# ---- bus_arb ----
bus_arb/layer_met2.png
Drawn at 4 px/µm.
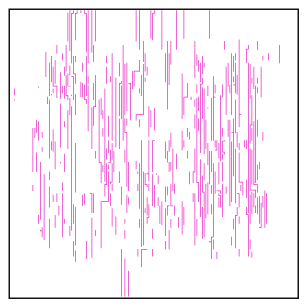

--- src/rtl/bus_arb.sv ---
// Four-way bus arbiter with rotating priority, reply timeout alarm
// and a forced idle gap between consecutive grants.
module bus_arb #(
   parameter int ALARM_TICKS = 250,
   parameter int GAP_CYCLES  = 2
) (
   input  logic       __clk,
   input  logic       clo,
   input  logic [3:0] zg,
   input  logic [3:0] zz,
   input  logic       rok,
   input  logic       ren,
   input  logic       rpe,
   output logic [3:0] zw,
   output logic [1:0] owner,
   output logic       busy,
   output logic       talarm,
   output logic       replied
);

   typedef enum logic [1:0] {IDLE, GRANT, HOLD, GAP} state_t;

   localparam logic [15:0] TMO   = 16'(ALARM_TICKS - 1);
   localparam logic [3:0]  GAP_N = 4'(GAP_CYCLES);

   state_t      state, state_n;
   logic [3:0]  zw_n;
   logic [1:0]  owner_n;
   logic [1:0]  last, last_n;
   logic [15:0] timer, timer_n;
   logic        talarm_n;
   logic        replied_n;
   logic        busy_n;
   logic [3:0]  gap_cnt, gap_n;

   logic [3:0]  er;
   logic        alive;
   logic        reply;
   logic        found;
   logic [1:0]  sel;
   logic [1:0]  idx;

   assign er    = zg & zz;
   assign alive = er[owner];
   assign reply = rok | ren | rpe;

   // Search starts just after the last grantee so it gets lowest priority.
   always_comb begin
      found = 1'b0;
      sel   = 2'd0;
      idx   = 2'd0;
      for (int k = 1; k <= 4; k++) begin
         idx = last + 2'(k);
         if (!found && er[idx]) begin
            found = 1'b1;
            sel   = idx;
         end
      end
   end

   always_comb begin
      state_n   = state;
      zw_n      = zw;
      owner_n   = owner;
      last_n    = last;
      timer_n   = timer;
      talarm_n  = 1'b0;
      replied_n = replied;
      gap_n     = gap_cnt;
      unique case (state)
         IDLE, GAP: begin
            if (state == GAP && gap_cnt > 4'd1) begin
               gap_n = gap_cnt - 4'd1;
            end else if (found) begin
               state_n   = GRANT;
               zw_n      = 4'b0001 << sel;
               owner_n   = sel;
               timer_n   = 16'd0;
               replied_n = 1'b0;
            end else begin
               state_n = IDLE;
            end
         end
         GRANT: begin
            if (timer != 16'hFFFF)
               timer_n = timer + 16'd1;
            if (reply) begin
               replied_n = 1'b1;
               state_n   = HOLD;
            end else if (!alive) begin
               zw_n      = 4'b0000;
               replied_n = 1'b0;
               last_n    = owner;
               gap_n     = GAP_N;
               state_n   = GAP;
            end else if (timer == TMO) begin
               talarm_n = 1'b1;
               state_n  = HOLD;
            end
         end
         HOLD: begin
            if (!alive) begin
               zw_n      = 4'b0000;
               replied_n = 1'b0;
               last_n    = owner;
               gap_n     = GAP_N;
               state_n   = GAP;
            end
         end
      endcase
      busy_n = |zw_n;
   end

   always_ff @(posedge __clk) begin
      if (clo) begin
         state   <= IDLE;
         zw      <= 4'b0000;
         owner   <= 2'd0;
         last    <= 2'd3;
         timer   <= 16'd0;
         talarm  <= 1'b0;
         replied <= 1'b0;
         busy    <= 1'b0;
         gap_cnt <= 4'd0;
      end else begin
         state   <= state_n;
         zw      <= zw_n;
         owner   <= owner_n;
         last    <= last_n;
         timer   <= timer_n;
         talarm  <= talarm_n;
         replied <= replied_n;
         busy    <= busy_n;
         gap_cnt <= gap_n;
      end
   end

endmodule

--- config.mk ---
export PLATFORM = sky130hd
export DESIGN_NAME = bus_arb
export DESIGN_NICKNAME = d
export VERILOG_FILES = /design/src/rtl/bus_arb.sv
export SDC_FILE = /design/constraint.sdc
export NUM_CORES = 1
export LEC_CHECK = 0
export CORE_MARGIN = 4
export CORE_UTILIZATION = 44
export CTS_CLUSTER_SIZE = 12
export DETAILED_ROUTE_END_ITERATION = 8
export GPL_ROUTABILITY_DRIVEN = 0
export GPL_TIMING_DRIVEN = 0
export PLACE_DENSITY_LB_ADDON = 0.1
export SLEW_MARGIN = 10
export SYNTH_ARGS = -nofsm -noshare
export SYNTH_HDL_FRONTEND = slang
export SYNTH_SLANG_ARGS = --single-unit
--- constraint.sdc ---
create_clock -name __clk -period 3.56 [get_ports __clk]
set_input_delay 0.356 -clock __clk [delete_from_list [all_inputs] [get_ports __clk]]
set_output_delay 0.356 -clock __clk [all_outputs]
set_load 0.05 [all_outputs]
# ---- sync_fifo_param ----
$ cat src/rtl/sync_fifo_param.sv
// Parametrised single-clock FIFO with occupancy count, sticky error flags, thresholds.
// Latency: write-to-readable 1 cycle; standard read data 1 cycle after rd_acc (SYNC_FIFO_FWFT_EN: head shown combinationally).
// Backpressure: writes dropped when full unless a read is accepted the same cycle; overflow/underflow stick until clr_err.
module sync_fifo_param #(
  parameter int DATA_W    = 8,
  parameter int DEPTH     = 8,
  parameter int AFULL_TH  = 6,
  parameter int AEMPTY_TH = 2
) (
  input  logic                       clk,
  input  logic                       rst_n,
  input  logic                       wr_en,
  input  logic [DATA_W-1:0]          data_in,
  input  logic                       rd_en,
  input  logic                       clr_err,
  output logic [DATA_W-1:0]          data_out,
  output logic                       data_valid,
  output logic [$clog2(DEPTH):0]     count,
  output logic                       empty,
  output logic                       full,
  output logic                       almost_empty,
  output logic                       almost_full,
  output logic                       overflow,
  output logic                       underflow
);

  localparam int AW = $clog2(DEPTH);
  localparam int CW = AW + 1;
  localparam logic [CW-1:0] DEPTH_C = CW'(DEPTH);
  localparam logic [CW-1:0] AF_TH_C = CW'(AFULL_TH);
  localparam logic [CW-1:0] AE_TH_C = CW'(AEMPTY_TH);

  logic [DATA_W-1:0] mem_q [DEPTH];

  logic [AW-1:0] wr_ptr_q, wr_ptr_d;
  logic [AW-1:0] rd_ptr_q, rd_ptr_d;
  logic [CW-1:0] count_q, count_d;
  logic          overflow_q, overflow_d;
  logic          underflow_q, underflow_d;
  logic          wr_acc, rd_acc;

  // Flags decode only from registered count, so they never glitch mid-cycle.
  assign empty        = (count_q == '0);
  assign full         = (count_q == DEPTH_C);
  assign almost_empty = (count_q <= AE_TH_C);
  assign almost_full  = (count_q >= AF_TH_C);
  assign count        = count_q;
  assign overflow     = overflow_q;
  assign underflow    = underflow_q;

  always_comb begin
    rd_acc      = rd_en && !empty;
    wr_acc      = wr_en && (!full || rd_acc);
    wr_ptr_d    = wr_acc ? wr_ptr_q + AW'(1) : wr_ptr_q;
    rd_ptr_d    = rd_acc ? rd_ptr_q + AW'(1) : rd_ptr_q;
    count_d     = count_q;
    case ({wr_acc, rd_acc})
      2'b10:   count_d = count_q + CW'(1);
      2'b01:   count_d = count_q - CW'(1);
      default: count_d = count_q;
    endcase
    // A new error in the same cycle as clr_err keeps the flag set.
    overflow_d  = (overflow_q  && !clr_err) || (wr_en && !wr_acc);
    underflow_d = (underflow_q && !clr_err) || (rd_en && empty);
  end

  always_ff @(posedge clk or negedge rst_n) begin
    if (!rst_n) begin
      wr_ptr_q    <= '0;
      rd_ptr_q    <= '0;
      count_q     <= '0;
      overflow_q  <= 1'b0;
      underflow_q <= 1'b0;
    end else begin
      wr_ptr_q    <= wr_ptr_d;
      rd_ptr_q    <= rd_ptr_d;
      count_q     <= count_d;
      overflow_q  <= overflow_d;
      underflow_q <= underflow_d;
    end
  end

  // Storage is deliberately not reset; contents are unreachable after reset anyway.
  always_ff @(posedge clk) begin
    if (wr_acc) begin
      mem_q[wr_ptr_q] <= data_in;
    end
  end

`ifdef SYNC_FIFO_FWFT_EN
  assign data_out   = mem_q[rd_ptr_q];
  assign data_valid = !empty;
`else
  logic [DATA_W-1:0] data_out_q, data_out_d;
  logic              data_valid_q, data_valid_d;

  always_comb begin
    data_out_d   = rd_acc ? mem_q[rd_ptr_q] : data_out_q;
    data_valid_d = rd_acc;
  end

  always_ff @(posedge clk or negedge rst_n) begin
    if (!rst_n) begin
      data_out_q   <= '0;
      data_valid_q <= 1'b0;
    end else begin
      data_out_q   <= data_out_d;
      data_valid_q <= data_valid_d;
    end
  end

  assign data_out   = data_out_q;
  assign data_valid = data_valid_q;
`endif

endmodule

$ cat config.mk
export PLATFORM = sky130hd
export DESIGN_NAME = sync_fifo_param
export DESIGN_NICKNAME = d
export VERILOG_FILES = /design/src/rtl/sync_fifo_param.sv
export SDC_FILE = /design/constraint.sdc
export NUM_CORES = 1
export LEC_CHECK = 0
export ABC_AREA = 1
export CAP_MARGIN = 5
export CORE_ASPECT_RATIO = 1.75
export CORE_UTILIZATION = 48
export CTS_CLUSTER_SIZE = 8
export DETAILED_ROUTE_END_ITERATION = 8
export DONT_BUFFER_PORTS = 1
export SLEW_MARGIN = 40
export SYNTH_ARGS = -nofsm -noshare
export SYNTH_HDL_FRONTEND = slang
export SYNTH_SLANG_ARGS = --single-unit
export TNS_END_PERCENT = 10
$ cat constraint.sdc
create_clock -name clk -period 3.4 [get_ports clk]
set_clock_uncertainty 0.2 [all_clocks]
set_input_delay 0.85 -clock clk [delete_from_list [all_inputs] [get_ports clk]]
set_output_delay 0.85 -clock clk [all_outputs]
set_load 0.005 [all_outputs]
# ---- press_judge_flat ----
===== config.mk =====
export PLATFORM = sky130hd
export DESIGN_NAME = press_judge_flat
export DESIGN_NICKNAME = d
export VERILOG_FILES = /design/src/rtl/press_judge_pkg.sv /design/src/rtl/press_judge_if.sv /design/src/rtl/press_judge_debounce.sv /design/src/rtl/press_judge.sv /design/src/flat_wrapper.sv
export SDC_FILE = /design/constraint.sdc
export NUM_CORES = 1
export LEC_CHECK = 0
export CORE_UTILIZATION = 31
export DETAILED_ROUTE_END_ITERATION = 8
export PLACE_DENSITY = 0.58
export SLEW_MARGIN = 20
export SYNTH_ARGS = -nofsm -noshare
export SYNTH_HDL_FRONTEND = slang
export SYNTH_SLANG_ARGS = --single-unit

===== constraint.sdc =====
create_clock -name clk -period 6.7 [get_ports clk]
set_clock_uncertainty 0.1 [all_clocks]
set_input_delay 2.01 -clock clk [delete_from_list [all_inputs] [get_ports clk]]
set_output_delay 2.01 -clock clk [all_outputs]
set_load 0.03 [all_outputs]

===== src/rtl/press_judge_pkg.sv =====
// Shared definitions for the press_judge rhythm-game judge.
package press_judge_pkg;

    typedef enum logic [1:0] {
        IDLE   = 2'd0,
        WINDOW = 2'd1,
        DONE   = 2'd2
    } judge_state_t;

    localparam int unsigned UP       = 0;
    localparam int unsigned DOWN     = 1;
    localparam int unsigned LEFT     = 2;
    localparam int unsigned RIGHT    = 3;
    localparam int unsigned N_ARROWS = 4;

    function automatic logic [2:0] popcount4(input logic [3:0] v);
        logic [2:0] n;
        n = '0;
        for (int unsigned i = 0; i < N_ARROWS; i++) begin
            n = n + {2'b00, v[i]};
        end
        return n;
    endfunction

endpackage


===== src/rtl/press_judge_if.sv =====
// Control, button and result signals of one press_judge player.
interface press_judge_if #(
    parameter int CNT_W = 16
);
    logic             en;
    logic             clr;
    logic             beat_tick;
    logic [3:0]       arrow;
    logic [3:0]       btn;
    logic [CNT_W-1:0] hit_cnt;
    logic [CNT_W-1:0] err_cnt;
    logic             hit_pulse;
    logic             err_pulse;
    logic             judged;

    modport master (
        output en, clr, beat_tick, arrow, btn,
        input  hit_cnt, err_cnt, hit_pulse, err_pulse, judged
    );

    modport slave (
        input  en, clr, beat_tick, arrow, btn,
        output hit_cnt, err_cnt, hit_pulse, err_pulse, judged
    );
endinterface


===== src/rtl/press_judge_debounce.sv =====
// One button bit: 2-flop synchronizer, debouncer, rising-edge press strobe.
module btn_debounce #(
    parameter int DEB_CYCLES = 16
) (
    input  logic clk,
    input  logic rst_n,
    input  logic i_btn,
    output logic o_press
);
    localparam int unsigned CW = (DEB_CYCLES > 1) ? $clog2(DEB_CYCLES) : 1;
    localparam logic [CW-1:0] LAST = CW'(DEB_CYCLES - 1);

    logic          r_s1;
    logic          r_s2;
    logic          r_level;
    logic          r_press;
    logic [CW-1:0] r_cnt;

    // Synchronize, then accept the new level once it differed for DEB_CYCLES cycles.
    always_ff @(posedge clk) begin
        if (!rst_n) begin
            r_s1    <= 1'b0;
            r_s2    <= 1'b0;
            r_level <= 1'b0;
            r_press <= 1'b0;
            r_cnt   <= '0;
        end else begin
            r_s1    <= i_btn;
            r_s2    <= r_s1;
            r_press <= 1'b0;
            if (r_s2 != r_level) begin
                if (r_cnt == LAST) begin
                    r_level <= r_s2;
                    r_press <= r_s2;
                    r_cnt   <= '0;
                end else begin
                    r_cnt <= r_cnt + CW'(1);
                end
            end else begin
                r_cnt <= '0;
            end
        end
    end

    assign o_press = r_press;

endmodule


===== src/rtl/press_judge.sv =====
// Beat judge: debounces four arrow buttons and scores hits, wrong presses and misses.
module press_judge
    import press_judge_pkg::*;
#(
    parameter int DEB_CYCLES = 16,
    parameter int CNT_W      = 16
) (
    input  logic         clk,
    input  logic         rst_n,
    press_judge_if.slave bus
);
    logic [3:0]       w_press;
    logic [3:0]       w_press_en;
    logic             w_beat;
    judge_state_t     r_state;
    judge_state_t     w_state_b;
    judge_state_t     w_state_next;
    logic [3:0]       r_target;
    logic [3:0]       r_got;
    logic [3:0]       w_tgt_b;
    logic [3:0]       w_got_b;
    logic [3:0]       w_good;
    logic [3:0]       w_bad;
    logic [3:0]       w_got_next;
    logic             w_miss;
    logic             w_hit;
    logic [2:0]       w_err_n;
    logic [CNT_W-1:0] r_hit_cnt;
    logic [CNT_W-1:0] r_err_cnt;
    logic [CNT_W:0]   w_err_sum;
    logic             r_hit_pulse;
    logic             r_err_pulse;

    for (genvar gi = 0; gi < N_ARROWS; gi++) begin : g_btn
        btn_debounce #(.DEB_CYCLES(DEB_CYCLES)) u_deb (
            .clk     (clk),
            .rst_n   (rst_n),
            .i_btn   (bus.btn[gi]),
            .o_press (w_press[gi])
        );
    end

    assign w_beat     = bus.en & bus.beat_tick;
    assign w_press_en = bus.en ? w_press : 4'b0000;

    // State register; clr forces IDLE ahead of any event.
    always_ff @(posedge clk) begin
        if (!rst_n)       r_state <= IDLE;
        else if (bus.clr) r_state <= IDLE;
        else              r_state <= w_state_next;
    end

    // Next state: close the old window on a beat first, then judge presses against the new target.
    always_comb begin
        w_state_b = r_state;
        w_tgt_b   = r_target;
        w_got_b   = r_got;
        w_miss    = 1'b0;
        if (w_beat) begin
            w_miss    = (r_state == WINDOW) && (r_got != r_target);
            w_tgt_b   = bus.arrow;
            w_got_b   = '0;
            w_state_b = (bus.arrow == 4'b0000) ? DONE : WINDOW;
        end
        w_good = '0;
        w_bad  = '0;
        case (w_state_b)
            WINDOW: begin
                w_good = w_press_en & w_tgt_b & ~w_got_b;
                w_bad  = w_press_en & ~(w_tgt_b & ~w_got_b);
            end
            DONE:    w_bad = w_press_en;
            default: ;
        endcase
        w_got_next   = w_got_b | w_good;
        w_state_next = w_state_b;
        if (w_state_b == WINDOW && w_got_next == w_tgt_b) w_state_next = DONE;
        if (!bus.en) w_state_next = IDLE;
    end

    // Per-cycle scoring: completion strobe and number of error events.
    always_comb begin
        w_hit     = bus.en && (w_state_b == WINDOW) && (w_got_next == w_tgt_b);
        w_err_n   = popcount4(w_bad) + {2'b00, w_miss};
        w_err_sum = {1'b0, r_err_cnt} + (CNT_W + 1)'(w_err_n);
    end

    // Target/got tracking and saturating counters with their strobes.
    always_ff @(posedge clk) begin
        if (!rst_n || bus.clr) begin
            r_target    <= '0;
            r_got       <= '0;
            r_hit_cnt   <= '0;
            r_err_cnt   <= '0;
            r_hit_pulse <= 1'b0;
            r_err_pulse <= 1'b0;
        end else begin
            r_target    <= w_tgt_b;
            r_got       <= w_got_next;
            r_hit_pulse <= w_hit;
            r_err_pulse <= (w_err_n != 3'd0);
            if (w_hit && r_hit_cnt != '1) r_hit_cnt <= r_hit_cnt + CNT_W'(1);
            r_err_cnt <= w_err_sum[CNT_W] ? '1 : w_err_sum[CNT_W-1:0];
        end
    end

    assign bus.hit_cnt   = r_hit_cnt;
    assign bus.err_cnt   = r_err_cnt;
    assign bus.hit_pulse = r_hit_pulse;
    assign bus.err_pulse = r_err_pulse;
    assign bus.judged    = (r_state == DONE);

endmodule

===== src/flat_wrapper.sv =====
// flat-port wrapper written by rule: the top's interface ports become plain ports
module press_judge_flat import press_judge_pkg::*;
#(
    parameter int DEB_CYCLES = 16,
    parameter int CNT_W      = 16
)
  (clk, rst_n, bus_en, bus_clr, bus_beat_tick, bus_arrow, bus_btn, bus_hit_cnt, bus_err_cnt, bus_hit_pulse, bus_err_pulse, bus_judged);
  press_judge_if #(.CNT_W(CNT_W)) bus_i ();
  input  logic clk;
  input  logic rst_n;
  input wire logic [$bits(bus_i.en)-1:0] bus_en;
  input wire logic [$bits(bus_i.clr)-1:0] bus_clr;
  input wire logic [$bits(bus_i.beat_tick)-1:0] bus_beat_tick;
  input wire logic [$bits(bus_i.arrow)-1:0] bus_arrow;
  input wire logic [$bits(bus_i.btn)-1:0] bus_btn;
  output wire logic [$bits(bus_i.hit_cnt)-1:0] bus_hit_cnt;
  output wire logic [$bits(bus_i.err_cnt)-1:0] bus_err_cnt;
  output wire logic [$bits(bus_i.hit_pulse)-1:0] bus_hit_pulse;
  output wire logic [$bits(bus_i.err_pulse)-1:0] bus_err_pulse;
  output wire logic [$bits(bus_i.judged)-1:0] bus_judged;
  assign bus_i.en = bus_en;
  assign bus_i.clr = bus_clr;
  assign bus_i.beat_tick = bus_beat_tick;
  assign bus_i.arrow = bus_arrow;
  assign bus_i.btn = bus_btn;
  assign bus_hit_cnt = bus_i.hit_cnt;
  assign bus_err_cnt = bus_i.err_cnt;
  assign bus_hit_pulse = bus_i.hit_pulse;
  assign bus_err_pulse = bus_i.err_pulse;
  assign bus_judged = bus_i.judged;
  press_judge #(.DEB_CYCLES(DEB_CYCLES), .CNT_W(CNT_W)) u_core (.clk(clk), .rst_n(rst_n), .bus(bus_i));
endmodule

# ---- phase_tx_serializer ----
==> config.mk <==
export PLATFORM = sky130hd
export DESIGN_NAME = phase_tx_serializer
export DESIGN_NICKNAME = d
export VERILOG_FILES = /design/src/rtl/phase_tx_serializer.sv
export SDC_FILE = /design/constraint.sdc
export NUM_CORES = 1
export LEC_CHECK = 0
export CAP_MARGIN = 0
export CORE_ASPECT_RATIO = 1.2
export CORE_MARGIN = 10
export CORE_UTILIZATION = 50
export CTS_CLUSTER_SIZE = 10
export DETAILED_ROUTE_END_ITERATION = 12
export GPL_ROUTABILITY_DRIVEN = 0
export MAX_ROUTING_LAYER = met4
export PLACE_DENSITY = 0.71
export SYNTH_ARGS = -nofsm -noshare
export SYNTH_HDL_FRONTEND = slang
export SYNTH_SLANG_ARGS = --single-unit
==> constraint.sdc <==
create_clock -name i_clk -period 2.25 [get_ports i_clk]
set_input_delay 0.45 -clock i_clk [delete_from_list [all_inputs] [get_ports i_clk]]
set_output_delay 0.45 -clock i_clk [all_outputs]
set_load 0.01 [all_outputs]
==> src/rtl/phase_tx_serializer.sv <==
// Byte-to-chip serializer: FIFO-buffered bytes sent LSB first, each bit held N clocks.
// Ports: i_clk, i_rst (async, active-low), i_data/i_valid/o_ready byte input,
//        i_nb_P chip period, o_phase serial out, o_strobe chip start, o_busy in SEND.
// Optional: define PHASE_TX_DIFF_EN for differential chip encoding.
module phase_tx_serializer #(
    parameter logic IDLE_PHASE = 1'b0,
    parameter int   FIFO_DEPTH = 2
) (
    input  logic       i_clk,
    input  logic       i_rst,
    input  logic [7:0] i_data,
    input  logic       i_valid,
    output logic       o_ready,
    input  logic [5:0] i_nb_P,
    output logic       o_phase,
    output logic       o_strobe,
    output logic       o_busy
);

    localparam int AW = $clog2(FIFO_DEPTH);
    localparam logic [AW:0] FULL = (AW+1)'(FIFO_DEPTH);

    typedef enum logic {
        S_IDLE,
        S_SEND
    } state_t;

    state_t state_q, state_d;

    logic [7:0]    mem [FIFO_DEPTH];
    logic [AW-1:0] wr_ptr, rd_ptr;
    logic [AW:0]   count_q;
    logic          push, pop, empty;

    logic [5:0] n_q, cnt_q, n_eff;
    logic [2:0] idx_q;
    logic [7:0] sh_q;
    logic       phase_q;
    logic       load, shift, go_idle;
    logic       nbit, chip;

    assign empty   = (count_q == '0);
    assign o_ready = (count_q != FULL);
    assign push    = i_valid && o_ready;
    assign pop     = load;
    assign n_eff   = (i_nb_P < 6'd2) ? 6'd2 : i_nb_P;

    // Next bit to present: head of FIFO on load, else next shift position.
    assign nbit = load ? mem[rd_ptr][0] : sh_q[1];

`ifdef PHASE_TX_DIFF_EN
    logic diff_q;
    assign chip = diff_q ^ nbit;

    always_ff @(posedge i_clk or negedge i_rst) begin
        if (!i_rst) begin
            diff_q <= IDLE_PHASE;
        end else if (load || shift) begin
            diff_q <= chip;
        end
    end
`else
    assign chip = nbit;
`endif

    always_ff @(posedge i_clk) begin
        if (push) begin
            mem[wr_ptr] <= i_data;
        end
    end

    always_ff @(posedge i_clk or negedge i_rst) begin
        if (!i_rst) begin
            wr_ptr  <= '0;
            rd_ptr  <= '0;
            count_q <= '0;
        end else begin
            if (push) wr_ptr <= wr_ptr + 1'b1;
            if (pop)  rd_ptr <= rd_ptr + 1'b1;
            case ({push, pop})
                2'b10:   count_q <= count_q + 1'b1;
                2'b01:   count_q <= count_q - 1'b1;
                default: count_q <= count_q;
            endcase
        end
    end

    always_ff @(posedge i_clk or negedge i_rst) begin
        if (!i_rst) begin
            state_q <= S_IDLE;
        end else begin
            state_q <= state_d;
        end
    end

    always_comb begin
        state_d = state_q;
        load    = 1'b0;
        shift   = 1'b0;
        go_idle = 1'b0;
        unique case (state_q)
            S_IDLE: begin
                if (!empty) begin
                    load    = 1'b1;
                    state_d = S_SEND;
                end
            end
            S_SEND: begin
                if (cnt_q == n_q - 6'd1) begin
                    if (idx_q != 3'd7) begin
                        shift = 1'b1;
                    end else if (!empty) begin
                        load = 1'b1;
                    end else begin
                        go_idle = 1'b1;
                        state_d = S_IDLE;
                    end
                end
            end
        endcase
    end

    always_ff @(posedge i_clk or negedge i_rst) begin
        if (!i_rst) begin
            sh_q    <= '0;
            n_q     <= 6'd2;
            cnt_q   <= '0;
            idx_q   <= '0;
            phase_q <= IDLE_PHASE;
        end else if (load) begin
            sh_q    <= mem[rd_ptr];
            n_q     <= n_eff;
            cnt_q   <= '0;
            idx_q   <= '0;
            phase_q <= chip;
        end else if (shift) begin
            sh_q    <= sh_q >> 1;
            cnt_q   <= '0;
            idx_q   <= idx_q + 3'd1;
            phase_q <= chip;
        end else if (go_idle) begin
            cnt_q   <= '0;
            idx_q   <= '0;
            phase_q <= IDLE_PHASE;
        end else if (state_q == S_SEND) begin
            cnt_q   <= cnt_q + 6'd1;
        end
    end

    assign o_phase  = phase_q;
    assign o_busy   = (state_q == S_SEND);
    assign o_strobe = (state_q == S_SEND) && (cnt_q == '0);

endmodule

# ---- arb4_priority_sched ----
<file path="src/rtl/arb4_priority_sched.sv">
// arb4_priority_sched: four-client arbiter with fixed or round-robin
// priority, grant hold while the owner keeps requesting, bounded by MAX_HOLD.
// Ports: clk, rst (async, active-high), rr_mode, req[3:0] in;
//        gnt[3:0] (one-hot), gnt_id[1:0], gnt_valid, preempt out (all registered).
module arb4_priority_sched #(
    parameter int MAX_HOLD = 8,
    parameter int CNT_W    = 8
) (
    input  logic       clk,
    input  logic       rst,
    input  logic       rr_mode,
    input  logic [3:0] req,
    output logic [3:0] gnt,
    output logic [1:0] gnt_id,
    output logic       gnt_valid,
    output logic       preempt
);

    typedef enum logic {IDLE, GRANT} state_t;

    state_t           state, state_nxt;
    logic [CNT_W-1:0] cnt, cnt_nxt;
    logic [1:0]       last, last_nxt;
    logic [3:0]       gnt_nxt;
    logic [1:0]       gnt_id_nxt;
    logic             gnt_valid_nxt;
    logic             preempt_nxt;

    logic [3:0] cand;
    logic       win_ok;
    logic [1:0] win_id;
    logic [1:0] rr_start;
    logic [1:0] rr_idx;
    logic       owner_req;
    logic       expired;
    logic       do_grant;

    assign owner_req = req[gnt_id];
    assign expired   = (cnt == CNT_W'(MAX_HOLD));

    // While the owner still requests, it is excluded from the candidates;
    // the result is only used on expiry in that situation.
    always_comb begin
        cand = req;
        if (state == GRANT && owner_req)
            cand[gnt_id] = 1'b0;
    end

    always_comb begin
        win_ok   = |cand;
        win_id   = 2'd0;
        rr_start = last + 2'd1;
        rr_idx   = 2'd0;
        if (!rr_mode) begin
            for (int i = 0; i < 4; i++)
                if (cand[i]) win_id = 2'(i);
        end else begin
            // Descending offsets: the smallest offset from rr_start wins.
            for (int i = 3; i >= 0; i--) begin
                rr_idx = rr_start + 2'(i);
                if (cand[rr_idx]) win_id = rr_idx;
            end
        end
    end

    always_comb begin
        do_grant = 1'b0;
        unique case (state)
            IDLE:  do_grant = win_ok;
            GRANT: do_grant = (!owner_req || expired) && win_ok;
            default: do_grant = 1'b0;
        endcase
    end

    // State register
    always_ff @(posedge clk or posedge rst) begin
        if (rst) state <= IDLE;
        else     state <= state_nxt;
    end

    // Next-state logic
    always_comb begin
        state_nxt = state;
        unique case (state)
            IDLE:    if (win_ok) state_nxt = GRANT;
            GRANT:   if (!owner_req && !win_ok) state_nxt = IDLE;
            default: state_nxt = IDLE;
        endcase
    end

    // Output / datapath next values
    always_comb begin
        gnt_nxt       = gnt;
        gnt_id_nxt    = gnt_id;
        gnt_valid_nxt = gnt_valid;
        preempt_nxt   = 1'b0;
        last_nxt      = last;
        cnt_nxt       = cnt;
        if (do_grant) begin
            gnt_nxt       = 4'b0001 << win_id;
            gnt_id_nxt    = win_id;
            gnt_valid_nxt = 1'b1;
            last_nxt      = win_id;
            cnt_nxt       = CNT_W'(1);
            preempt_nxt   = (state == GRANT) && owner_req;
        end else if (state == GRANT) begin
            if (!owner_req) begin
                gnt_nxt       = 4'b0000;
                gnt_valid_nxt = 1'b0;
                cnt_nxt       = '0;
            end else if (expired) begin
                cnt_nxt = CNT_W'(1);
            end else begin
                cnt_nxt = cnt + CNT_W'(1);
            end
        end
    end

    always_ff @(posedge clk or posedge rst) begin
        if (rst) begin
            gnt       <= 4'b0000;
            gnt_id    <= 2'd0;
            gnt_valid <= 1'b0;
            preempt   <= 1'b0;
            last      <= 2'd3;
            cnt       <= '0;
        end else begin
            gnt       <= gnt_nxt;
            gnt_id    <= gnt_id_nxt;
            gnt_valid <= gnt_valid_nxt;
            preempt   <= preempt_nxt;
            last      <= last_nxt;
            cnt       <= cnt_nxt;
        end
    end

endmodule

</file>
<file path="config.mk">
export PLATFORM = sky130hd
export DESIGN_NAME = arb4_priority_sched
export DESIGN_NICKNAME = d
export VERILOG_FILES = /design/src/rtl/arb4_priority_sched.sv
export SDC_FILE = /design/constraint.sdc
export NUM_CORES = 1
export LEC_CHECK = 0
export CAP_MARGIN = 30
export CORE_MARGIN = 5
export CORE_UTILIZATION = 50
export CTS_BUF_LIST = sky130_fd_sc_hd__clkbuf_8 sky130_fd_sc_hd__clkbuf_16
export CTS_CLUSTER_DIAMETER = 150
export DETAILED_ROUTE_END_ITERATION = 12
export GPL_TIMING_DRIVEN = 0
export PLACE_DENSITY = 0.83
export SLEW_MARGIN = 20
export SYNTH_ARGS = -nofsm -noshare
export SYNTH_HDL_FRONTEND = slang
export SYNTH_SLANG_ARGS = --single-unit
</file>
<file path="constraint.sdc">
create_clock -name clk -period 2.7 [get_ports clk]
set_input_delay 0.54 -clock clk [delete_from_list [all_inputs] [get_ports clk]]
set_output_delay 0.54 -clock clk [all_outputs]
set_load 0.02 [all_outputs]
</file>
press_judge_flat/wires.png
Drawn at 3 px/µm.
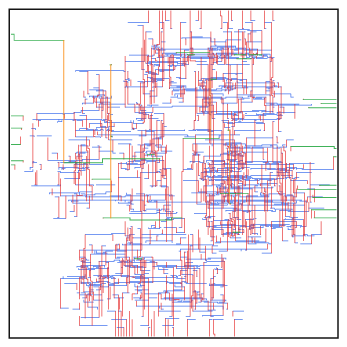
Blue shows metal 1, wire length 3620 µm. Red shows metal 2, wire length 3600 µm. Orange shows metal 4, wire length 136 µm. Green shows metal 3, wire length 242 µm.

==> flow_metrics.py, press_judge_flat <==
# Generated from Yosys and OpenROAD reports
metrics = {
    "status": {
        "status": "finished clean",
    },
    "global_route": {
        "grt_most_used_layer": "met2",
        "grt_pass1_wl_mm": 12.45,
    },
    "critical_path": {
        "worstSetupPathType": "in -> reg",
        "cp_slowest_cell": "fa_1",
        "rr_worst_depth": 18,
        "critPathLaunch": "bus_arrow[2]",
        "crit_path_max_fanout": 4,
        "critPathCaptureType": "flop",
    },
    "finish": {
        "fin_area_um2": 4523,
        "diodes": 0,
        "fin_nets": 491,
        "drive_gt1_share_pct": 8.137,
        "syn_to_final_growth_pct": 27.24,
    },
    "pwr": {
        "power-top-group": "sequential cells",
        "comb_power_w": 0.0000497,
        "p_comb_share_pct": 5.2,
        "p_clk_w": 0.000439,
        "power.density_nw_per_um2": 209.3,
    },
    "die": {
        "core_um2": 10980,
        "dieArea_um2": 11900,
        "die_w_um": 109.1,
    },
    "sta": {
        "max_clock_freq_mhz": 157.8,
    },
    "yosys": {
        "yosys.area_share.xor_xnor_pct": 5.667,
        "ys.flop_type": "dfxtp_1",
        "synth_flops": 76,
        "synth_cells": 408,
        "synth-adder-area-share_pct": 5.913,
        "synth_area_um2": 3555,
        "synth-edff-count": 0,
        "syn_nets": 436,
        "yosysUniqueCellTypes": 44,
        "synth.logic.top_family": "simple AND/OR/NAND/NOR gates",
    },
    "run": {
        "drv_cap": 0,
    },
    "placement": {
        "globalplace.congestion": 0.8312,
    },
    "clocking": {
        "cts_tree": "yes",
    },
}
==> press_judge_flat: worst reg2reg max path: cells and delay by family, from the launching register on <==
family          cells  cell delay [ps]
simple gates        8              900
fa+ha+maj           6             2180
buf+inv             2              220
flops               1              310
compound gates      2              430
==> press_judge_flat: layout make-up <==
cell class | count | area share (%)
multi-input combinational | 299 | 42.30
inverter | 14 | 1.162
timing repair buffer | 63 | 13.06
clock inverter | 2 | 0.2213
sequential | 76 | 33.64
tap | 140 | 3.873
clock buffer | 13 | 5.754
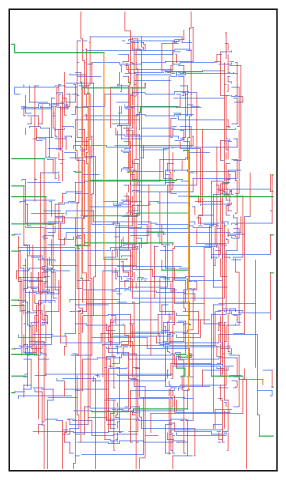
sync_fifo_param/wires.png
Drawn at 4 px/µm.
Blue shows metal 1, wire length 2870 µm. Green shows metal 3, wire length 279 µm. Orange shows metal 4, wire length 220 µm. Red shows metal 2, wire length 3830 µm.
Routed WL per cell: 18.22 µm
GRT Total Usage: 21.18%
WL final: 7.195 mm
via count: 2201

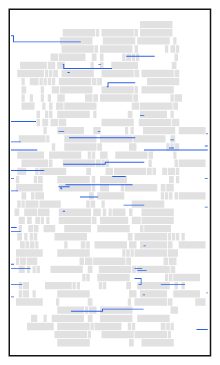
sync_fifo_param/layer_met3.png
Drawn at 3 px/µm.
The layer carries 279 µm of wire. The layer holds 3.9% of the routed length. The wires run mostly horizontal.

==> flow_metrics.py, sync_fifo_param <==
# Generated from Yosys and OpenROAD reports
metrics = {
    "pwr": {
        "finalPower_w": 0.003293,
        "power.density_nw_per_um2": 848.8,
        "ir_drop_v": 0.0004638,
        "p_leak_nw": 1.483,
    },
    "clocking": {
        "cts_max_level": 3,
        "cts_made_buffers": 9,
        "holdBufCountCts": 1,
        "post_cts_buffers": 0,
        "cts_tree": "yes",
    },
    "yosys": {
        "syn_nets": 314,
        "ys_seq_share_pct": 69.86,
        "yosysUniqueCellTypes": 25,
        "synthTopCellsByArea": "edfxtp_1 55%, dfrtp_1 15%, nor2_1 6.2%, nand2_1 3.8%, o211ai_1 3.4%",
        "mux_area_share_pct": 0,
        "synth_cells": 296,
        "ys_sh_aoi_pct": 9.214,
    },
    "finish": {
        "buffers": 11,
        "largest_reg_flops": 64,
        "syn_to_final_growth_pct": 10.75,
        "fin_area_um2": 3880,
        "comb_share_pct": 23.57,
        "clkCellAreaFrac_pct": 6.514,
    },
    "critical_path": {
        "startpoint_type": "flop",
        "crit_path_max_fanout": 13,
        "cp.required_ps": 3430,
        "worstSetupPathType": "reg -> reg",
    },
    "sta": {
        "tightest_slew_ps": 601.3,
        "fin_hold_ws_ps": 8.967,
        "setup_slack_ps": 797.6,
        "period_used_pct": 76.54,
        "final_max_slew_viol_count": 0,
        "timing.slew.headroom_pct": 59.85,
    },
    "worst_hold_path": {
        "hp-class": "in -> async",
    },
    "die": {
        "ios": 32,
        "row_count": 40,
        "fp_util_pct": 50.36,
    },
    "run": {
        "warnings": 26,
    },
    "global_route": {
        "grt_pass1_wl_mm": 11.08,
        "grtUsageMet1_pct": 23.74,
        "grt_max_degree": 35,
        "grt_most_used_layer": "met2",
        "overflow": 0,
        "grt_antenna_before_repair": 0,
    },
    "drt": {
        "ant_nets": 0,
    },
    "status": {
        "status": "finished clean",
    },
}
sync_fifo_param: Yosys cell counts (all sizes together):
cell,n
edfxtp,64
nand4,1
o211ai,16
nand2,39
fa,1
or2,1
o22ai,2
xnor2,1
a21oi,2
clkinv,1
xor2,4
inv,18
o21ai,36
dfrtp,21
nand3,14
buf,12
nor2,59
ha,4
sync_fifo_param: per-layer routing:
metal  share of wire, %  up-vias
met5                  0        -
met4                3.0        0
met3                3.9       16
met2                 53       57
met1                 40     1083
li1                   -     1045
sync_fifo_param: power by group:
part,internal [W],switching (W)
registers,0.00134,0.000230
logic,0.000315,0.000567
clock network,0.000486,0.000355
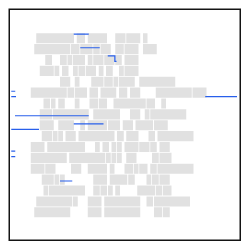
arb4_priority_sched/layer_met3.png
Drawn at 4 px/µm.
10 nets have wire on it. The wires run mostly horizontal. The layer holds 2.4% of the routed length.

==> flow_metrics.py, arb4_priority_sched <==
# Generated from Yosys and OpenROAD reports
metrics = {
    "critical_path": {
        "worstSetupPathType": "in -> reg",
        "critPathLaunch": "req[0]",
        "startpoint_type": "input port",
        "r2r-start": "cnt[0]$_DFFE_PP0P_",
        "critPathCaptureType": "flop",
        "crit-reg2reg-capture": "gnt[3]$_DFFE_PP0P_",
        "crit_path_max_fanout": 10,
        "cp.depth": 6,
        "worstSetupEndpoint": "gnt[3]$_DFFE_PP0P_",
        "path_cells": "clkdlybuf4s50_1, mux4_2, o211ai_2, buf_2, nand2_1, o31ai_1",
    },
    "drt": {
        "dr_wl_met3_um": 56,
        "routed_wl_mm": 2.372,
        "ant_nets": 0,
        "wl_met2_mm": 1.232,
        "m1WireLength_mm": 1.056,
        "drt_iter0_markers": 28,
        "wire_per_inst_um": 14.29,
    },
    "global_route": {
        "use_met3_pct": 2.262,
        "grt_antenna_before_repair": 0,
        "grt_max_degree": 20,
    },
    "die": {
        "ios": 15,
        "dieArea_um2": 3292,
        "fp_util_pct": 51.73,
        "row_count": 17,
    },
    "finish": {
        "top_register": "cnt",
        "fin_area_um2": 1336,
        "final_core_util_pct": 61.59,
        "fin_nets": 148,
        "drive_gt1_share_pct": 12.32,
        "largest_reg_flops": 8,
        "lay_top_cells": "17 x dfrtp_1, 14 x nand2_1, 13 x clkdlybuf4s50_1, 11 x nor2_1, 10 x o21ai_0",
    },
    "yosys": {
        "top_cell_area_share_pct": 37.90,
        "yosysUniqueCellTypes": 37,
        "yosys.area_share.simple_pct": 20.51,
        "mux_area_share_pct": 4.013,
        "yosys.area_share.xor_xnor_pct": 0.7804,
        "ys_area_um2": 1122,
        "synth_cells": 121,
    },
    "pwr": {
        "ir_drop_v": 0.0006592,
        "p_seq_share_pct": 32.5,
        "power.share.clock_pct": 14.9,
        "p_leak_nw": 0.5634,
        "p_sw_w": 0.0005880,
        "p_seq_w": 0.000463,
    },
    "run": {
        "warnings": 27,
    },
    "placement": {
        "globalplace.congestion": 0.8462,
        "dp_cells": 162,
    },
    "status": {
        "status": "finished clean",
    },
    "sta": {
        "tightest_slew_ps": 711.3,
    },
    "clocking": {
        "path_clk_slew_ps": 80,
        "cts-resized-gates": 0,
    },
    "worst_hold_path": {
        "hold_end": "gnt_valid$_DFFE_PP0P_",
        "hold_start": "gnt_valid$_DFFE_PP0P_",
    },
}
arb4_priority_sched: area by class of cell:
class | count | area, µm² | share of cell area (%)
multi-input cells | 93 | 600.6 | 44.94
flip-flops and latches | 19 | 478.0 | 35.77
repair buffers | 13 | 130.1 | 9.738
clock buffers | 3 | 41.29 | 3.090
well taps | 28 | 35.03 | 2.622
plain buffers | 4 | 25.02 | 1.873
inverters | 5 | 18.77 | 1.404
clock inverters | 1 | 7.507 | 0.5618
arb4_priority_sched: tightest hold or removal path: stages, from the launching register on:
cell and delay (ps):
dfrtp_1 350, nand2_1 60, nand2_1 60
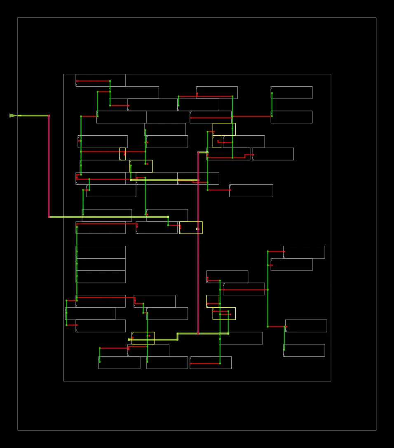
phase_tx_serializer/clocks.png
clock buffer count from CTS: 5
final clock skew: 6.161 ps
sequential cell count: 44
Clock Sink Count: 44

==> flow_metrics.py, phase_tx_serializer <==
# Generated from Yosys and OpenROAD reports
metrics = {
    "sta": {
        "setup_slack_ps": -8.793,
        "setup_viol": 1,
        "tns_ps": -8.793,
        "max_clock_freq_mhz": 442.7,
        "period_used_pct": 100.4,
        "timing.slew.headroom_pct": 65.35,
        "rsz0062_at_grt": "yes",
    },
    "finish": {
        "lay_top_count": "dfrtp_1",
        "reg_top3": "mem: 16 flops, sh_q: 7 flops",
        "logic_gate_count": 118,
        "diodes": 0,
        "comb_share_pct": 36.50,
        "top_register": "mem",
        "drive_gt1_share_pct": 21.53,
    },
    "yosys": {
        "top_cells_by_count": "27 x dfrtp_1, 16 x edfxtp_1, 13 x nor2_1, 9 x mux2i_1, 9 x nand2_1",
        "synth.logic.top_family": "simple AND/OR/NAND/NOR gates",
        "yosysTopAreaCell": "dfrtp_1",
        "synth_area_um2": 2122,
        "most_common_cell": "dfrtp_1",
        "syn_nets": 199,
    },
    "status": {
        "status": "finished with violations",
        "violations": "setup timing",
    },
    "drt": {
        "drt_iter0_markers": 37,
        "top_layer": "met4",
        "ant_nets": 0,
        "via_per_inst": 5.350,
        "routed_wl_mm": 4.048,
    },
    "clocking": {
        "cts-resized-gates": 3,
        "holdBufCountCts": 0,
    },
    "worst_hold_path": {
        "hold_start": "wr_ptr$_DFFE_PN0P_",
    },
    "global_route": {
        "grt_most_used_layer": "met2",
        "grtUsageMet1_pct": 12.51,
        "grt_usage_pct": 12.17,
    },
    "run": {
        "drv_cap": 0,
    },
    "pwr": {
        "p_leak_nw": 1.101,
        "p_clk_w": 0.000476,
        "p_comb_share_pct": 37.4,
        "power-top-group": "sequential cells",
    },
    "die": {
        "fp_util_pct": 52.59,
        "die_y_um": 91.37,
        "core_um2": 4035,
    },
    "critical_path": {
        "startpoint_type": "flop",
    },
}
-- phase_tx_serializer: worst max-delay path, stage by stage, from the launching register on --
cell      delay (ps)
dfstp_2          550
inv_2             50
ha_4             260
xor2_1           130
nand2_1           70
and4bb_4         400
a41oi_4          150
inv_2             90
ha_4             130
xnor2_2          130
nor2_4            50
xor2_1           140
-- phase_tx_serializer: through the flow --
stage	area (µm²)	cells	setup WS [ps]	utilization [%]
final	2609	263	-8.793	64.65
after floorplan	2177	176	-34.80	-
after CTS	2575	262	9.321	63.81
after detailed placement	2466	252	4.243	61.12
after global placement	2466	252	71.29	61.12
after global routing	2609	263	-84.59	64.65
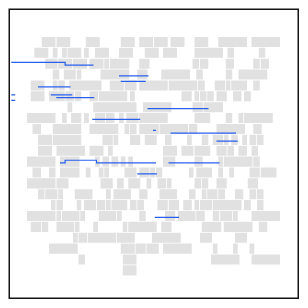
bus_arb/layer_met3.png
Drawn at 4 px/µm.
The layer holds 3.7% of the routed length. The wires run mostly horizontal. 12 nets have wire on it. The longest straight run is 16.1 µm. The layer carries 153 µm of wire.
met3 Use GR: 5.956%
via count: 1688
WL final: 4.187 mm

Notes on bus_arb/layer_met2.png above:
The longest straight run is 37.4 µm. The wires run mostly vertical. The layer holds 49% of the routed length. The layer carries 2060 µm of wire. 220 nets have wire on it.
GRT met2 Usage: 27.55%

==> flow_metrics.py, bus_arb <==
# Generated from Yosys and OpenROAD reports
metrics = {
    "yosys": {
        "yosys.area_share.simple_pct": 29.04,
        "ys_sh_aoi_pct": 18.18,
        "yosysTopAreaCell": "dfxtp_1",
        "synth_area_per_cell_um2": 8.475,
        "top_cell_area_share_pct": 36.77,
        "synth_cells": 212,
        "ys.flop_type": "dfxtp_1",
        "ys_cells": 212,
        "synth-edff-count": 0,
        "synth_area_um2": 1797,
        "yosysUniqueCellTypes": 49,
    },
    "critical_path": {
        "arrival_ps": 2670,
        "cp_slowest_cell": "o21bai_1",
        "crit-reg2reg-capture": "timer[15]$_SDFFE_PP0P_",
        "r2r-start": "state[0]$_SDFFE_PP0P_",
        "critPathTopFamily": "buffers and inverters",
        "crit_path_max_fanout": 10,
        "critical-path-max-stage-delay_ps": 460,
        "rr_worst_depth": 7,
        "worstSetupPathType": "reg -> reg",
    },
    "die": {
        "die_w_um": 71.90,
        "die_y_um": 71.90,
        "fp_util_pct": 47.30,
    },
    "run": {
        "warnings": 30,
    },
    "clocking": {
        "path_clk_slew_ps": 70,
    },
    "finish": {
        "largestClassByArea": "logic gates",
        "buffers": 30,
        "top_register": "timer",
        "reg_top3": "timer: 16 flops, gap_cnt: 4 flops, zw: 4 flops",
        "clkCellAreaFrac_pct": 5.330,
        "fin_nets": 260,
    },
    "drt": {
        "wl_met2_mm": 2.060,
        "drc": 0,
        "drtPass1Iterations": 4,
    },
    "placement": {
        "pre_cts_slack_ps": 964.8,
    },
    "global_route": {
        "grtUsageMet1_pct": 21.47,
        "grt_pass1_wl_mm": 7.065,
    },
    "status": {
        "status": "finished clean",
    },
    "sta": {
        "hold_viol_final": 0,
        "setup_slack_ps": 1051,
        "finClkSkew_ps": 4.132,
    },
    "pwr": {
        "p_seq_share_pct": 32.1,
        "comb_power_w": 0.000647,
    },
}
[bus_arb: placed cells by master (no fill, tap or decap), types with 3 or more instances in the layout]
master / count
o21ai_1: 5
nand3b_1: 3
nor3_1: 8
or3_1: 7
xnor2_1: 4
nor4_1: 5
nand4_1: 3
o31ai_1: 5
dfxtp_1: 33
a21oi_1: 12
nor4b_1: 4
ha_1: 7
inv_1: 8
clkbuf_8: 6
mux2i_1: 3
o21ai_0: 4
o211ai_1: 3
clkbuf_1: 8
nand2_1: 15
or4_1: 5
nand3_1: 15
clkdlybuf4s50_1: 21
nor2_1: 20

==> screenshots <==
Supply network.
picture 1
Drawn at 4 px/µm. Pins as bars on the die edge. Tap cells in gray.
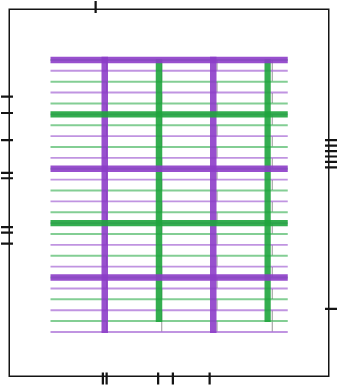
picture 2
Drawn at 3 px/µm. Pins as bars on the die edge. Tap cells in gray.
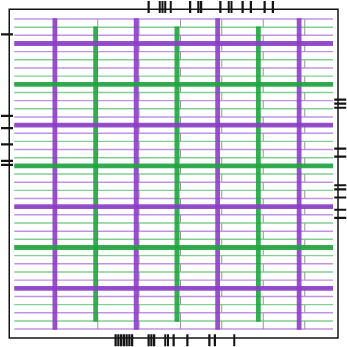
picture 3
Drawn at 4 px/µm. Pins as bars on the die edge. Tap cells in gray.
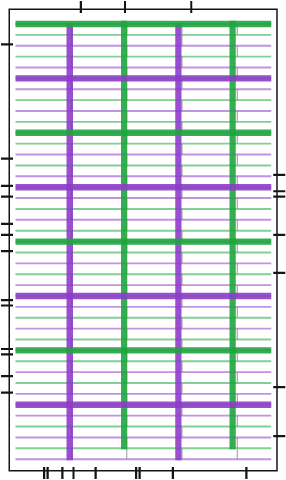
picture 4
Drawn at 6 px/µm. Pins as bars on the die edge. Tap cells in gray.
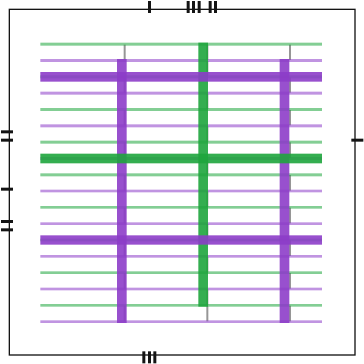
picture 5
Drawn at 4 px/µm. Pins as bars on the die edge. Tap cells in gray.
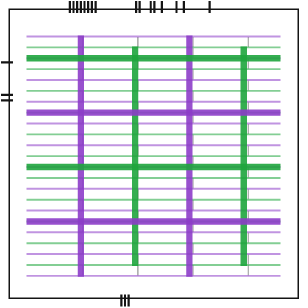
| from | picture |
|---|---|
| phase_tx_serializer | picture 1 |
| sync_fifo_param | picture 3 |
| arb4_priority_sched | picture 4 |
| press_judge_flat | picture 2 |
| bus_arb | picture 5 |

Key to picture 2:
Green shows VDD. Purple shows VSS.
39 met1 rails follow the rows. The core has 38 rows. 7 straps on met4. 140 tap cells. 7 straps on met5.


# ---- digit_timer ----
digit_timer/power_grid.png
Drawn at 8 px/µm. Pins as bars on the die edge. Tap cells in gray.
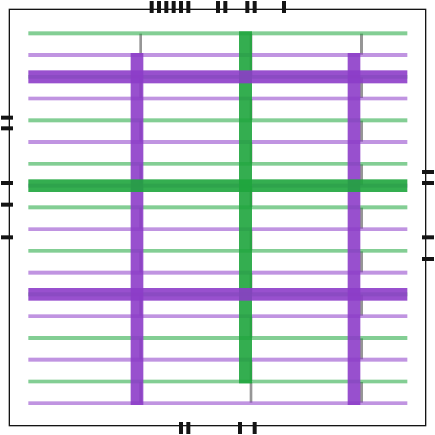

--- src/rtl/microwave_pkg.sv ---
// Shared types and constants for the microwave keypad, timer and display blocks.
package microwave_pkg;

  typedef logic [3:0] bcd_t;

  localparam bcd_t BCD_MAX       = 4'd9;
  localparam bcd_t SEC_TENS_WRAP = 4'd5;
  localparam bcd_t BCD_ZERO      = 4'd0;

  // True when a keypad digit is a legal BCD value.
  function automatic logic bcd_valid(input bcd_t d);
    return d <= BCD_MAX;
  endfunction

endpackage

--- src/rtl/bcd_digit_down.sv ---
// One stage of a BCD down-counter borrow chain. When dec_i is set the digit
// decrements; a zero digit reloads to wrap_i and raises borrow_o for the next stage.
module bcd_digit_down
  import microwave_pkg::*;
(
  input  logic [3:0] digit_i,
  input  logic       dec_i,
  input  logic [3:0] wrap_i,
  output logic [3:0] digit_o,
  output logic       borrow_o
);

  // Decrement-or-wrap for a single digit.
  always_comb begin
    digit_o  = digit_i;
    borrow_o = 1'b0;
    if (dec_i) begin
      if (digit_i == BCD_ZERO) begin
        digit_o  = wrap_i;
        borrow_o = 1'b1;
      end else begin
        digit_o = digit_i - 4'd1;
      end
    end
  end

endmodule

--- src/rtl/digit_timer.sv ---
// Microwave cook-time register: keypad digit entry (M:SS shift-in), once-per-second
// countdown to 0:00 and a completion pulse.
// Build option: DIGIT_TIMER_PRESCALER_EN selects an internal TICK_DIV prescaler in
// place of the external tick input.
module digit_timer
  import microwave_pkg::*;
#(
  parameter int unsigned TICK_DIV = 100
) (
  input  logic       clk,
  input  logic       rst,
  input  logic [3:0] D,
  input  logic       loadn,
  input  logic       clear,
  input  logic       count_en,
  input  logic       tick,
  output logic [3:0] sec_ones,
  output logic [3:0] sec_tens,
  output logic [3:0] min_ones,
  output logic       zero,
  output logic       done
);

  bcd_t ones_q, ones_d;
  bcd_t tens_q, tens_d;
  bcd_t min_q, min_d;
  logic loadn_q;
  logic done_q, done_d;
  logic tick_w;

  bcd_t ones_dec, tens_dec, min_dec;
  logic ones_borrow, tens_borrow;
  logic unused_min_borrow;

`ifdef DIGIT_TIMER_PRESCALER_EN
  localparam int unsigned CntW = (TICK_DIV > 1) ? $clog2(TICK_DIV) : 1;
  localparam logic [CntW-1:0] CntMax = CntW'(TICK_DIV - 1);

  logic [CntW-1:0] cnt_q, cnt_d;
  logic            unused_tick;

  assign unused_tick = tick;

  // Prescaler runs only while cooking; a pause discards the partial second.
  always_comb begin
    cnt_d = '0;
    if (count_en) begin
      cnt_d = (cnt_q == CntMax) ? '0 : cnt_q + CntW'(1);
    end
  end

  assign tick_w = count_en && (cnt_q == CntMax);

  // Prescaler count register.
  always_ff @(posedge clk) begin
    if (rst) begin
      cnt_q <= '0;
    end else begin
      cnt_q <= cnt_d;
    end
  end
`else
  logic unused_tick_div;

  assign unused_tick_div = ^TICK_DIV;
  assign tick_w          = tick;
`endif

  // Borrow chain: seconds units wrap to 9, seconds tens to 5, minutes to 9.
  bcd_digit_down u_ones (
    .digit_i  (ones_q),
    .dec_i    (1'b1),
    .wrap_i   (BCD_MAX),
    .digit_o  (ones_dec),
    .borrow_o (ones_borrow)
  );

  bcd_digit_down u_tens (
    .digit_i  (tens_q),
    .dec_i    (ones_borrow),
    .wrap_i   (SEC_TENS_WRAP),
    .digit_o  (tens_dec),
    .borrow_o (tens_borrow)
  );

  bcd_digit_down u_min (
    .digit_i  (min_q),
    .dec_i    (tens_borrow),
    .wrap_i   (BCD_MAX),
    .digit_o  (min_dec),
    .borrow_o (unused_min_borrow)
  );

  logic load_evt;
  logic dec_fire;

  assign zero     = (ones_q == BCD_ZERO) && (tens_q == BCD_ZERO) && (min_q == BCD_ZERO);
  assign load_evt = loadn_q && !loadn;
  assign dec_fire = count_en && tick_w && !zero;

  // Next-state priority: clear, then countdown, then digit entry.
  always_comb begin
    ones_d = ones_q;
    tens_d = tens_q;
    min_d  = min_q;
    done_d = 1'b0;
    if (clear) begin
      ones_d = BCD_ZERO;
      tens_d = BCD_ZERO;
      min_d  = BCD_ZERO;
    end else if (dec_fire) begin
      ones_d = ones_dec;
      tens_d = tens_dec;
      min_d  = min_dec;
      done_d = (ones_dec == BCD_ZERO) && (tens_dec == BCD_ZERO) && (min_dec == BCD_ZERO);
    end else if (load_evt && !count_en && bcd_valid(D)) begin
      min_d  = tens_q;
      tens_d = ones_q;
      ones_d = D;
    end
  end

  // Time register, strobe edge detector and completion pulse.
  always_ff @(posedge clk) begin
    if (rst) begin
      ones_q  <= BCD_ZERO;
      tens_q  <= BCD_ZERO;
      min_q   <= BCD_ZERO;
      loadn_q <= 1'b1;
      done_q  <= 1'b0;
    end else begin
      ones_q  <= ones_d;
      tens_q  <= tens_d;
      min_q   <= min_d;
      loadn_q <= loadn;
      done_q  <= done_d;
    end
  end

  assign sec_ones = ones_q;
  assign sec_tens = tens_q;
  assign min_ones = min_q;
  assign done     = done_q;

endmodule

--- config.mk ---
export PLATFORM = sky130hd
export DESIGN_NAME = digit_timer
export DESIGN_NICKNAME = d
export VERILOG_FILES = /design/src/rtl/microwave_pkg.sv /design/src/rtl/bcd_digit_down.sv /design/src/rtl/digit_timer.sv
export SDC_FILE = /design/constraint.sdc
export NUM_CORES = 1
export LEC_CHECK = 0
export CAP_MARGIN = 40
export CORE_MARGIN = 2
export CORE_UTILIZATION = 51
export CTS_CLUSTER_DIAMETER = 60
export CTS_CLUSTER_SIZE = 24
export DETAILED_ROUTE_END_ITERATION = 8
export PLACE_DENSITY = 0.9
export SLEW_MARGIN = 10
export SYNTH_ARGS = -nofsm -noshare
export SYNTH_HDL_FRONTEND = slang
export SYNTH_HIERARCHICAL = 1
export SYNTH_SLANG_ARGS = --single-unit
--- constraint.sdc ---
create_clock -name clk -period 2.55 [get_ports clk]
set_clock_uncertainty 0.1 [all_clocks]
set_input_delay 0.3825 -clock clk [delete_from_list [all_inputs] [get_ports clk]]
set_output_delay 0.3825 -clock clk [all_outputs]
set_load 0.02 [all_outputs]
# ---- seg_scan_driver ----
`src/rtl/seg_scan_driver.sv`:
```
// seg_scan_driver: time-multiplexed driver for a six-digit seven-segment bank.
// Snapshots the six ALU segment patterns once per frame (no mid-scan tearing)
// and scans them onto a shared segment bus, one digit per CLK_DIV-clock slot.
//
// Ports:
//   clk                  system clock, rising edge
//   reset                asynchronous, active-high reset
//   display0..display5   7-bit active-low segment patterns (display0 = rightmost)
//   hold                 skip the frame-boundary snapshot, keep previous shadow
//   segments             registered active-low segment bus
//   digit_sel            registered active-low one-hot digit enables
//   frame_done           one-cycle pulse after digit 5's slot ends
//
// Optional feature: define SEG_SCAN_BLANK_EN to blank the first BLANK_CYCLES
// clocks of every slot (anti-ghosting). Without it BLANK_CYCLES is ignored.
module seg_scan_driver #(
   parameter int unsigned CLK_DIV      = 50000,
   parameter int unsigned BLANK_CYCLES = 16
) (
   input  logic       clk,
   input  logic       reset,
   input  logic [6:0] display0,
   input  logic [6:0] display1,
   input  logic [6:0] display2,
   input  logic [6:0] display3,
   input  logic [6:0] display4,
   input  logic [6:0] display5,
   input  logic       hold,
   output logic [6:0] segments,
   output logic [5:0] digit_sel,
   output logic       frame_done
);

   localparam int unsigned CNT_W      = (CLK_DIV > 1) ? $clog2(CLK_DIV) : 1;
   localparam int unsigned IDX_W      = 3;
   localparam int unsigned SEG_W      = 7;
   localparam int unsigned NUM_DIGITS = 6;

   localparam logic [CNT_W-1:0] CNT_MAX  = CNT_W'(CLK_DIV - 1);
   localparam logic [IDX_W-1:0] IDX_LAST = IDX_W'(NUM_DIGITS - 1);
   localparam logic [SEG_W-1:0] SEG_OFF  = 7'h7F;
   localparam logic [5:0]       SEL_OFF  = 6'h3F;

   logic [CNT_W-1:0] cnt_q, cnt_d;
   logic [IDX_W-1:0] idx_q, idx_d;
   logic [SEG_W-1:0] shadow_q [NUM_DIGITS];
   logic [SEG_W-1:0] shadow_d [NUM_DIGITS];
   logic [SEG_W-1:0] display_c [NUM_DIGITS];
   logic             load_pending_q, load_pending_d;
   logic [SEG_W-1:0] segments_q, segments_d;
   logic [5:0]       digit_sel_q, digit_sel_d;
   logic             frame_done_q, frame_done_d;

   logic tick_c;
   logic wrap_c;
   logic load_due_c;
   logic blank_c;

   assign display_c[0] = display0;
   assign display_c[1] = display1;
   assign display_c[2] = display2;
   assign display_c[3] = display3;
   assign display_c[4] = display4;
   assign display_c[5] = display5;

   // Blanking window at the start of each slot (only when the feature is built)
`ifdef SEG_SCAN_BLANK_EN
   assign blank_c = (cnt_q < CNT_W'(BLANK_CYCLES));
`else
   logic [31:0] unused_blank_cycles;
   assign unused_blank_cycles = BLANK_CYCLES;
   assign blank_c = 1'b0;
`endif

   // Next-state: prescaler, digit index, snapshot and registered outputs
   always_comb begin
      cnt_d          = cnt_q + CNT_W'(1);
      idx_d          = idx_q;
      shadow_d       = shadow_q;
      load_pending_d = load_pending_q;
      segments_d     = shadow_q[idx_q];
      digit_sel_d    = ~(6'b00_0001 << idx_q);
      frame_done_d   = 1'b0;

      tick_c     = (cnt_q == CNT_MAX);
      wrap_c     = tick_c && (idx_q == IDX_LAST);
      // A wrap coinciding with a pending load still yields a single load
      load_due_c = wrap_c || load_pending_q;

      if (tick_c) begin
         cnt_d = '0;
         idx_d = (idx_q == IDX_LAST) ? '0 : idx_q + IDX_W'(1);
      end

      // hold only matters on load-due cycles; the pending flag clears regardless
      if (load_due_c) begin
         load_pending_d = 1'b0;
         if (!hold) begin
            shadow_d = display_c;
         end
      end

      if (blank_c) begin
         segments_d  = SEG_OFF;
         digit_sel_d = SEL_OFF;
      end

      frame_done_d = wrap_c;
   end

   // State and output registers
   always_ff @(posedge clk or posedge reset) begin
      if (reset) begin
         cnt_q          <= '0;
         idx_q          <= '0;
         load_pending_q <= 1'b1;
         segments_q     <= SEG_OFF;
         digit_sel_q    <= SEL_OFF;
         frame_done_q   <= 1'b0;
         for (int i = 0; i < int'(NUM_DIGITS); i++) begin
            shadow_q[i] <= SEG_OFF;
         end
      end else begin
         cnt_q          <= cnt_d;
         idx_q          <= idx_d;
         load_pending_q <= load_pending_d;
         segments_q     <= segments_d;
         digit_sel_q    <= digit_sel_d;
         frame_done_q   <= frame_done_d;
         for (int i = 0; i < int'(NUM_DIGITS); i++) begin
            shadow_q[i] <= shadow_d[i];
         end
      end
   end

   assign segments   = segments_q;
   assign digit_sel  = digit_sel_q;
   assign frame_done = frame_done_q;

endmodule

```
`config.mk`:
```
export PLATFORM = sky130hd
export DESIGN_NAME = seg_scan_driver
export DESIGN_NICKNAME = d
export VERILOG_FILES = /design/src/rtl/seg_scan_driver.sv
export SDC_FILE = /design/constraint.sdc
export NUM_CORES = 1
export LEC_CHECK = 0
export ABC_AREA = 1
export CAP_MARGIN = 25
export CORE_ASPECT_RATIO = 0.75
export CORE_MARGIN = 5
export CORE_UTILIZATION = 35
export DETAILED_ROUTE_END_ITERATION = 7
export PLACE_DENSITY = 0.65
export SYNTH_ARGS = -nofsm -noshare
export SYNTH_HDL_FRONTEND = slang
export SYNTH_SLANG_ARGS = --single-unit
```
`constraint.sdc`:
```
create_clock -name clk -period 3.21 [get_ports clk]
set_input_delay 0.8025 -clock clk [delete_from_list [all_inputs] [get_ports clk]]
set_output_delay 0.8025 -clock clk [all_outputs]
set_load 0.01 [all_outputs]
```
# ---- serpent_round_sequencer ----
`src/rtl/serpent_round_sequencer.sv`:
```
// ---------------------------------------------------------------------------
// serpent_round_sequencer
//
// Iterative controller that walks one 128-bit Serpent block through ROUNDS
// iterations of a single shared, purely combinational external round unit.
// An accepted block is passed through the initial permutation (IP) into the
// state register. The state, round index and direction are then presented to
// the round unit for ROUNDS cycles. The final-permuted (FP) result is then
// held on a valid/ready output.
//
// Ports:
//   i_clk, i_rst        clock (rising edge), asynchronous active-high reset
//   i_valid/o_ready     input handshake; i_data and i_decrypt sampled on accept
//   o_rnd_state         state register, fed to the round unit
//   o_rnd_idx           current round number
//   o_rnd_dec           latched direction (1 = decrypt)
//   o_rnd_last          current round is the final iteration
//   i_rnd_result        round unit output for the presented state/idx/dir
//   o_valid/i_ready     output handshake; o_data is stable while o_valid
//   o_busy              block in flight (RUN or DONE)
// ---------------------------------------------------------------------------
module serpent_round_sequencer #(
    parameter int ROUNDS = 32,
    parameter int IDX_W  = 6
) (
    input  logic             i_clk,
    input  logic             i_rst,
    input  logic             i_valid,
    output logic             o_ready,
    input  logic [127:0]     i_data,
    input  logic             i_decrypt,
    output logic [127:0]     o_rnd_state,
    output logic [IDX_W-1:0] o_rnd_idx,
    output logic             o_rnd_dec,
    output logic             o_rnd_last,
    input  logic [127:0]     i_rnd_result,
    output logic             o_valid,
    input  logic             i_ready,
    output logic [127:0]     o_data,
    output logic             o_busy
);

    localparam logic [1:0] S_IDLE = 2'd0;
    localparam logic [1:0] S_RUN  = 2'd1;
    localparam logic [1:0] S_DONE = 2'd2;

    localparam logic [IDX_W-1:0] LAST_IDX = IDX_W'(ROUNDS - 1);

    // Bit ordering: the permuted word read MSB-first is
    // d[0], d[32], d[64], d[96], d[1], d[33], ... so source bit 32j+k
    // lands at position 127-(4k+j).
    function automatic logic [127:0] f_ip(input logic [127:0] d);
        logic [127:0] o;
        o = '0;
        for (int k = 0; k < 32; k++) begin
            for (int j = 0; j < 4; j++) begin
                o[127 - (4*k + j)] = d[32*j + k];
            end
        end
        return o;
    endfunction

    // Exact inverse of f_ip.
    function automatic logic [127:0] f_fp(input logic [127:0] d);
        logic [127:0] o;
        o = '0;
        for (int k = 0; k < 32; k++) begin
            for (int j = 0; j < 4; j++) begin
                o[32*j + k] = d[127 - (4*k + j)];
            end
        end
        return o;
    endfunction

    logic [1:0]       r_fsm;
    logic [127:0]     r_state;
    logic [IDX_W-1:0] r_idx;
    logic             r_dec;
    logic [127:0]     r_data;
    logic             w_last;

    // The final round is reached at the far end of the index range for the
    // latched direction; qualified by RUN so it reads 0 in IDLE and DONE.
    assign w_last = (r_fsm == S_RUN) &&
                    (r_dec ? (r_idx == '0) : (r_idx == LAST_IDX));

    always_ff @(posedge i_clk or posedge i_rst) begin
        if (i_rst) begin
            r_fsm   <= S_IDLE;
            r_state <= '0;
            r_idx   <= '0;
            r_dec   <= 1'b0;
            r_data  <= '0;
        end else begin
            case (r_fsm)
                S_IDLE: begin
                    if (i_valid) begin
                        r_state <= f_ip(i_data);
                        r_dec   <= i_decrypt;
                        r_idx   <= i_decrypt ? LAST_IDX : '0;
                        r_fsm   <= S_RUN;
                    end
                end
                S_RUN: begin
                    r_state <= i_rnd_result;
                    if (w_last) begin
                        // Index holds its final value, so it never leaves
                        // the 0..ROUNDS-1 range outside RUN.
                        r_data <= f_fp(i_rnd_result);
                        r_fsm  <= S_DONE;
                    end else if (r_dec) begin
                        r_idx <= r_idx - 1'b1;
                    end else begin
                        r_idx <= r_idx + 1'b1;
                    end
                end
                S_DONE: begin
                    if (i_ready) begin
                        r_fsm <= S_IDLE;
                    end
                end
                default: begin
                    r_fsm <= S_IDLE;
                end
            endcase
        end
    end

    // All outputs decode registers only; nothing passes combinationally
    // from i_ready or i_valid.
    assign o_ready     = (r_fsm == S_IDLE);
    assign o_valid     = (r_fsm == S_DONE);
    assign o_busy      = (r_fsm == S_RUN) || (r_fsm == S_DONE);
    assign o_rnd_state = r_state;
    assign o_rnd_idx   = r_idx;
    assign o_rnd_dec   = r_dec;
    assign o_rnd_last  = w_last;
    assign o_data      = r_data;

endmodule
```
`config.mk`:
```
export PLATFORM = sky130hd
export DESIGN_NAME = serpent_round_sequencer
export DESIGN_NICKNAME = d
export VERILOG_FILES = /design/src/rtl/serpent_round_sequencer.sv
export SDC_FILE = /design/constraint.sdc
export NUM_CORES = 1
export LEC_CHECK = 0
export CAP_MARGIN = 40
export CORE_AREA = 2 2 206 208
export DETAILED_ROUTE_END_ITERATION = 10
export DIE_AREA = 0 0 208 210
export PLACE_DENSITY = 0.56
export SETUP_SLACK_MARGIN = 0.4
export SYNTH_ARGS = -nofsm -noshare
export SYNTH_HDL_FRONTEND = slang
export SYNTH_SLANG_ARGS = --single-unit
```
`constraint.sdc`:
```
create_clock -name i_clk -period 10.5 [get_ports i_clk]
set_input_delay 1.575 -clock i_clk [delete_from_list [all_inputs] [get_ports i_clk]]
set_output_delay 1.575 -clock i_clk [all_outputs]
set_load 0.01 [all_outputs]
```
serpent_round_sequencer/wires.png
Drawn at 2 px/µm.
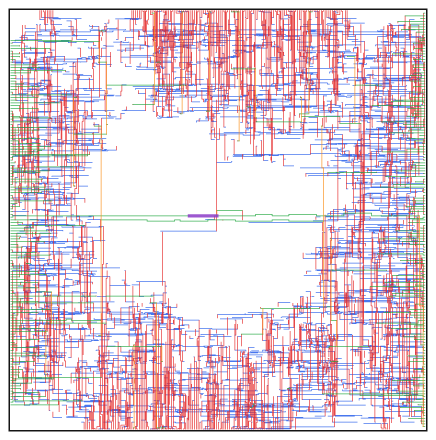
Red shows metal 2, wire length 19400 µm. Orange shows metal 4, wire length 948 µm. Green shows metal 3, wire length 3360 µm. Blue shows metal 1, wire length 15200 µm. Purple shows metal 5, wire length 13.8 µm.

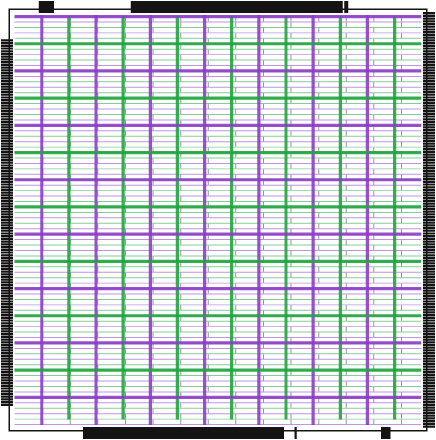
serpent_round_sequencer/power_grid.png
Drawn at 2 px/µm. Pins as bars on the die edge. Tap cells in gray.
Purple shows VSS. Green shows VDD.
76 met1 rails follow the rows. 14 straps on met4.

==> flow_metrics.py, serpent_round_sequencer <==
# Generated from Yosys and OpenROAD reports
metrics = {
    "status": {
        "status": "finished clean",
    },
    "yosys": {
        "yosys.area_share.xor_xnor_pct": 0.1539,
        "syn_nets": 1177,
        "top_cell_area_share_pct": 58.27,
        "synth_area_um2": 11380,
        "synth-edff-count": 0,
        "yosysTopAreaCell": "dfrtp_1",
        "ys_seq_share_pct": 58.27,
        "ys_sh_aoi_pct": 7.223,
    },
    "sta": {
        "tns_ps": 0,
        "final_max_slew_viol_count": 0,
        "fin_hold_ws_ps": 475.9,
    },
    "critical_path": {
        "crit_path_max_fanout": 6,
        "critPathCaptureType": "output port",
        "critPathLaunch": "o_rnd_idx[0]$_DFFE_PP0P_",
        "cp.required_ps": 8930,
        "critPathTopFamily": "simple AND/OR/NAND/NOR gates",
    },
    "drt": {
        "vias": 8937,
    },
    "clocking": {
        "post_cts_buffers": 0,
        "cts-resized-gates": 0,
        "holdBufCountCts": 0,
    },
    "die": {
        "die_w_um": 208,
    },
    "finish": {
        "drive_gt1_share_pct": 13.86,
        "fin_area_um2": 18460,
        "regArea_um2": 6631,
        "final_cells": 1989,
    },
    "run": {
        "drv_cap": 0,
    },
    "pwr": {
        "power.density_nw_per_um2": 326.4,
        "p_sw_w": 0.002084,
    },
    "global_route": {
        "grt_pass1_wl_mm": 59.17,
    },
}
==> serpent_round_sequencer: routing by layer <==
metal	wire, µm	global-route usage, %	vias to the layer above
met5	13	0	-
met4	947	6.016	2
met3	3360	6.302	56
met2	19360	30.59	361
met1	15240	20.03	4305
li1	-	-	4213
==> serpent_round_sequencer: layout make-up <==
type,count,area share (%)
repair buffers,540,29.60
clock buffers,51,5.733
flip-flops and latches,265,35.92
inverters,12,0.2846
well taps,539,3.652
multi-input cells,573,24.10
clock inverters,9,0.7115
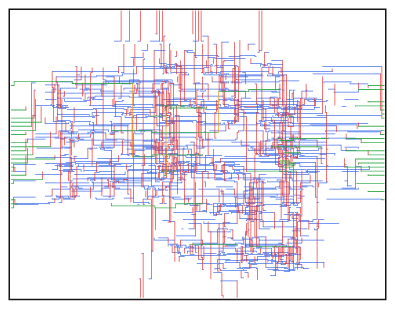
seg_scan_driver/wires.png
Drawn at 3 px/µm.
Red shows metal 2, wire length 3210 µm. Blue shows metal 1, wire length 4280 µm. Orange shows metal 4, wire length 59.8 µm. Green shows metal 3, wire length 542 µm.

==> flow_metrics.py, seg_scan_driver <==
# Generated from Yosys and OpenROAD reports
metrics = {
    "clocking": {
        "holdBufCountCts": 0,
        "insertion_delay_ps": 330,
        "clockBufferDepth": 2,
    },
    "worst_hold_path": {
        "hold_start": "cnt_q[0]$_DFF_PP0_",
    },
    "drt": {
        "top_layer": "met4",
        "m1WireLength_mm": 4.275,
        "wl_met2_mm": 3.211,
        "ant_nets": 0,
        "wire_per_inst_um": 13.57,
        "vias": 2746,
    },
    "critical_path": {
        "arrival_ps": 1410,
        "crit_path_max_fanout": 1,
        "path_cells": "clkdlybuf4s50_1",
        "r2r-start": "idx_q[1]$_DFFE_PP0N_",
        "cp.required_ps": 2410,
        "cp.depth": 1,
    },
    "pwr": {
        "sw_frac_of_total_pct": 22.10,
        "power.share.clock_pct": 43.2,
        "finalPower_w": 0.002415,
    },
    "yosys": {
        "synth_area_per_cell_um2": 8.609,
        "synthTopCellsByArea": "dfstp_2 42%, nand2_1 16%, dfrtp_1 14%, nand3_1 10%, nor2_1 2.9%",
        "yosys.area_share.xor_xnor_pct": 1.767,
        "ys.flop_type": "dfstp_2",
    },
    "run": {
        "warnings": 26,
    },
    "die": {
        "core_um2": 9658,
        "ios": 59,
        "row_count": 31,
        "die_w_um": 125.0,
        "fp_util_pct": 35.92,
    },
    "status": {
        "status": "finished clean",
    },
    "sta": {
        "setup_viol": 0,
        "tightest_slew_ps": 546.9,
        "hold_viol_final": 0,
    },
    "finish": {
        "final_core_util_pct": 46.12,
        "fin_area_um2": 4454,
    },
    "placement": {
        "dp_cells": 581,
        "pre_cts_slack_ps": 1039,
    },
    "global_route": {
        "overflow": 0,
    },
}
==> seg_scan_driver: area by class of cell <==
cell class                      count  area, µm²
Fill cell                         908       5204
Sequential cell                    76       1972
Multi-Input combinational cell    280       1274
Timing Repair Buffer               61      615.6
Clock buffer                       10      229.0
Tap cell                          132      165.2
Inverter                           32      121.4
Clock inverter                      5      77.57
==> seg_scan_driver: state kept, by name, indices dropped and copies added, names as in the netlist <==
| signal | cells |
|---|---|
| shadow_q | 42 |
| cnt_q | 16 |
| segments | 7 |
| digit_sel | 6 |
| idx_q | 3 |
| frame_done | 1 |
| load_pending_q | 1 |
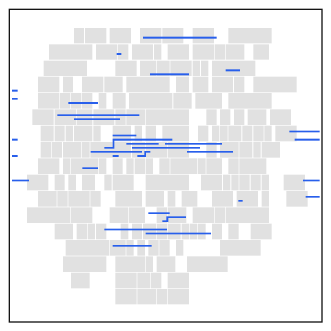
digit_timer/layer_met3.png
Drawn at 6 px/µm.
The layer carries 161 µm of wire. The layer holds 5.7% of the routed length.
met3 Use GR: 2.586%
WL final: 2.844 mm
via count: 1177

Notes on digit_timer/power_grid.png above:
Purple shows VSS. Green shows VDD.
28 tap cells. 18 met1 rails follow the rows.

==> flow_metrics.py, digit_timer <==
# Generated from Yosys and OpenROAD reports
metrics = {
    "status": {
        "status": "finished clean",
    },
    "pwr": {
        "power-top-group": "combinational cells",
        "power.share.clock_pct": 24.1,
        "comb_power_w": 0.000281,
        "p_comb_share_pct": 40.0,
        "p_sw_w": 0.0002537,
        "p_seq_w": 0.000252,
        "p_clk_w": 0.000169,
    },
    "die": {
        "die_w_um": 51.87,
        "die_y_um": 51.87,
    },
    "critical_path": {
        "crit-reg2reg-capture": "min_ones[3]$_SDFFE_PP0P_",
        "critPathTopFamily": "simple AND/OR/NAND/NOR gates",
        "crit_path_max_fanout": 10,
    },
    "sta": {
        "setup_slack_ps": 131.3,
        "period_used_pct": 94.85,
        "fin_hold_ws_ps": 545.0,
        "tightest_slew_ps": 738.2,
        "rsz0062_at_grt": "no",
        "final_max_slew_viol_count": 0,
        "tns_ps": 0,
        "hold_viol_final": 0,
    },
    "global_route": {
        "grt_pass1_wl_mm": 4.623,
        "overflow": 0,
        "grt_antenna_before_repair": 0,
        "grt_usage_pct": 22.60,
        "first_global_vias": 1026,
    },
    "yosys": {
        "synth_area_um2": 1169,
        "synth_area_per_cell_um2": 8.288,
        "yosysWarnings": 6,
    },
    "drt": {
        "drt_iter0_markers": 42,
    },
    "finish": {
        "regArea_um2": 280.3,
        "nFlopsAndLatches": 14,
        "syn_to_final_growth_pct": 24.63,
        "logic_area_um2": 844.6,
        "diodes": 0,
        "drive_gt1_share_pct": 14.45,
    },
    "worst_hold_path": {
        "hold_path_depth": 2,
        "hp-class": "reg -> reg",
        "hold_start": "min_ones[1]$_SDFFE_PP0P_",
    },
    "placement": {
        "pre_cts_slack_ps": 145.8,
        "dp_hpwl_mm": 2.149,
    },
    "clocking": {
        "cts_tree": "yes",
        "cts-root-buf": "clkbuf_4",
        "insertion_delay_ps": 290,
        "path_clk_slew_ps": 90,
    },
    "run": {
        "drv_cap": 0,
    },
}
digit_timer: per-stage QoR:
step,instances,area [µm²]
6_report,201,1456
3_3_place_gp,197,1419
5_1_grt,201,1456
2_1_floorplan,152,1210
3_5_place_dp,197,1419
4_1_cts,201,1455
digit_timer: metal layers:
layer / routed length, µm / global-route usage [%] / up-vias
li1: - / - / 578
met1: 1220 / 30.91 / 542
met2: 1394 / 35.86 / 51
met3: 161 / 2.586 / 6
met4: 67 / 9.211 / 0
met5: 0 / 0 / -

# ---- vga_dac_output_stage ----
vga_dac_output_stage/layer_met3.png
Drawn at 4 px/µm.
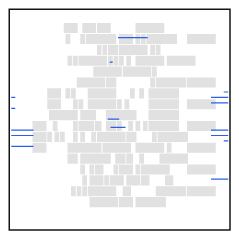

File: src/rtl/vga_dac_output_stage.sv
// Two-cycle VGA output stage: 8-bit RGB -> 3-bit resistor DAC, with syncs delayed to match.
// Define DITHER_EN to add a frame-rotated 4x4 Bayer offset ahead of truncation.
module vga_dac_output_stage #(
    parameter int   IN_BITS   = 8,
    parameter int   OUT_BITS  = 3,
    parameter int   POS_BITS  = 10,
    parameter logic SYNC_IDLE = 1'b1
) (
    input  logic                i_clk,
    input  logic                i_reset,
    input  logic                i_hsync,
    input  logic                i_vsync,
    input  logic                i_visible,
    input  logic [POS_BITS-1:0] i_hpos,
    input  logic [POS_BITS-1:0] i_vpos,
    input  logic [IN_BITS-1:0]  i_r,
    input  logic [IN_BITS-1:0]  i_g,
    input  logic [IN_BITS-1:0]  i_b,
    output logic                o_vga_hsync,
    output logic                o_vga_vsync,
    output logic [OUT_BITS-1:0] o_vga_r,
    output logic [OUT_BITS-1:0] o_vga_g,
    output logic [OUT_BITS-1:0] o_vga_b,
    output logic [1:0]          o_frame
);

    localparam int SHIFT = IN_BITS - OUT_BITS;

    // Add with clamp: a carry out pins the channel at full scale instead of wrapping.
    function automatic logic [IN_BITS-1:0] sat_add(input logic [IN_BITS-1:0] pix,
                                                   input logic [IN_BITS-1:0] off);
        logic [IN_BITS:0] sum;
        sum = {1'b0, pix} + {1'b0, off};
        return sum[IN_BITS] ? {IN_BITS{1'b1}} : sum[IN_BITS-1:0];
    endfunction

`ifdef DITHER_EN
    function automatic logic [IN_BITS-1:0] bayer_offset(input logic [1:0] row,
                                                        input logic [1:0] col);
        logic [3:0] t;
        case ({row, col})
            4'd0:  t = 4'd0;   4'd1:  t = 4'd8;   4'd2:  t = 4'd2;   4'd3:  t = 4'd10;
            4'd4:  t = 4'd12;  4'd5:  t = 4'd4;   4'd6:  t = 4'd14;  4'd7:  t = 4'd6;
            4'd8:  t = 4'd3;   4'd9:  t = 4'd11;  4'd10: t = 4'd1;   4'd11: t = 4'd9;
            4'd12: t = 4'd15;  4'd13: t = 4'd7;   4'd14: t = 4'd13;  default: t = 4'd5;
        endcase
        return {{(IN_BITS-4){1'b0}}, t} << (SHIFT - 4);
    endfunction

    logic [1:0]         dither_row;
    logic [IN_BITS-1:0] offset;

    // Row index advances with the frame so the pattern does not sit still on screen.
    assign dither_row = i_vpos[1:0] + o_frame;
    assign offset     = bayer_offset(dither_row, i_hpos[1:0]);
`else
    logic [IN_BITS-1:0] offset;

    assign offset = '0;
`endif

    logic unused_pos;
    assign unused_pos = ^{i_hpos, i_vpos};

    logic [IN_BITS-1:0] sum_r_p1, sum_g_p1, sum_b_p1;
    logic               vis_p1, hs_p1, vs_p1;
    logic               vs_q;

    // Stage 1: offset and saturate, register alongside visible and syncs
    always_ff @(posedge i_clk) begin
        if (i_reset) begin
            sum_r_p1 <= '0;
            sum_g_p1 <= '0;
            sum_b_p1 <= '0;
            vis_p1   <= 1'b0;
            hs_p1    <= SYNC_IDLE;
            vs_p1    <= SYNC_IDLE;
        end else begin
            sum_r_p1 <= sat_add(i_r, offset);
            sum_g_p1 <= sat_add(i_g, offset);
            sum_b_p1 <= sat_add(i_b, offset);
            vis_p1   <= i_visible;
            hs_p1    <= i_hsync;
            vs_p1    <= i_vsync;
        end
    end

    // Stage 2: truncate to DAC width and blank outside the visible area
    always_ff @(posedge i_clk) begin
        if (i_reset) begin
            o_vga_r     <= '0;
            o_vga_g     <= '0;
            o_vga_b     <= '0;
            o_vga_hsync <= SYNC_IDLE;
            o_vga_vsync <= SYNC_IDLE;
        end else begin
            o_vga_r     <= vis_p1 ? sum_r_p1[IN_BITS-1:SHIFT] : '0;
            o_vga_g     <= vis_p1 ? sum_g_p1[IN_BITS-1:SHIFT] : '0;
            o_vga_b     <= vis_p1 ? sum_b_p1[IN_BITS-1:SHIFT] : '0;
            o_vga_hsync <= hs_p1;
            o_vga_vsync <= vs_p1;
        end
    end

    // Frame counter steps on the vsync assertion edge seen at the input
    always_ff @(posedge i_clk) begin
        if (i_reset) begin
            vs_q    <= SYNC_IDLE;
            o_frame <= 2'd0;
        end else begin
            vs_q <= i_vsync;
            if (vs_q != i_vsync && i_vsync != SYNC_IDLE)
                o_frame <= o_frame + 2'd1;
        end
    end

endmodule

File: config.mk
export PLATFORM = sky130hd
export DESIGN_NAME = vga_dac_output_stage
export DESIGN_NICKNAME = d
export VERILOG_FILES = /design/src/rtl/vga_dac_output_stage.sv
export SDC_FILE = /design/constraint.sdc
export NUM_CORES = 1
export LEC_CHECK = 0
export ABC_AREA = 1
export CORE_MARGIN = 3
export CORE_UTILIZATION = 31
export CTS_CLUSTER_SIZE = 16
export DETAILED_ROUTE_END_ITERATION = 10
export GPL_TIMING_DRIVEN = 0
export PLACE_DENSITY = 0.76
export SYNTH_ARGS = -nofsm -noshare
export SYNTH_HDL_FRONTEND = slang
export SYNTH_SLANG_ARGS = --single-unit
File: constraint.sdc
create_clock -name i_clk -period 0.9 [get_ports i_clk]
set_input_delay 0.18 -clock i_clk [delete_from_list [all_inputs] [get_ports i_clk]]
set_output_delay 0.18 -clock i_clk [all_outputs]
set_load 0.1 [all_outputs]
# ---- ospfb_phase_sequencer_flat ----
<file path="src/rtl/ospfb_phase_sequencer_if.sv">
// Stream-side bundle of the OSPFB phase sequencer: the AXIS sample input
// and the AXIS FFT configuration output.
interface ospfb_phase_sequencer_if #(
    parameter int WIDTH    = 16,
    parameter int CONF_WID = 8
);
    logic [2*WIDTH-1:0]  s_axis_tdata;
    logic                s_axis_tvalid;
    logic                s_axis_tready;
    logic [CONF_WID-1:0] cfg_tdata;
    logic                cfg_tvalid;
    logic                cfg_tready;

    // Upstream sample source that also consumes the FFT config channel
    modport master (
        output s_axis_tdata, s_axis_tvalid, cfg_tready,
        input  s_axis_tready, cfg_tdata, cfg_tvalid
    );

    // Sequencer side: sinks samples, sources the FFT config word
    modport slave (
        input  s_axis_tdata, s_axis_tvalid, cfg_tready,
        output s_axis_tready, cfg_tdata, cfg_tvalid
    );
endinterface

</file>
<file path="src/rtl/ospfb_phase_sequencer.sv">
// OSPFB front-end sequencer: tracks the commutator phase, gates input beats
// into the re/im FIR datapaths, drives the FIR/phasecomp hold reset, flags
// feedback phases and recovers from input underruns via a flush period.
module ospfb_phase_sequencer #(
    parameter int WIDTH      = 16,
    parameter int FFT_LEN    = 32,
    parameter int DEC_FAC    = 24,
    parameter int SRT_PHA    = 23,
    parameter int RESYNC_CYC = 64,
    parameter int CONF_WID   = 8,
    parameter int CNT_WID    = 16
) (
    input  logic                       clk,
    input  logic                       rst,
    input  logic                       en,
    ospfb_phase_sequencer_if.slave     bus,
    input  logic [CONF_WID-1:0]        cfg_word,
    output logic                       vin,
    output logic [WIDTH-1:0]           din_re,
    output logic [WIDTH-1:0]           din_im,
    output logic                       hold_rst,
    output logic [$clog2(FFT_LEN)-1:0] modtimer,
    output logic                       feedback,
    output logic                       frame_last,
    output logic                       underrun,
    output logic [CNT_WID-1:0]         underrun_cnt
);
    localparam int MT_WID = $clog2(FFT_LEN);
    localparam int RC_WID = (RESYNC_CYC > 1) ? $clog2(RESYNC_CYC) : 1;

    // One extra bit so DEC_FAC == FFT_LEN stays representable and the
    // "phase open" compare is simply always true in that configuration.
    localparam logic [MT_WID:0]   DEC_EXT   = (MT_WID+1)'(DEC_FAC);
    localparam logic [MT_WID-1:0] SRT_MT    = MT_WID'(SRT_PHA);
    localparam logic [MT_WID-1:0] START_MT  = MT_WID'((SRT_PHA + 1) % FFT_LEN);
    localparam logic [MT_WID-1:0] LAST_MT   = MT_WID'(FFT_LEN - 1);
    localparam logic [RC_WID-1:0] RC_LAST   = RC_WID'(RESYNC_CYC - 1);

    if (DEC_FAC < 1 || DEC_FAC > FFT_LEN || SRT_PHA < 0 || SRT_PHA >= DEC_FAC ||
        (FFT_LEN & (FFT_LEN - 1)) != 0 || RESYNC_CYC < 1) begin : g_param_check
        $error("ospfb_phase_sequencer: illegal FFT_LEN/DEC_FAC/SRT_PHA/RESYNC_CYC");
    end

    typedef enum logic [1:0] {
        IDLE   = 2'd0,
        RUN    = 2'd1,
        RESYNC = 2'd2
    } state_t;

    state_t              state;
    logic [RC_WID-1:0]   resync_cnt;
    logic                tready;
    logic                accept;
    logic                phase_open;
    logic                in_run;
    logic [CONF_WID-1:0] cfg_tdata_q;
    logic                cfg_tvalid_q;

    assign in_run     = (state == RUN);
    assign phase_open = ({1'b0, modtimer} < DEC_EXT);
    assign feedback   = in_run && !phase_open;
    assign frame_last = in_run && (modtimer == LAST_MT);

    // Input ready: open in IDLE, or in RUN during the decimated phases; never in reset
    // NOTE: every variable written here gets a default first, so no path can infer a latch.
    always_comb begin
        tready = 1'b0;
        if (!rst && en) begin
            case (state)
                IDLE:    tready = 1'b1;
                RUN:     tready = phase_open;
                default: tready = 1'b0;
            endcase
        end
    end

    assign accept            = tready && bus.s_axis_tvalid;
    assign bus.s_axis_tready = tready;
    assign bus.cfg_tdata     = cfg_tdata_q;
    assign bus.cfg_tvalid    = cfg_tvalid_q;

    // Sequencer FSM with registered sample path, cfg handshake and underrun tracking
    // NOTE: non-blocking assignments only, so every register samples pre-edge values.
    always_ff @(posedge clk) begin
        if (rst) begin
            state        <= IDLE;
            modtimer     <= SRT_MT;
            hold_rst     <= 1'b1;
            resync_cnt   <= '0;
            vin          <= 1'b0;
            din_re       <= '0;
            din_im       <= '0;
            cfg_tdata_q  <= '0;
            cfg_tvalid_q <= 1'b0;
            underrun     <= 1'b0;
            underrun_cnt <= '0;
        end else begin
            underrun <= 1'b0;
            vin      <= accept;
            if (accept) begin
                din_re <= bus.s_axis_tdata[WIDTH-1:0];
                din_im <= bus.s_axis_tdata[2*WIDTH-1:WIDTH];
            end

            // Config channel completes independently of the sequencer state
            if (cfg_tvalid_q && bus.cfg_tready) begin
                cfg_tvalid_q <= 1'b0;
            end

            if (en) begin
                case (state)
                    IDLE: begin
                        if (accept) begin
                            hold_rst     <= 1'b0;
                            modtimer     <= START_MT;
                            cfg_tdata_q  <= cfg_word;
                            cfg_tvalid_q <= 1'b1;
                            state        <= RUN;
                        end
                    end
                    RUN: begin
                        if (tready && !bus.s_axis_tvalid) begin
                            underrun   <= 1'b1;
                            if (underrun_cnt != '1) begin
                                underrun_cnt <= underrun_cnt + 1'b1;
                            end
                            hold_rst   <= 1'b1;
                            modtimer   <= SRT_MT;
                            resync_cnt <= '0;
                            state      <= RESYNC;
                        end else begin
                            modtimer <= modtimer + 1'b1;
                        end
                    end
                    RESYNC: begin
                        if (resync_cnt == RC_LAST) begin
                            resync_cnt <= '0;
                            state      <= IDLE;
                        end else begin
                            resync_cnt <= resync_cnt + 1'b1;
                        end
                    end
                    default: state <= IDLE;
                endcase
            end
        end
    end
endmodule
</file>
<file path="src/flat_wrapper.sv">
// flat-port wrapper written by rule: the top's interface ports become plain ports
module ospfb_phase_sequencer_flat 
#(
    parameter int WIDTH      = 16,
    parameter int FFT_LEN    = 32,
    parameter int DEC_FAC    = 24,
    parameter int SRT_PHA    = 23,
    parameter int RESYNC_CYC = 64,
    parameter int CONF_WID   = 8,
    parameter int CNT_WID    = 16
)
  (clk, rst, en, cfg_word, vin, din_re, din_im, hold_rst, modtimer, feedback, frame_last, underrun, underrun_cnt, bus_s_axis_tdata, bus_s_axis_tvalid, bus_cfg_tready, bus_s_axis_tready, bus_cfg_tdata, bus_cfg_tvalid);
  ospfb_phase_sequencer_if #(.WIDTH(WIDTH), .CONF_WID(CONF_WID)) bus_i ();
  input  logic clk;
  input  logic rst;
  input  logic en;
  input  logic [CONF_WID-1:0] cfg_word;
  output logic vin;
  output logic [WIDTH-1:0] din_re;
  output logic [WIDTH-1:0] din_im;
  output logic hold_rst;
  output logic [$clog2(FFT_LEN)-1:0] modtimer;
  output logic feedback;
  output logic frame_last;
  output logic underrun;
  output logic [CNT_WID-1:0] underrun_cnt;
  input wire logic [$bits(bus_i.s_axis_tdata)-1:0] bus_s_axis_tdata;
  input wire logic [$bits(bus_i.s_axis_tvalid)-1:0] bus_s_axis_tvalid;
  input wire logic [$bits(bus_i.cfg_tready)-1:0] bus_cfg_tready;
  output wire logic [$bits(bus_i.s_axis_tready)-1:0] bus_s_axis_tready;
  output wire logic [$bits(bus_i.cfg_tdata)-1:0] bus_cfg_tdata;
  output wire logic [$bits(bus_i.cfg_tvalid)-1:0] bus_cfg_tvalid;
  assign bus_i.s_axis_tdata = bus_s_axis_tdata;
  assign bus_i.s_axis_tvalid = bus_s_axis_tvalid;
  assign bus_i.cfg_tready = bus_cfg_tready;
  assign bus_s_axis_tready = bus_i.s_axis_tready;
  assign bus_cfg_tdata = bus_i.cfg_tdata;
  assign bus_cfg_tvalid = bus_i.cfg_tvalid;
  ospfb_phase_sequencer #(.WIDTH(WIDTH), .FFT_LEN(FFT_LEN), .DEC_FAC(DEC_FAC), .SRT_PHA(SRT_PHA), .RESYNC_CYC(RESYNC_CYC), .CONF_WID(CONF_WID), .CNT_WID(CNT_WID)) u_core (.clk(clk), .rst(rst), .en(en), .bus(bus_i), .cfg_word(cfg_word), .vin(vin), .din_re(din_re), .din_im(din_im), .hold_rst(hold_rst), .modtimer(modtimer), .feedback(feedback), .frame_last(frame_last), .underrun(underrun), .underrun_cnt(underrun_cnt));
endmodule
</file>
<file path="config.mk">
export PLATFORM = sky130hd
export DESIGN_NAME = ospfb_phase_sequencer_flat
export DESIGN_NICKNAME = d
export VERILOG_FILES = /design/src/rtl/ospfb_phase_sequencer_if.sv /design/src/rtl/ospfb_phase_sequencer.sv /design/src/flat_wrapper.sv
export SDC_FILE = /design/constraint.sdc
export NUM_CORES = 1
export LEC_CHECK = 0
export CORE_UTILIZATION = 45
export DETAILED_ROUTE_END_ITERATION = 7
export MAX_ROUTING_LAYER = met4
export PLACE_DENSITY = 0.8
export SYNTH_ARGS = -nofsm -noshare
export SYNTH_HDL_FRONTEND = slang
export SYNTH_SLANG_ARGS = --single-unit
</file>
<file path="constraint.sdc">
create_clock -name clk -period 5.35 [get_ports clk]
set_input_delay 0.535 -clock clk [delete_from_list [all_inputs] [get_ports clk]]
set_output_delay 0.535 -clock clk [all_outputs]
set_load 0.05 [all_outputs]
</file>
# ---- multdiv_unit ----
--- config.mk ---
export PLATFORM = sky130hd
export DESIGN_NAME = multdiv_unit
export DESIGN_NICKNAME = d
export VERILOG_FILES = /design/src/rtl/multdiv_pkg.sv /design/src/rtl/multdiv_datapath.sv /design/src/rtl/multdiv_unit.sv
export SDC_FILE = /design/constraint.sdc
export NUM_CORES = 1
export LEC_CHECK = 0
export ABC_AREA = 1
export CAP_MARGIN = 5
export CORE_ASPECT_RATIO = 0.9
export CORE_MARGIN = 2
export CORE_UTILIZATION = 55
export CTS_CLUSTER_DIAMETER = 40
export CTS_CLUSTER_SIZE = 28
export DETAILED_ROUTE_END_ITERATION = 6
export GPL_TIMING_DRIVEN = 1
export PLACE_DENSITY = 0.79
export SYNTH_ARGS = -nofsm -noshare
export SYNTH_HDL_FRONTEND = slang
export SYNTH_SLANG_ARGS = --single-unit
--- constraint.sdc ---
create_clock -name clock -period 5 [get_ports clock]
set_clock_uncertainty 0.15 [all_clocks]
set_input_delay 1 -clock clock [delete_from_list [all_inputs] [get_ports clock]]
set_output_delay 1 -clock clock [all_outputs]
set_load 0.05 [all_outputs]
--- src/rtl/multdiv_pkg.sv ---
// rtl/multdiv_pkg.sv - shared constants, state encoding and iteration counts for multdiv_unit
// MULTDIV_RADIX4_EN selects the radix-4 Booth multiply iteration count.
package multdiv_pkg;

  localparam int WIDTH_DEFAULT = 32;

  typedef logic [1:0] state_t;
  localparam state_t IDLE = 2'd0;
  localparam state_t RUN  = 2'd1;
  localparam state_t DONE = 2'd2;

  localparam logic [4:0] MULT = 5'b00110;
  localparam logic [4:0] DIV  = 5'b00111;

  localparam int MULT_ITERS_R2 = WIDTH_DEFAULT;
  localparam int MULT_ITERS_R4 = WIDTH_DEFAULT / 2;
  localparam int DIV_ITERS     = WIDTH_DEFAULT;

  function automatic int mult_iters(input int w);
`ifdef MULTDIV_RADIX4_EN
    return w / 2;
`else
    return w;
`endif
  endfunction

  function automatic int div_iters(input int w);
    return w;
  endfunction

endpackage

--- src/rtl/multdiv_datapath.sv ---
// rtl/multdiv_datapath.sv - magnitude shift-add multiplier and restoring divider datapath
// MULTDIV_RADIX4_EN switches the multiplier to radix-4 Booth recoding.
module multdiv_datapath
  import multdiv_pkg::*;
#(
  parameter int WIDTH = WIDTH_DEFAULT
) (
  input  logic                 clock,
  input  logic                 reset,
  input  logic                 load,
  input  logic                 iterate,
  input  logic                 is_div,
  input  logic [WIDTH-1:0]     a_mag,
  input  logic [WIDTH-1:0]     b_mag,
  output logic [2*WIDTH-1:0]   prod_nxt,
  output logic [WIDTH-1:0]     quo_nxt
);

  logic [WIDTH-1:0] mcand_q;
  logic [WIDTH-1:0] dsor_q;
  logic [WIDTH-1:0] rem_q;
  logic [WIDTH-1:0] rem_d;
  logic [WIDTH-1:0] quo_q;
  logic [WIDTH:0]   shifted;
  logic [WIDTH:0]   diff;
  logic             ge;

`ifdef MULTDIV_RADIX4_EN
  // {hi(W+2, signed), lo(W), booth_prev}
  logic [2*WIDTH+2:0] acc_q;
  logic [2*WIDTH+2:0] acc_d;
  logic [WIDTH+1:0]   mc_ext;
  logic [WIDTH+1:0]   pp;
  logic [WIDTH+1:0]   hi_sum;
  logic               b_msb_q;

  always_comb begin
    mc_ext = {2'b00, mcand_q};
    pp     = '0;
    case (acc_q[2:0])
      3'b001, 3'b010: pp = mc_ext;
      3'b011:         pp = mc_ext << 1;
      3'b100:         pp = -(mc_ext << 1);
      3'b101, 3'b110: pp = -mc_ext;
      default:        pp = '0;
    endcase
    hi_sum = acc_q[2*WIDTH+2:WIDTH+1] + pp;
    acc_d  = {{2{hi_sum[WIDTH+1]}}, hi_sum, acc_q[WIDTH:2]};
    // Booth reads a set magnitude MSB as -2^W; add that weight back.
    prod_nxt = acc_d[2*WIDTH:1] + (b_msb_q ? {mcand_q, {WIDTH{1'b0}}} : {2*WIDTH{1'b0}});
  end
`else
  // {hi(W+1), multiplier(W)}; multiplier bits retire from the bottom
  logic [2*WIDTH:0] acc_q;
  logic [2*WIDTH:0] acc_d;
  logic [WIDTH:0]   hi_sum;

  always_comb begin
    hi_sum   = acc_q[2*WIDTH:WIDTH] + (acc_q[0] ? {1'b0, mcand_q} : {(WIDTH+1){1'b0}});
    acc_d    = {1'b0, hi_sum, acc_q[WIDTH-1:1]};
    prod_nxt = acc_d[2*WIDTH-1:0];
  end
`endif

  always_comb begin
    shifted = {rem_q, quo_q[WIDTH-1]};
    diff    = shifted - {1'b0, dsor_q};
    ge      = ~diff[WIDTH];
    rem_d   = ge ? diff[WIDTH-1:0] : shifted[WIDTH-1:0];
    quo_nxt = {quo_q[WIDTH-2:0], ge};
  end

  always_ff @(posedge clock or negedge reset) begin
    if (!reset) begin
      mcand_q <= '0;
      dsor_q  <= '0;
      rem_q   <= '0;
      quo_q   <= '0;
      acc_q   <= '0;
`ifdef MULTDIV_RADIX4_EN
      b_msb_q <= 1'b0;
`endif
    end else if (load) begin
      mcand_q <= a_mag;
      dsor_q  <= b_mag;
      rem_q   <= '0;
      quo_q   <= a_mag;
`ifdef MULTDIV_RADIX4_EN
      acc_q   <= {{(WIDTH+2){1'b0}}, b_mag, 1'b0};
      b_msb_q <= b_mag[WIDTH-1];
`else
      acc_q   <= {{(WIDTH+1){1'b0}}, b_mag};
`endif
    end else if (iterate) begin
      if (is_div) begin
        rem_q <= rem_d;
        quo_q <= quo_nxt;
      end else begin
        acc_q <= acc_d;
      end
    end
  end

endmodule

--- src/rtl/multdiv_unit.sv ---
// rtl/multdiv_unit.sv - iterative signed multiply/divide unit with pipeline stall for the EX stage
// MULTDIV_RADIX4_EN halves multiply latency via radix-4 Booth; results are unchanged.
module multdiv_unit
  import multdiv_pkg::*;
#(
  parameter int WIDTH = WIDTH_DEFAULT
) (
  input  logic             clock,
  input  logic             reset,
  input  logic             ctrl_mult,
  input  logic             ctrl_div,
  input  logic [WIDTH-1:0] operand_a,
  input  logic [WIDTH-1:0] operand_b,
  output logic [WIDTH-1:0] result,
  output logic             exception,
  output logic             result_rdy,
  output logic             stall
);

  localparam int CW        = $clog2(WIDTH);
  localparam int MULT_LAST = mult_iters(WIDTH) - 1;
  localparam int DIV_LAST  = div_iters(WIDTH) - 1;

  state_t           state_q;
  logic [CW-1:0]    cnt_q;
  logic             is_div_q;
  logic             sign_q;
  logic             start;
  logic             start_div;
  logic             div_zero;
  logic             last_iter;
  logic [WIDTH-1:0] a_mag;
  logic [WIDTH-1:0] b_mag;
  logic [2*WIDTH-1:0] prod_nxt;
  logic [WIDTH-1:0]   quo_nxt;
  logic [2*WIDTH-1:0] prod_signed;
  logic [WIDTH-1:0]   quo_signed;
  logic [WIDTH-1:0]   fix_result;
  logic               fix_exc;

  assign start     = ctrl_mult | ctrl_div;
  assign start_div = ctrl_div & ~ctrl_mult;
  assign div_zero  = start_div && (operand_b == '0);
  assign a_mag     = operand_a[WIDTH-1] ? -operand_a : operand_a;
  assign b_mag     = operand_b[WIDTH-1] ? -operand_b : operand_b;
  assign last_iter = cnt_q == (is_div_q ? CW'(DIV_LAST) : CW'(MULT_LAST));

  assign stall      = ((state_q == IDLE) && start) || (state_q == RUN);
  assign result_rdy = state_q == DONE;

  multdiv_datapath #(.WIDTH(WIDTH)) u_datapath (
    .clock    (clock),
    .reset    (reset),
    .load     ((state_q == IDLE) && start && !div_zero),
    .iterate  (state_q == RUN),
    .is_div   (is_div_q),
    .a_mag    (a_mag),
    .b_mag    (b_mag),
    .prod_nxt (prod_nxt),
    .quo_nxt  (quo_nxt)
  );

  // Only a positive 2^(W-1) quotient overflows, i.e. MIN / -1.
  always_comb begin
    prod_signed = sign_q ? -prod_nxt : prod_nxt;
    quo_signed  = sign_q ? -quo_nxt : quo_nxt;
    fix_result  = prod_signed[WIDTH-1:0];
    fix_exc     = !((&prod_signed[2*WIDTH-1:WIDTH-1]) || !(|prod_signed[2*WIDTH-1:WIDTH-1]));
    if (is_div_q) begin
      fix_result = quo_signed;
      fix_exc    = !sign_q && quo_nxt[WIDTH-1];
    end
  end

  always_ff @(posedge clock or negedge reset) begin
    if (!reset) begin
      state_q   <= IDLE;
      cnt_q     <= '0;
      is_div_q  <= 1'b0;
      sign_q    <= 1'b0;
      result    <= '0;
      exception <= 1'b0;
    end else begin
      case (state_q)
        IDLE: begin
          if (div_zero) begin
            state_q   <= DONE;
            result    <= '0;
            exception <= 1'b1;
          end else if (start) begin
            state_q  <= RUN;
            cnt_q    <= '0;
            is_div_q <= start_div;
            sign_q   <= operand_a[WIDTH-1] ^ operand_b[WIDTH-1];
          end
        end
        RUN: begin
          cnt_q <= cnt_q + 1'b1;
          if (last_iter) begin
            state_q   <= DONE;
            result    <= fix_result;
            exception <= fix_exc;
          end
        end
        DONE:    state_q <= IDLE;
        default: state_q <= IDLE;
      endcase
    end
  end

endmodule

# ---- pwm_duty_ramp_ctrl_flat ----
`src/rtl/pwm_ctrl_pkg.sv`:
```
// Shared types, widths and the saturating ramp helper for the PWM duty ramp controller.
package pwm_ctrl_pkg;

    localparam int DUTY_W     = 12;
    localparam int PRESCALE_W = 16;
    localparam int STEP_W     = 8;

    // Last counter value of a period; a period is 2^DUTY_W - 1 ticks long.
    localparam logic [DUTY_W-1:0] PERIOD_MAX = DUTY_W'((2 ** DUTY_W) - 2);

    typedef enum logic [1:0] {
        IDLE = 2'd0,
        RUN  = 2'd1,
        STOP = 2'd2
    } state_e;

    // Move cur toward tgt by at most step; step == 0 jumps straight to tgt.
    // Arithmetic is one bit wider than the duty so the sum cannot overflow.
    function automatic logic [DUTY_W-1:0] sat_step(
        input logic [DUTY_W-1:0] cur,
        input logic [DUTY_W-1:0] tgt,
        input logic [STEP_W-1:0] step
    );
        logic [DUTY_W:0] cur_x;
        logic [DUTY_W:0] tgt_x;
        logic [DUTY_W:0] step_x;
        logic [DUTY_W:0] gap;
        logic [DUTY_W:0] res;
        cur_x  = {1'b0, cur};
        tgt_x  = {1'b0, tgt};
        step_x = {{(DUTY_W + 1 - STEP_W){1'b0}}, step};
        gap    = '0;
        res    = cur_x;
        if (step == '0) begin
            res = tgt_x;
        end else if (cur_x < tgt_x) begin
            gap = tgt_x - cur_x;
            res = (gap <= step_x) ? tgt_x : (cur_x + step_x);
        end else if (cur_x > tgt_x) begin
            gap = cur_x - tgt_x;
            res = (gap <= step_x) ? tgt_x : (cur_x - step_x);
        end else begin
            res = cur_x;
        end
        return res[DUTY_W-1:0];
    endfunction

endpackage

```
`src/rtl/pwm_duty_ramp_ctrl_if.sv`:
```
// Control/status bundle between the CPU-side PIO registers and the PWM ramp controller.
interface pwm_duty_ramp_ctrl_if;
    import pwm_ctrl_pkg::*;

    logic                  enable;
    logic [DUTY_W-1:0]     duty_target;
    logic [STEP_W-1:0]     step;
    logic [PRESCALE_W-1:0] prescale;
    logic                  pwm_out;
    logic [DUTY_W-1:0]     duty_now;
    logic                  period_tick;
    logic                  ramp_busy;
    logic                  active;

    modport master (
        output enable, duty_target, step, prescale,
        input  pwm_out, duty_now, period_tick, ramp_busy, active
    );

    modport slave (
        input  enable, duty_target, step, prescale,
        output pwm_out, duty_now, period_tick, ramp_busy, active
    );
endinterface

```
`src/rtl/pwm_prescaler.sv`:
```
// Tick generator: one tick every prescale+1 clocks while running, held at zero otherwise.
module pwm_prescaler
    import pwm_ctrl_pkg::*;
(
    input  logic                  clk,
    input  logic                  reset,
    input  logic                  run_i,
    input  logic [PRESCALE_W-1:0] prescale_i,
    output logic                  tick_o
);

    logic [PRESCALE_W-1:0] presc_cnt_q;
    logic [PRESCALE_W-1:0] presc_cnt_d;

    // Compared against the live reload value: a reload lowered below the
    // current count simply lets the counter wrap before the next tick.
    assign tick_o = run_i && (presc_cnt_q == prescale_i);

    // Next prescaler count: clear when stopped or on tick, else increment.
    always_comb begin
        presc_cnt_d = presc_cnt_q;
        if (!run_i) begin
            presc_cnt_d = '0;
        end else if (tick_o) begin
            presc_cnt_d = '0;
        end else begin
            presc_cnt_d = presc_cnt_q + PRESCALE_W'(1);
        end
    end

    // Prescaler count register with synchronous reset.
    always_ff @(posedge clk) begin
        if (reset) begin
            presc_cnt_q <= '0;
        end else begin
            presc_cnt_q <= presc_cnt_d;
        end
    end

endmodule

```
`src/rtl/pwm_duty_ramp_ctrl.sv`:
```
// PWM duty ramp controller: period counter, boundary-latched target, slew-limited
// duty, soft start/stop FSM and registered PWM compare.
module pwm_duty_ramp_ctrl
    import pwm_ctrl_pkg::*;
(
    input  logic                 clk,
    input  logic                 reset,
    pwm_duty_ramp_ctrl_if.slave  bus
);

    state_e            state_q, state_d;
    logic [DUTY_W-1:0] cnt_q, cnt_d;
    logic [DUTY_W-1:0] duty_q, duty_d;
    logic [DUTY_W-1:0] tgt_q, tgt_d;
    logic [DUTY_W-1:0] eff_tgt_d;
    logic              pwm_q, pwm_d;
    logic              ptick_q, ptick_d;
    logic              busy_q, busy_d;
    logic              active_q, active_d;
    logic              run_s;
    logic              tick_s;
    logic              period_end_s;

    assign run_s        = (state_q != IDLE);
    assign period_end_s = tick_s && (cnt_q == PERIOD_MAX);

    pwm_prescaler u_prescaler (
        .clk        (clk),
        .reset      (reset),
        .run_i      (run_s),
        .prescale_i (bus.prescale),
        .tick_o     (tick_s)
    );

    // Next-state logic: FSM, period counter, target latch and duty ramp.
    always_comb begin
        state_d = state_q;
        cnt_d   = cnt_q;
        duty_d  = duty_q;
        tgt_d   = tgt_q;
        if (tick_s) begin
            cnt_d = period_end_s ? '0 : (cnt_q + DUTY_W'(1));
        end else begin
            cnt_d = cnt_q;
        end
        case (state_q)
            IDLE: begin
                cnt_d   = '0;
                duty_d  = '0;
                state_d = bus.enable ? RUN : IDLE;
            end
            RUN: begin
                // The target is only sampled here so mid-period writes never glitch the waveform.
                if (period_end_s) begin
                    tgt_d  = bus.duty_target;
                    duty_d = sat_step(duty_q, bus.duty_target, bus.step);
                end else begin
                    duty_d = duty_q;
                end
                state_d = bus.enable ? RUN : STOP;
            end
            STOP: begin
                if (period_end_s && (duty_q != '0)) begin
                    duty_d = sat_step(duty_q, '0, bus.step);
                end else begin
                    duty_d = duty_q;
                end
                if (bus.enable) begin
                    state_d = RUN;
                end else if (period_end_s && (duty_q == '0)) begin
                    state_d = IDLE;
                end else begin
                    state_d = STOP;
                end
            end
            default: begin
                state_d = IDLE;
                cnt_d   = '0;
                duty_d  = '0;
            end
        endcase
        eff_tgt_d = (state_d == RUN) ? tgt_d : '0;
        active_d  = (state_d != IDLE);
        busy_d    = active_d && (duty_d != eff_tgt_d);
        ptick_d   = period_end_s;
        pwm_d     = run_s && (cnt_q < duty_q);
    end

    // State and registered outputs, all cleared by synchronous reset.
    always_ff @(posedge clk) begin
        if (reset) begin
            state_q  <= IDLE;
            cnt_q    <= '0;
            duty_q   <= '0;
            tgt_q    <= '0;
            pwm_q    <= 1'b0;
            ptick_q  <= 1'b0;
            busy_q   <= 1'b0;
            active_q <= 1'b0;
        end else begin
            state_q  <= state_d;
            cnt_q    <= cnt_d;
            duty_q   <= duty_d;
            tgt_q    <= tgt_d;
            pwm_q    <= pwm_d;
            ptick_q  <= ptick_d;
            busy_q   <= busy_d;
            active_q <= active_d;
        end
    end

    assign bus.pwm_out     = pwm_q;
    assign bus.duty_now    = duty_q;
    assign bus.period_tick = ptick_q;
    assign bus.ramp_busy   = busy_q;
    assign bus.active      = active_q;

endmodule

```
`src/flat_wrapper.sv`:
```
// flat-port wrapper written by rule: the top's interface ports become plain ports
module pwm_duty_ramp_ctrl_flat import pwm_ctrl_pkg::*;
  (clk, reset, bus_enable, bus_duty_target, bus_step, bus_prescale, bus_pwm_out, bus_duty_now, bus_period_tick, bus_ramp_busy, bus_active);
  pwm_duty_ramp_ctrl_if bus_i ();
  input  logic clk;
  input  logic reset;
  input wire logic [$bits(bus_i.enable)-1:0] bus_enable;
  input wire logic [$bits(bus_i.duty_target)-1:0] bus_duty_target;
  input wire logic [$bits(bus_i.step)-1:0] bus_step;
  input wire logic [$bits(bus_i.prescale)-1:0] bus_prescale;
  output wire logic [$bits(bus_i.pwm_out)-1:0] bus_pwm_out;
  output wire logic [$bits(bus_i.duty_now)-1:0] bus_duty_now;
  output wire logic [$bits(bus_i.period_tick)-1:0] bus_period_tick;
  output wire logic [$bits(bus_i.ramp_busy)-1:0] bus_ramp_busy;
  output wire logic [$bits(bus_i.active)-1:0] bus_active;
  assign bus_i.enable = bus_enable;
  assign bus_i.duty_target = bus_duty_target;
  assign bus_i.step = bus_step;
  assign bus_i.prescale = bus_prescale;
  assign bus_pwm_out = bus_i.pwm_out;
  assign bus_duty_now = bus_i.duty_now;
  assign bus_period_tick = bus_i.period_tick;
  assign bus_ramp_busy = bus_i.ramp_busy;
  assign bus_active = bus_i.active;
  pwm_duty_ramp_ctrl u_core (.clk(clk), .reset(reset), .bus(bus_i));
endmodule
```
`config.mk`:
```
export PLATFORM = sky130hd
export DESIGN_NAME = pwm_duty_ramp_ctrl_flat
export DESIGN_NICKNAME = d
export VERILOG_FILES = /design/src/rtl/pwm_ctrl_pkg.sv /design/src/rtl/pwm_duty_ramp_ctrl_if.sv /design/src/rtl/pwm_prescaler.sv /design/src/rtl/pwm_duty_ramp_ctrl.sv /design/src/flat_wrapper.sv
export SDC_FILE = /design/constraint.sdc
export NUM_CORES = 1
export LEC_CHECK = 0
export CORE_ASPECT_RATIO = 1.75
export CORE_MARGIN = 10
export CORE_UTILIZATION = 51
export CTS_BUF_LIST = sky130_fd_sc_hd__clkbuf_4
export DETAILED_ROUTE_END_ITERATION = 16
export PLACE_DENSITY = 0.8
export SETUP_SLACK_MARGIN = 0.15
export SLEW_MARGIN = 20
export SYNTH_ARGS = -nofsm -noshare
export SYNTH_HDL_FRONTEND = slang
export SYNTH_SLANG_ARGS = --single-unit
```
`constraint.sdc`:
```
create_clock -name clk -period 5.92 [get_ports clk]
set_input_delay 0.888 -clock clk [delete_from_list [all_inputs] [get_ports clk]]
set_output_delay 0.888 -clock clk [all_outputs]
set_load 0.01 [all_outputs]
```
ospfb_phase_sequencer_flat/layer_met2.png
Drawn at 3 px/µm.
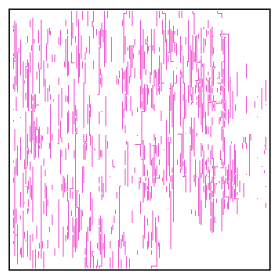
The longest straight run is 42.5 µm. The wires run mostly vertical.
via count: 2917
GRT met2 Usage: 33.91%
WL final: 8.064 mm

==> flow_metrics.py, ospfb_phase_sequencer_flat <==
# Generated from Yosys and OpenROAD reports
metrics = {
    "finish": {
        "logic_area_um2": 1617,
        "lay_top_cells": "111 x clkdlybuf4s50_1, 73 x dfxtp_1, 50 x nor2_1, 41 x mux2i_1, 18 x a21oi_1",
        "nFlopsAndLatches": 73,
        "seq_share_pct": 31.78,
        "syn_to_final_growth_pct": 43.33,
        "fin_area_um2": 4598,
        "clkCellAreaFrac_pct": 4.952,
        "buffers": 114,
    },
    "critical_path": {
        "critPathLaunch": "en",
        "cp.required_ps": 4820,
        "critPathCaptureType": "output port",
        "path_cells": "clkdlybuf4s50_1, nor3b_1, nand2_1, inv_1, clkdlybuf4s50_1",
        "worstSetupEndpoint": "bus_s_axis_tready",
    },
    "pwr": {
        "ir_drop_v": 0.0001732,
        "p_leak_nw": 1.841,
    },
    "status": {
        "status": "finished clean",
    },
    "yosys": {
        "yosys.area_share.simple_pct": 21.61,
        "most_common_cell": "dfxtp_1",
        "synthArstFlopShare_pct": 0,
        "synth-edff-count": 0,
        "synth_area_per_cell_um2": 9.463,
    },
    "drt": {
        "drt_iter0_markers": 167,
        "wl_met2_mm": 3.529,
        "ant_nets": 0,
    },
    "die": {
        "core_um2": 6832,
    },
    "placement": {
        "dp_hpwl_mm": 5.465,
        "pre_cts_slack_ps": 2155,
        "port-buffer-count": 112,
    },
    "clocking": {
        "cts-resized-gates": 0,
        "cts_made_buffers": 9,
        "cts_tree": "yes",
        "cts-root-buf": "clkbuf_8",
        "clockBufferDepth": 2,
    },
    "sta": {
        "max_clock_freq_mhz": 318.8,
        "hold_viol_final": 0,
    },
    "worst_hold_path": {
        "hold_end": "u_core.bus.cfg_tdata[4]$_SDFFE_PP0P_",
    },
    "global_route": {
        "first_global_vias": 2804,
        "grt_most_used_layer": "met2",
    },
}
[ospfb_phase_sequencer_flat: cell families after synthesis]
logic type / count (synthesis)
compound gates: 64
xor+xnor: 1
fa+ha+maj: 4
buf+inv: 30
flops: 73
mux: 42
simple gates: 125
[ospfb_phase_sequencer_flat: sequential cells by signal, indices dropped and copies added (netlist names), 2 cells and up]
register	flops
u_core.modtimer	5
u_core.resync_cnt	6
u_core.din_im	16
u_core.bus.cfg_tdata	8
u_core.din_re	16
u_core.underrun_cnt	16
u_core.state	2
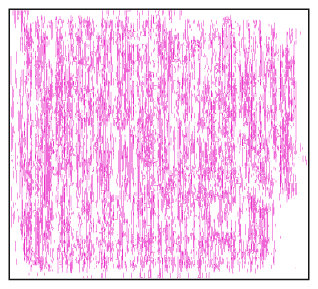
multdiv_unit/layer_met2.png
Drawn at 1.5 px/µm.
2574 nets have wire on it. The layer holds 42% of the routed length.
WL final: 63.57 mm
via count: 20280
GRT met2 Usage: 52.45%

==> flow_metrics.py, multdiv_unit <==
# Generated from Yosys and OpenROAD reports
metrics = {
    "clocking": {
        "insertion_delay_ps": 550,
        "cts-resized-gates": 0,
        "clock_sinks": 234,
    },
    "global_route": {
        "overflow": 0,
        "use_met3_pct": 6.226,
    },
    "critical_path": {
        "worstSetupPathType": "reg -> reg",
        "r2r_setup_slack_ps": 360,
        "r2r-start": "u_datapath.quo_q[31]$_DFFE_PN0P_",
        "critPathLaunch": "u_datapath.quo_q[31]$_DFFE_PN0P_",
        "cp.depth": 28,
        "worst_path_most_repeated_cell": "inv_1",
        "rr_worst_depth": 28,
    },
    "pwr": {
        "power.density_nw_per_um2": 758.8,
        "sw_frac_of_total_pct": 54.04,
        "p_int_w": 0.007496,
        "finalPower_w": 0.01631,
        "p_seq_share_pct": 20.9,
    },
    "yosys": {
        "most_common_cell": "nand2_1",
        "synth_area_um2": 18740,
        "mux_area_share_pct": 0,
        "yosys.area_share.xor_xnor_pct": 2.710,
        "synth_flops": 234,
        "top_cell_area_share_pct": 31.24,
    },
    "finish": {
        "final_core_util_pct": 63.60,
        "fin_nets": 3136,
        "syn_to_final_growth_pct": 14.67,
    },
    "drt": {
        "wire_per_inst_um": 18.23,
        "top_layer": "met5",
        "m1WireLength_mm": 28.19,
        "drt_iter0_markers": 2402,
    },
    "status": {
        "status": "finished clean",
    },
    "placement": {
        "port-buffer-count": 102,
        "dpl-instance-area_um2": 20230,
    },
    "sta": {
        "max_clock_freq_mhz": 215.5,
        "timing.slew.headroom_pct": 21.92,
        "fin_hold_ws_ps": 328.0,
        "tns_ps": 0,
    },
    "die": {
        "dieArea_um2": 35570,
        "die_w_um": 198.6,
        "core_um2": 33790,
    },
    "run": {
        "warnings": 28,
    },
}
[multdiv_unit: cell type report]
class | count | area (µm²)
fill | 3171 | 12300
multi-input combinational | 2164 | 10970
sequential | 234 | 5857
inverter | 427 | 1603
timing repair buffer | 132 | 1264
clock buffer | 40 | 958.4
tap | 462 | 578.1
clock inverter | 27 | 264.0
[multdiv_unit: flip-flops by register name (all words and copies together), names as in the netlist, 2 cells and up]
register,flops
result,32
u_datapath.acc_q,64
u_datapath.mcand_q,32
u_datapath.quo_q,32
u_datapath.rem_q,32
u_datapath.dsor_q,32
state_q,2
cnt_q,5
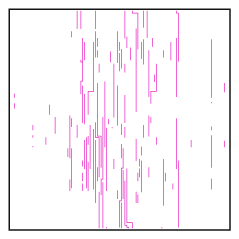
vga_dac_output_stage/layer_met2.png
Drawn at 4 px/µm.
The longest straight run is 20.7 µm. 85 nets have wire on it.
via count: 528
GRT met2 Usage: 17.32%
WL final: 1.284 mm

## Picture notes: vga_dac_output_stage/layer_met3.png
The layer carries 52.6 µm of wire. The wires run mostly horizontal. The longest straight run is 7.10 µm. The layer holds 4.1% of the routed length.
met3 Use GR: 1.635%

==> flow_metrics.py, vga_dac_output_stage <==
# Generated from Yosys and OpenROAD reports
metrics = {
    "status": {
        "status": "finished with violations",
        "violations": "setup timing",
    },
    "critical_path": {
        "path_cells": "buf_12",
        "path_buffers": 1,
        "cp.required_ps": 720,
        "critPathLaunch": "o_frame[1]$_SDFFE_PP0P_",
        "startpoint_type": "flop",
    },
    "global_route": {
        "grtUsageMet1_pct": 10.13,
    },
    "drt": {
        "wl_met2_um": 684,
        "top_layer": "met4",
    },
    "yosys": {
        "synth_area_um2": 739.5,
    },
    "clocking": {
        "clockBufferDepth": 2,
    },
    "sta": {
        "setup_viol": 13,
        "setup_slack_ps": -138.6,
        "tightest_slew_ps": 163.4,
    },
    "die": {
        "core_um2": 2233,
    },
}
vga_dac_output_stage: cells in the mapped netlist:
cell	number	area share [%]
nand2_4	1	1.5
nor2_1	21	11
nand4_1	1	0.85
buf_4	1	1.0
a21oi_1	1	0.68
or2_1	3	2.5
nand2_1	4	2.0
dfxtp_1	25	68
nand3_2	1	1.4
inv_1	21	11
inv_2	2	1.0
vga_dac_output_stage: cell families (layout without fill, tap and decap cells):
family | Yosys count | in the layout | share of synthesized area [%]
simple gates | 31 | 31 | 18.95
compound gates | 1 | 1 | 0.6762
flops | 25 | 25 | 67.68
buf+inv | 24 | 57 | 12.69
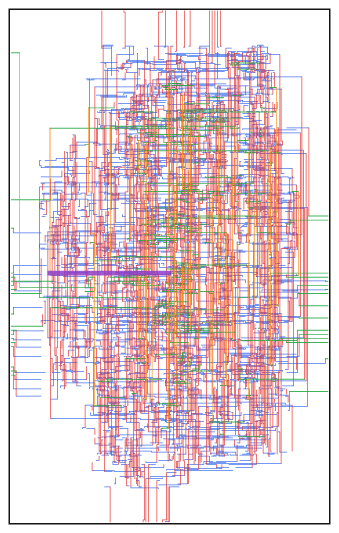
pwm_duty_ramp_ctrl_flat/wires.png
Drawn at 3 px/µm.
Purple shows metal 5, wire length 39.6 µm. Blue shows metal 1, wire length 8400 µm. Green shows metal 3, wire length 1590 µm. Red shows metal 2, wire length 12200 µm. Orange shows metal 4, wire length 2510 µm.
via count: 7125
WL final: 24.78 mm

==> flow_metrics.py, pwm_duty_ramp_ctrl_flat <==
# Generated from Yosys and OpenROAD reports
metrics = {
    "global_route": {
        "grt_usage_pct": 26.84,
        "grt_antenna_before_repair": 1,
        "grt_max_degree": 23,
        "first_global_vias": 7058,
        "use_met3_pct": 4.181,
    },
    "pwr": {
        "ir_drop_v": 0.0001498,
        "p_int_w": 0.0005659,
        "comb_power_w": 0.000233,
        "p_sw_w": 0.0002957,
        "p_comb_share_pct": 27.0,
    },
    "finish": {
        "inv_count": 57,
        "largest_reg_flops": 16,
        "regArea_um2": 1161,
        "nClkBuffers": 9,
        "diodes": 1,
        "final_core_util_pct": 59.23,
    },
    "critical_path": {
        "path_buffers": 4,
        "cp.depth": 22,
        "cp_slowest_cell": "o41ai_1",
        "crit_path_max_fanout": 7,
    },
    "worst_hold_path": {
        "hold_start": "u_core.tgt_q[4]$_SDFF_PP0_",
    },
    "clocking": {
        "path_clk_slew_ps": 100,
        "cts-root-buf": "clkbuf_4",
        "insertion_delay_ps": 410,
        "clockBufferDepth": 2,
    },
    "yosys": {
        "synth-adder-area-share_pct": 14.95,
        "yosys.area_share.xor_xnor_pct": 9.733,
        "yosys.area_share.simple_pct": 23.95,
        "ys_cells": 876,
        "synthArstFlopShare_pct": 0,
        "top_cell_area_share_pct": 17.47,
        "synth_area_um2": 6646,
        "yosysUniqueCellTypes": 84,
    },
    "sta": {
        "period_used_pct": 96.09,
        "max_clock_freq_mhz": 175.8,
        "setup_slack_ps": 231.4,
    },
    "drt": {
        "drc": 0,
        "dr_wl_met3_mm": 1.586,
        "ant_nets": 0,
        "top_layer": "met5",
    },
    "die": {
        "row_count": 55,
    },
    "placement": {
        "dp_hpwl_mm": 19.72,
        "dp_cells": 1102,
    },
    "status": {
        "status": "finished clean",
    },
}
==> pwm_duty_ramp_ctrl_flat: layout by cell type, fill, tap and decap left out, drive strengths merged, types with 6 or more instances in the layout <==
cell           count
nor2             105
buf               41
o21a              13
and2              11
nand3             27
nand2             53
a21o              17
o31ai              7
a21oi             71
nand2b            15
ha                73
and3              12
a22oi              7
clkbuf             9
o21bai            10
nor2b             12
xnor2             31
nor3              27
dfxtp             58
clkdlybuf4s50     54
o2111ai            7
nor3b              6
nor4              15
o211ai            14
nand4             17
xor2              42
inv               56
o21ai             32

## Gallery

Supply network.
(a)
Drawn at 3 px/µm. Pins as bars on the die edge. Tap cells in gray.
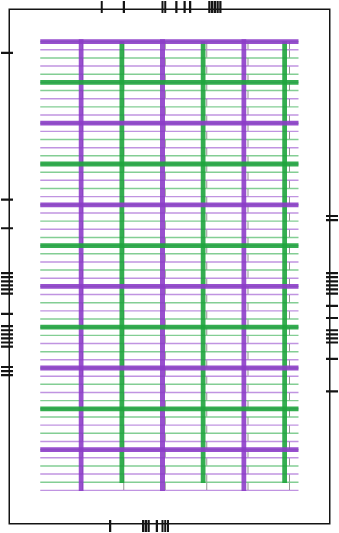
(b)
Drawn at 4 px/µm. Pins as bars on the die edge. Tap cells in gray.
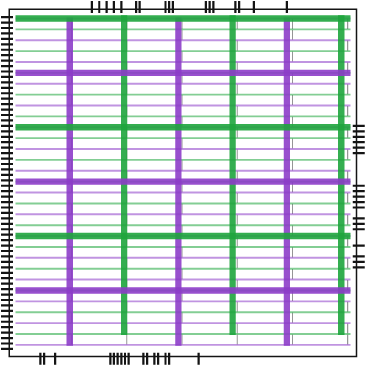
(c)
Drawn at 6 px/µm. Pins as bars on the die edge. Tap cells in gray.
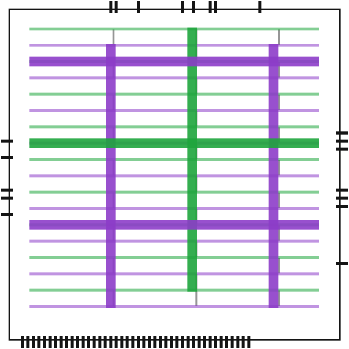
(d)
Drawn at 2 px/µm. Pins as bars on the die edge. Tap cells in gray.
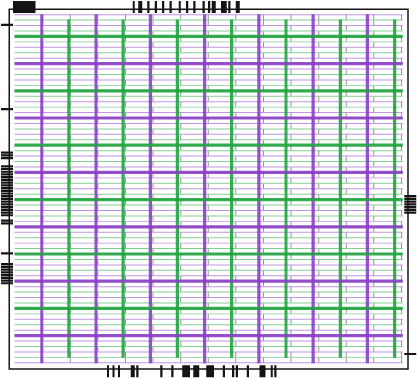
- multdiv_unit = (d)
- pwm_duty_ramp_ctrl_flat = (a)
- ospfb_phase_sequencer_flat = (b)
- vga_dac_output_stage = (c)



==> layout pictures side by side <==
The metal 2 layer.
panel A
Drawn at 3 px/µm.
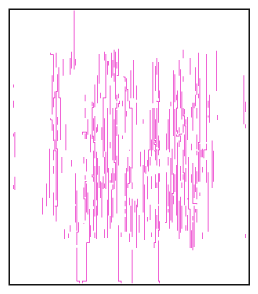
panel B
Drawn at 3 px/µm.
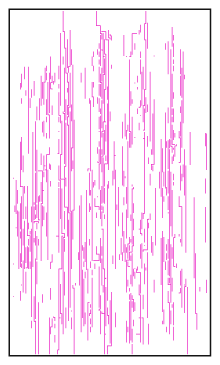
panel C
Drawn at 6 px/µm.
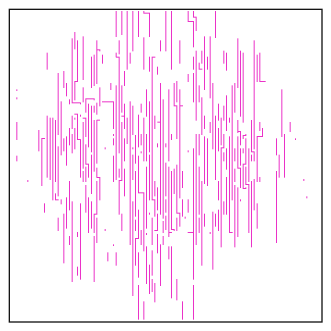
panel D
Drawn at 1.5 px/µm.
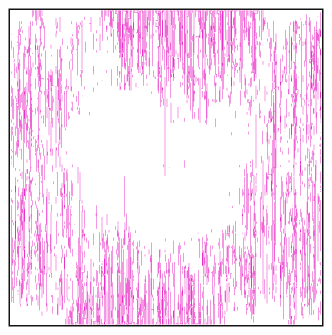
panel E
Drawn at 4 px/µm.
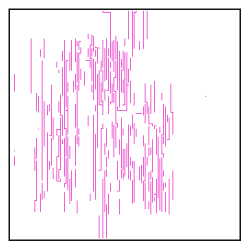
panel F
Drawn at 2 px/µm.
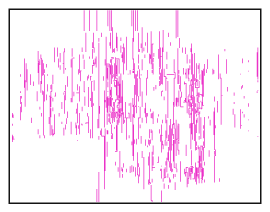
- largest die: panel D
- smallest die: panel C
seg_scan_driver -> panel F
digit_timer -> panel C
serpent_round_sequencer -> panel D
arb4_priority_sched -> panel E
phase_tx_serializer -> panel A
sync_fifo_param -> panel B


## Gallery

Clock nets.
Plate I
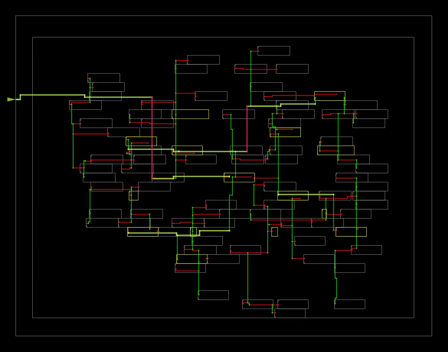
Plate II
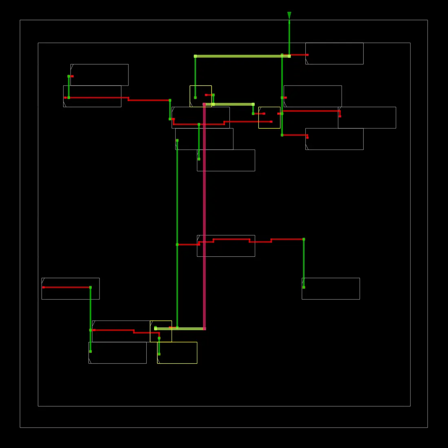
Plate III
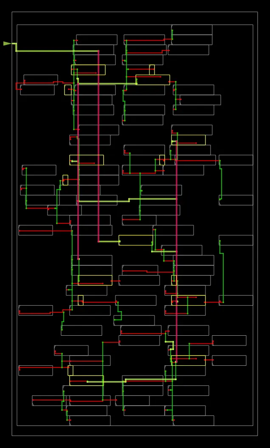
Plate IV
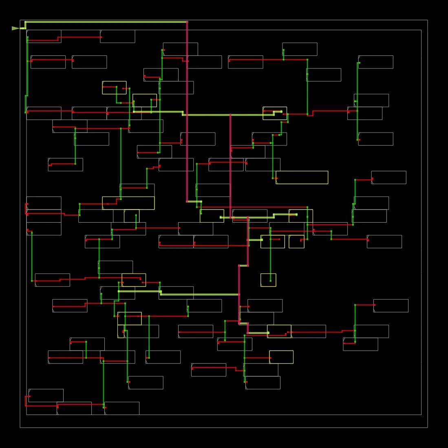
Plate V
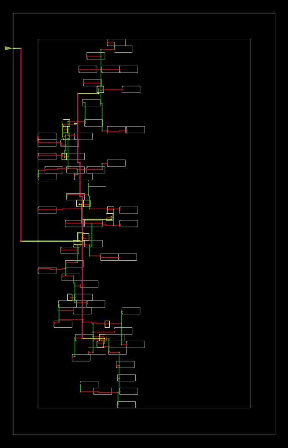
Plate VI
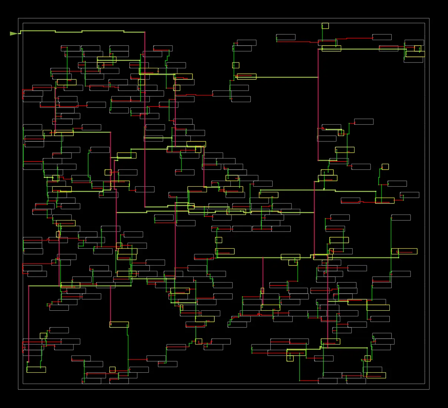
Plate II comes from digit_timer.
Plate III comes from sync_fifo_param.
Plate V comes from pwm_duty_ramp_ctrl_flat.
Plate IV comes from ospfb_phase_sequencer_flat.
Plate VI comes from multdiv_unit.
Plate I comes from seg_scan_driver.
Of these, fewest clock buffers: Plate II
Of these, most sequential cells: Plate VI

Power is estimated from default activity; no workload was simulated.
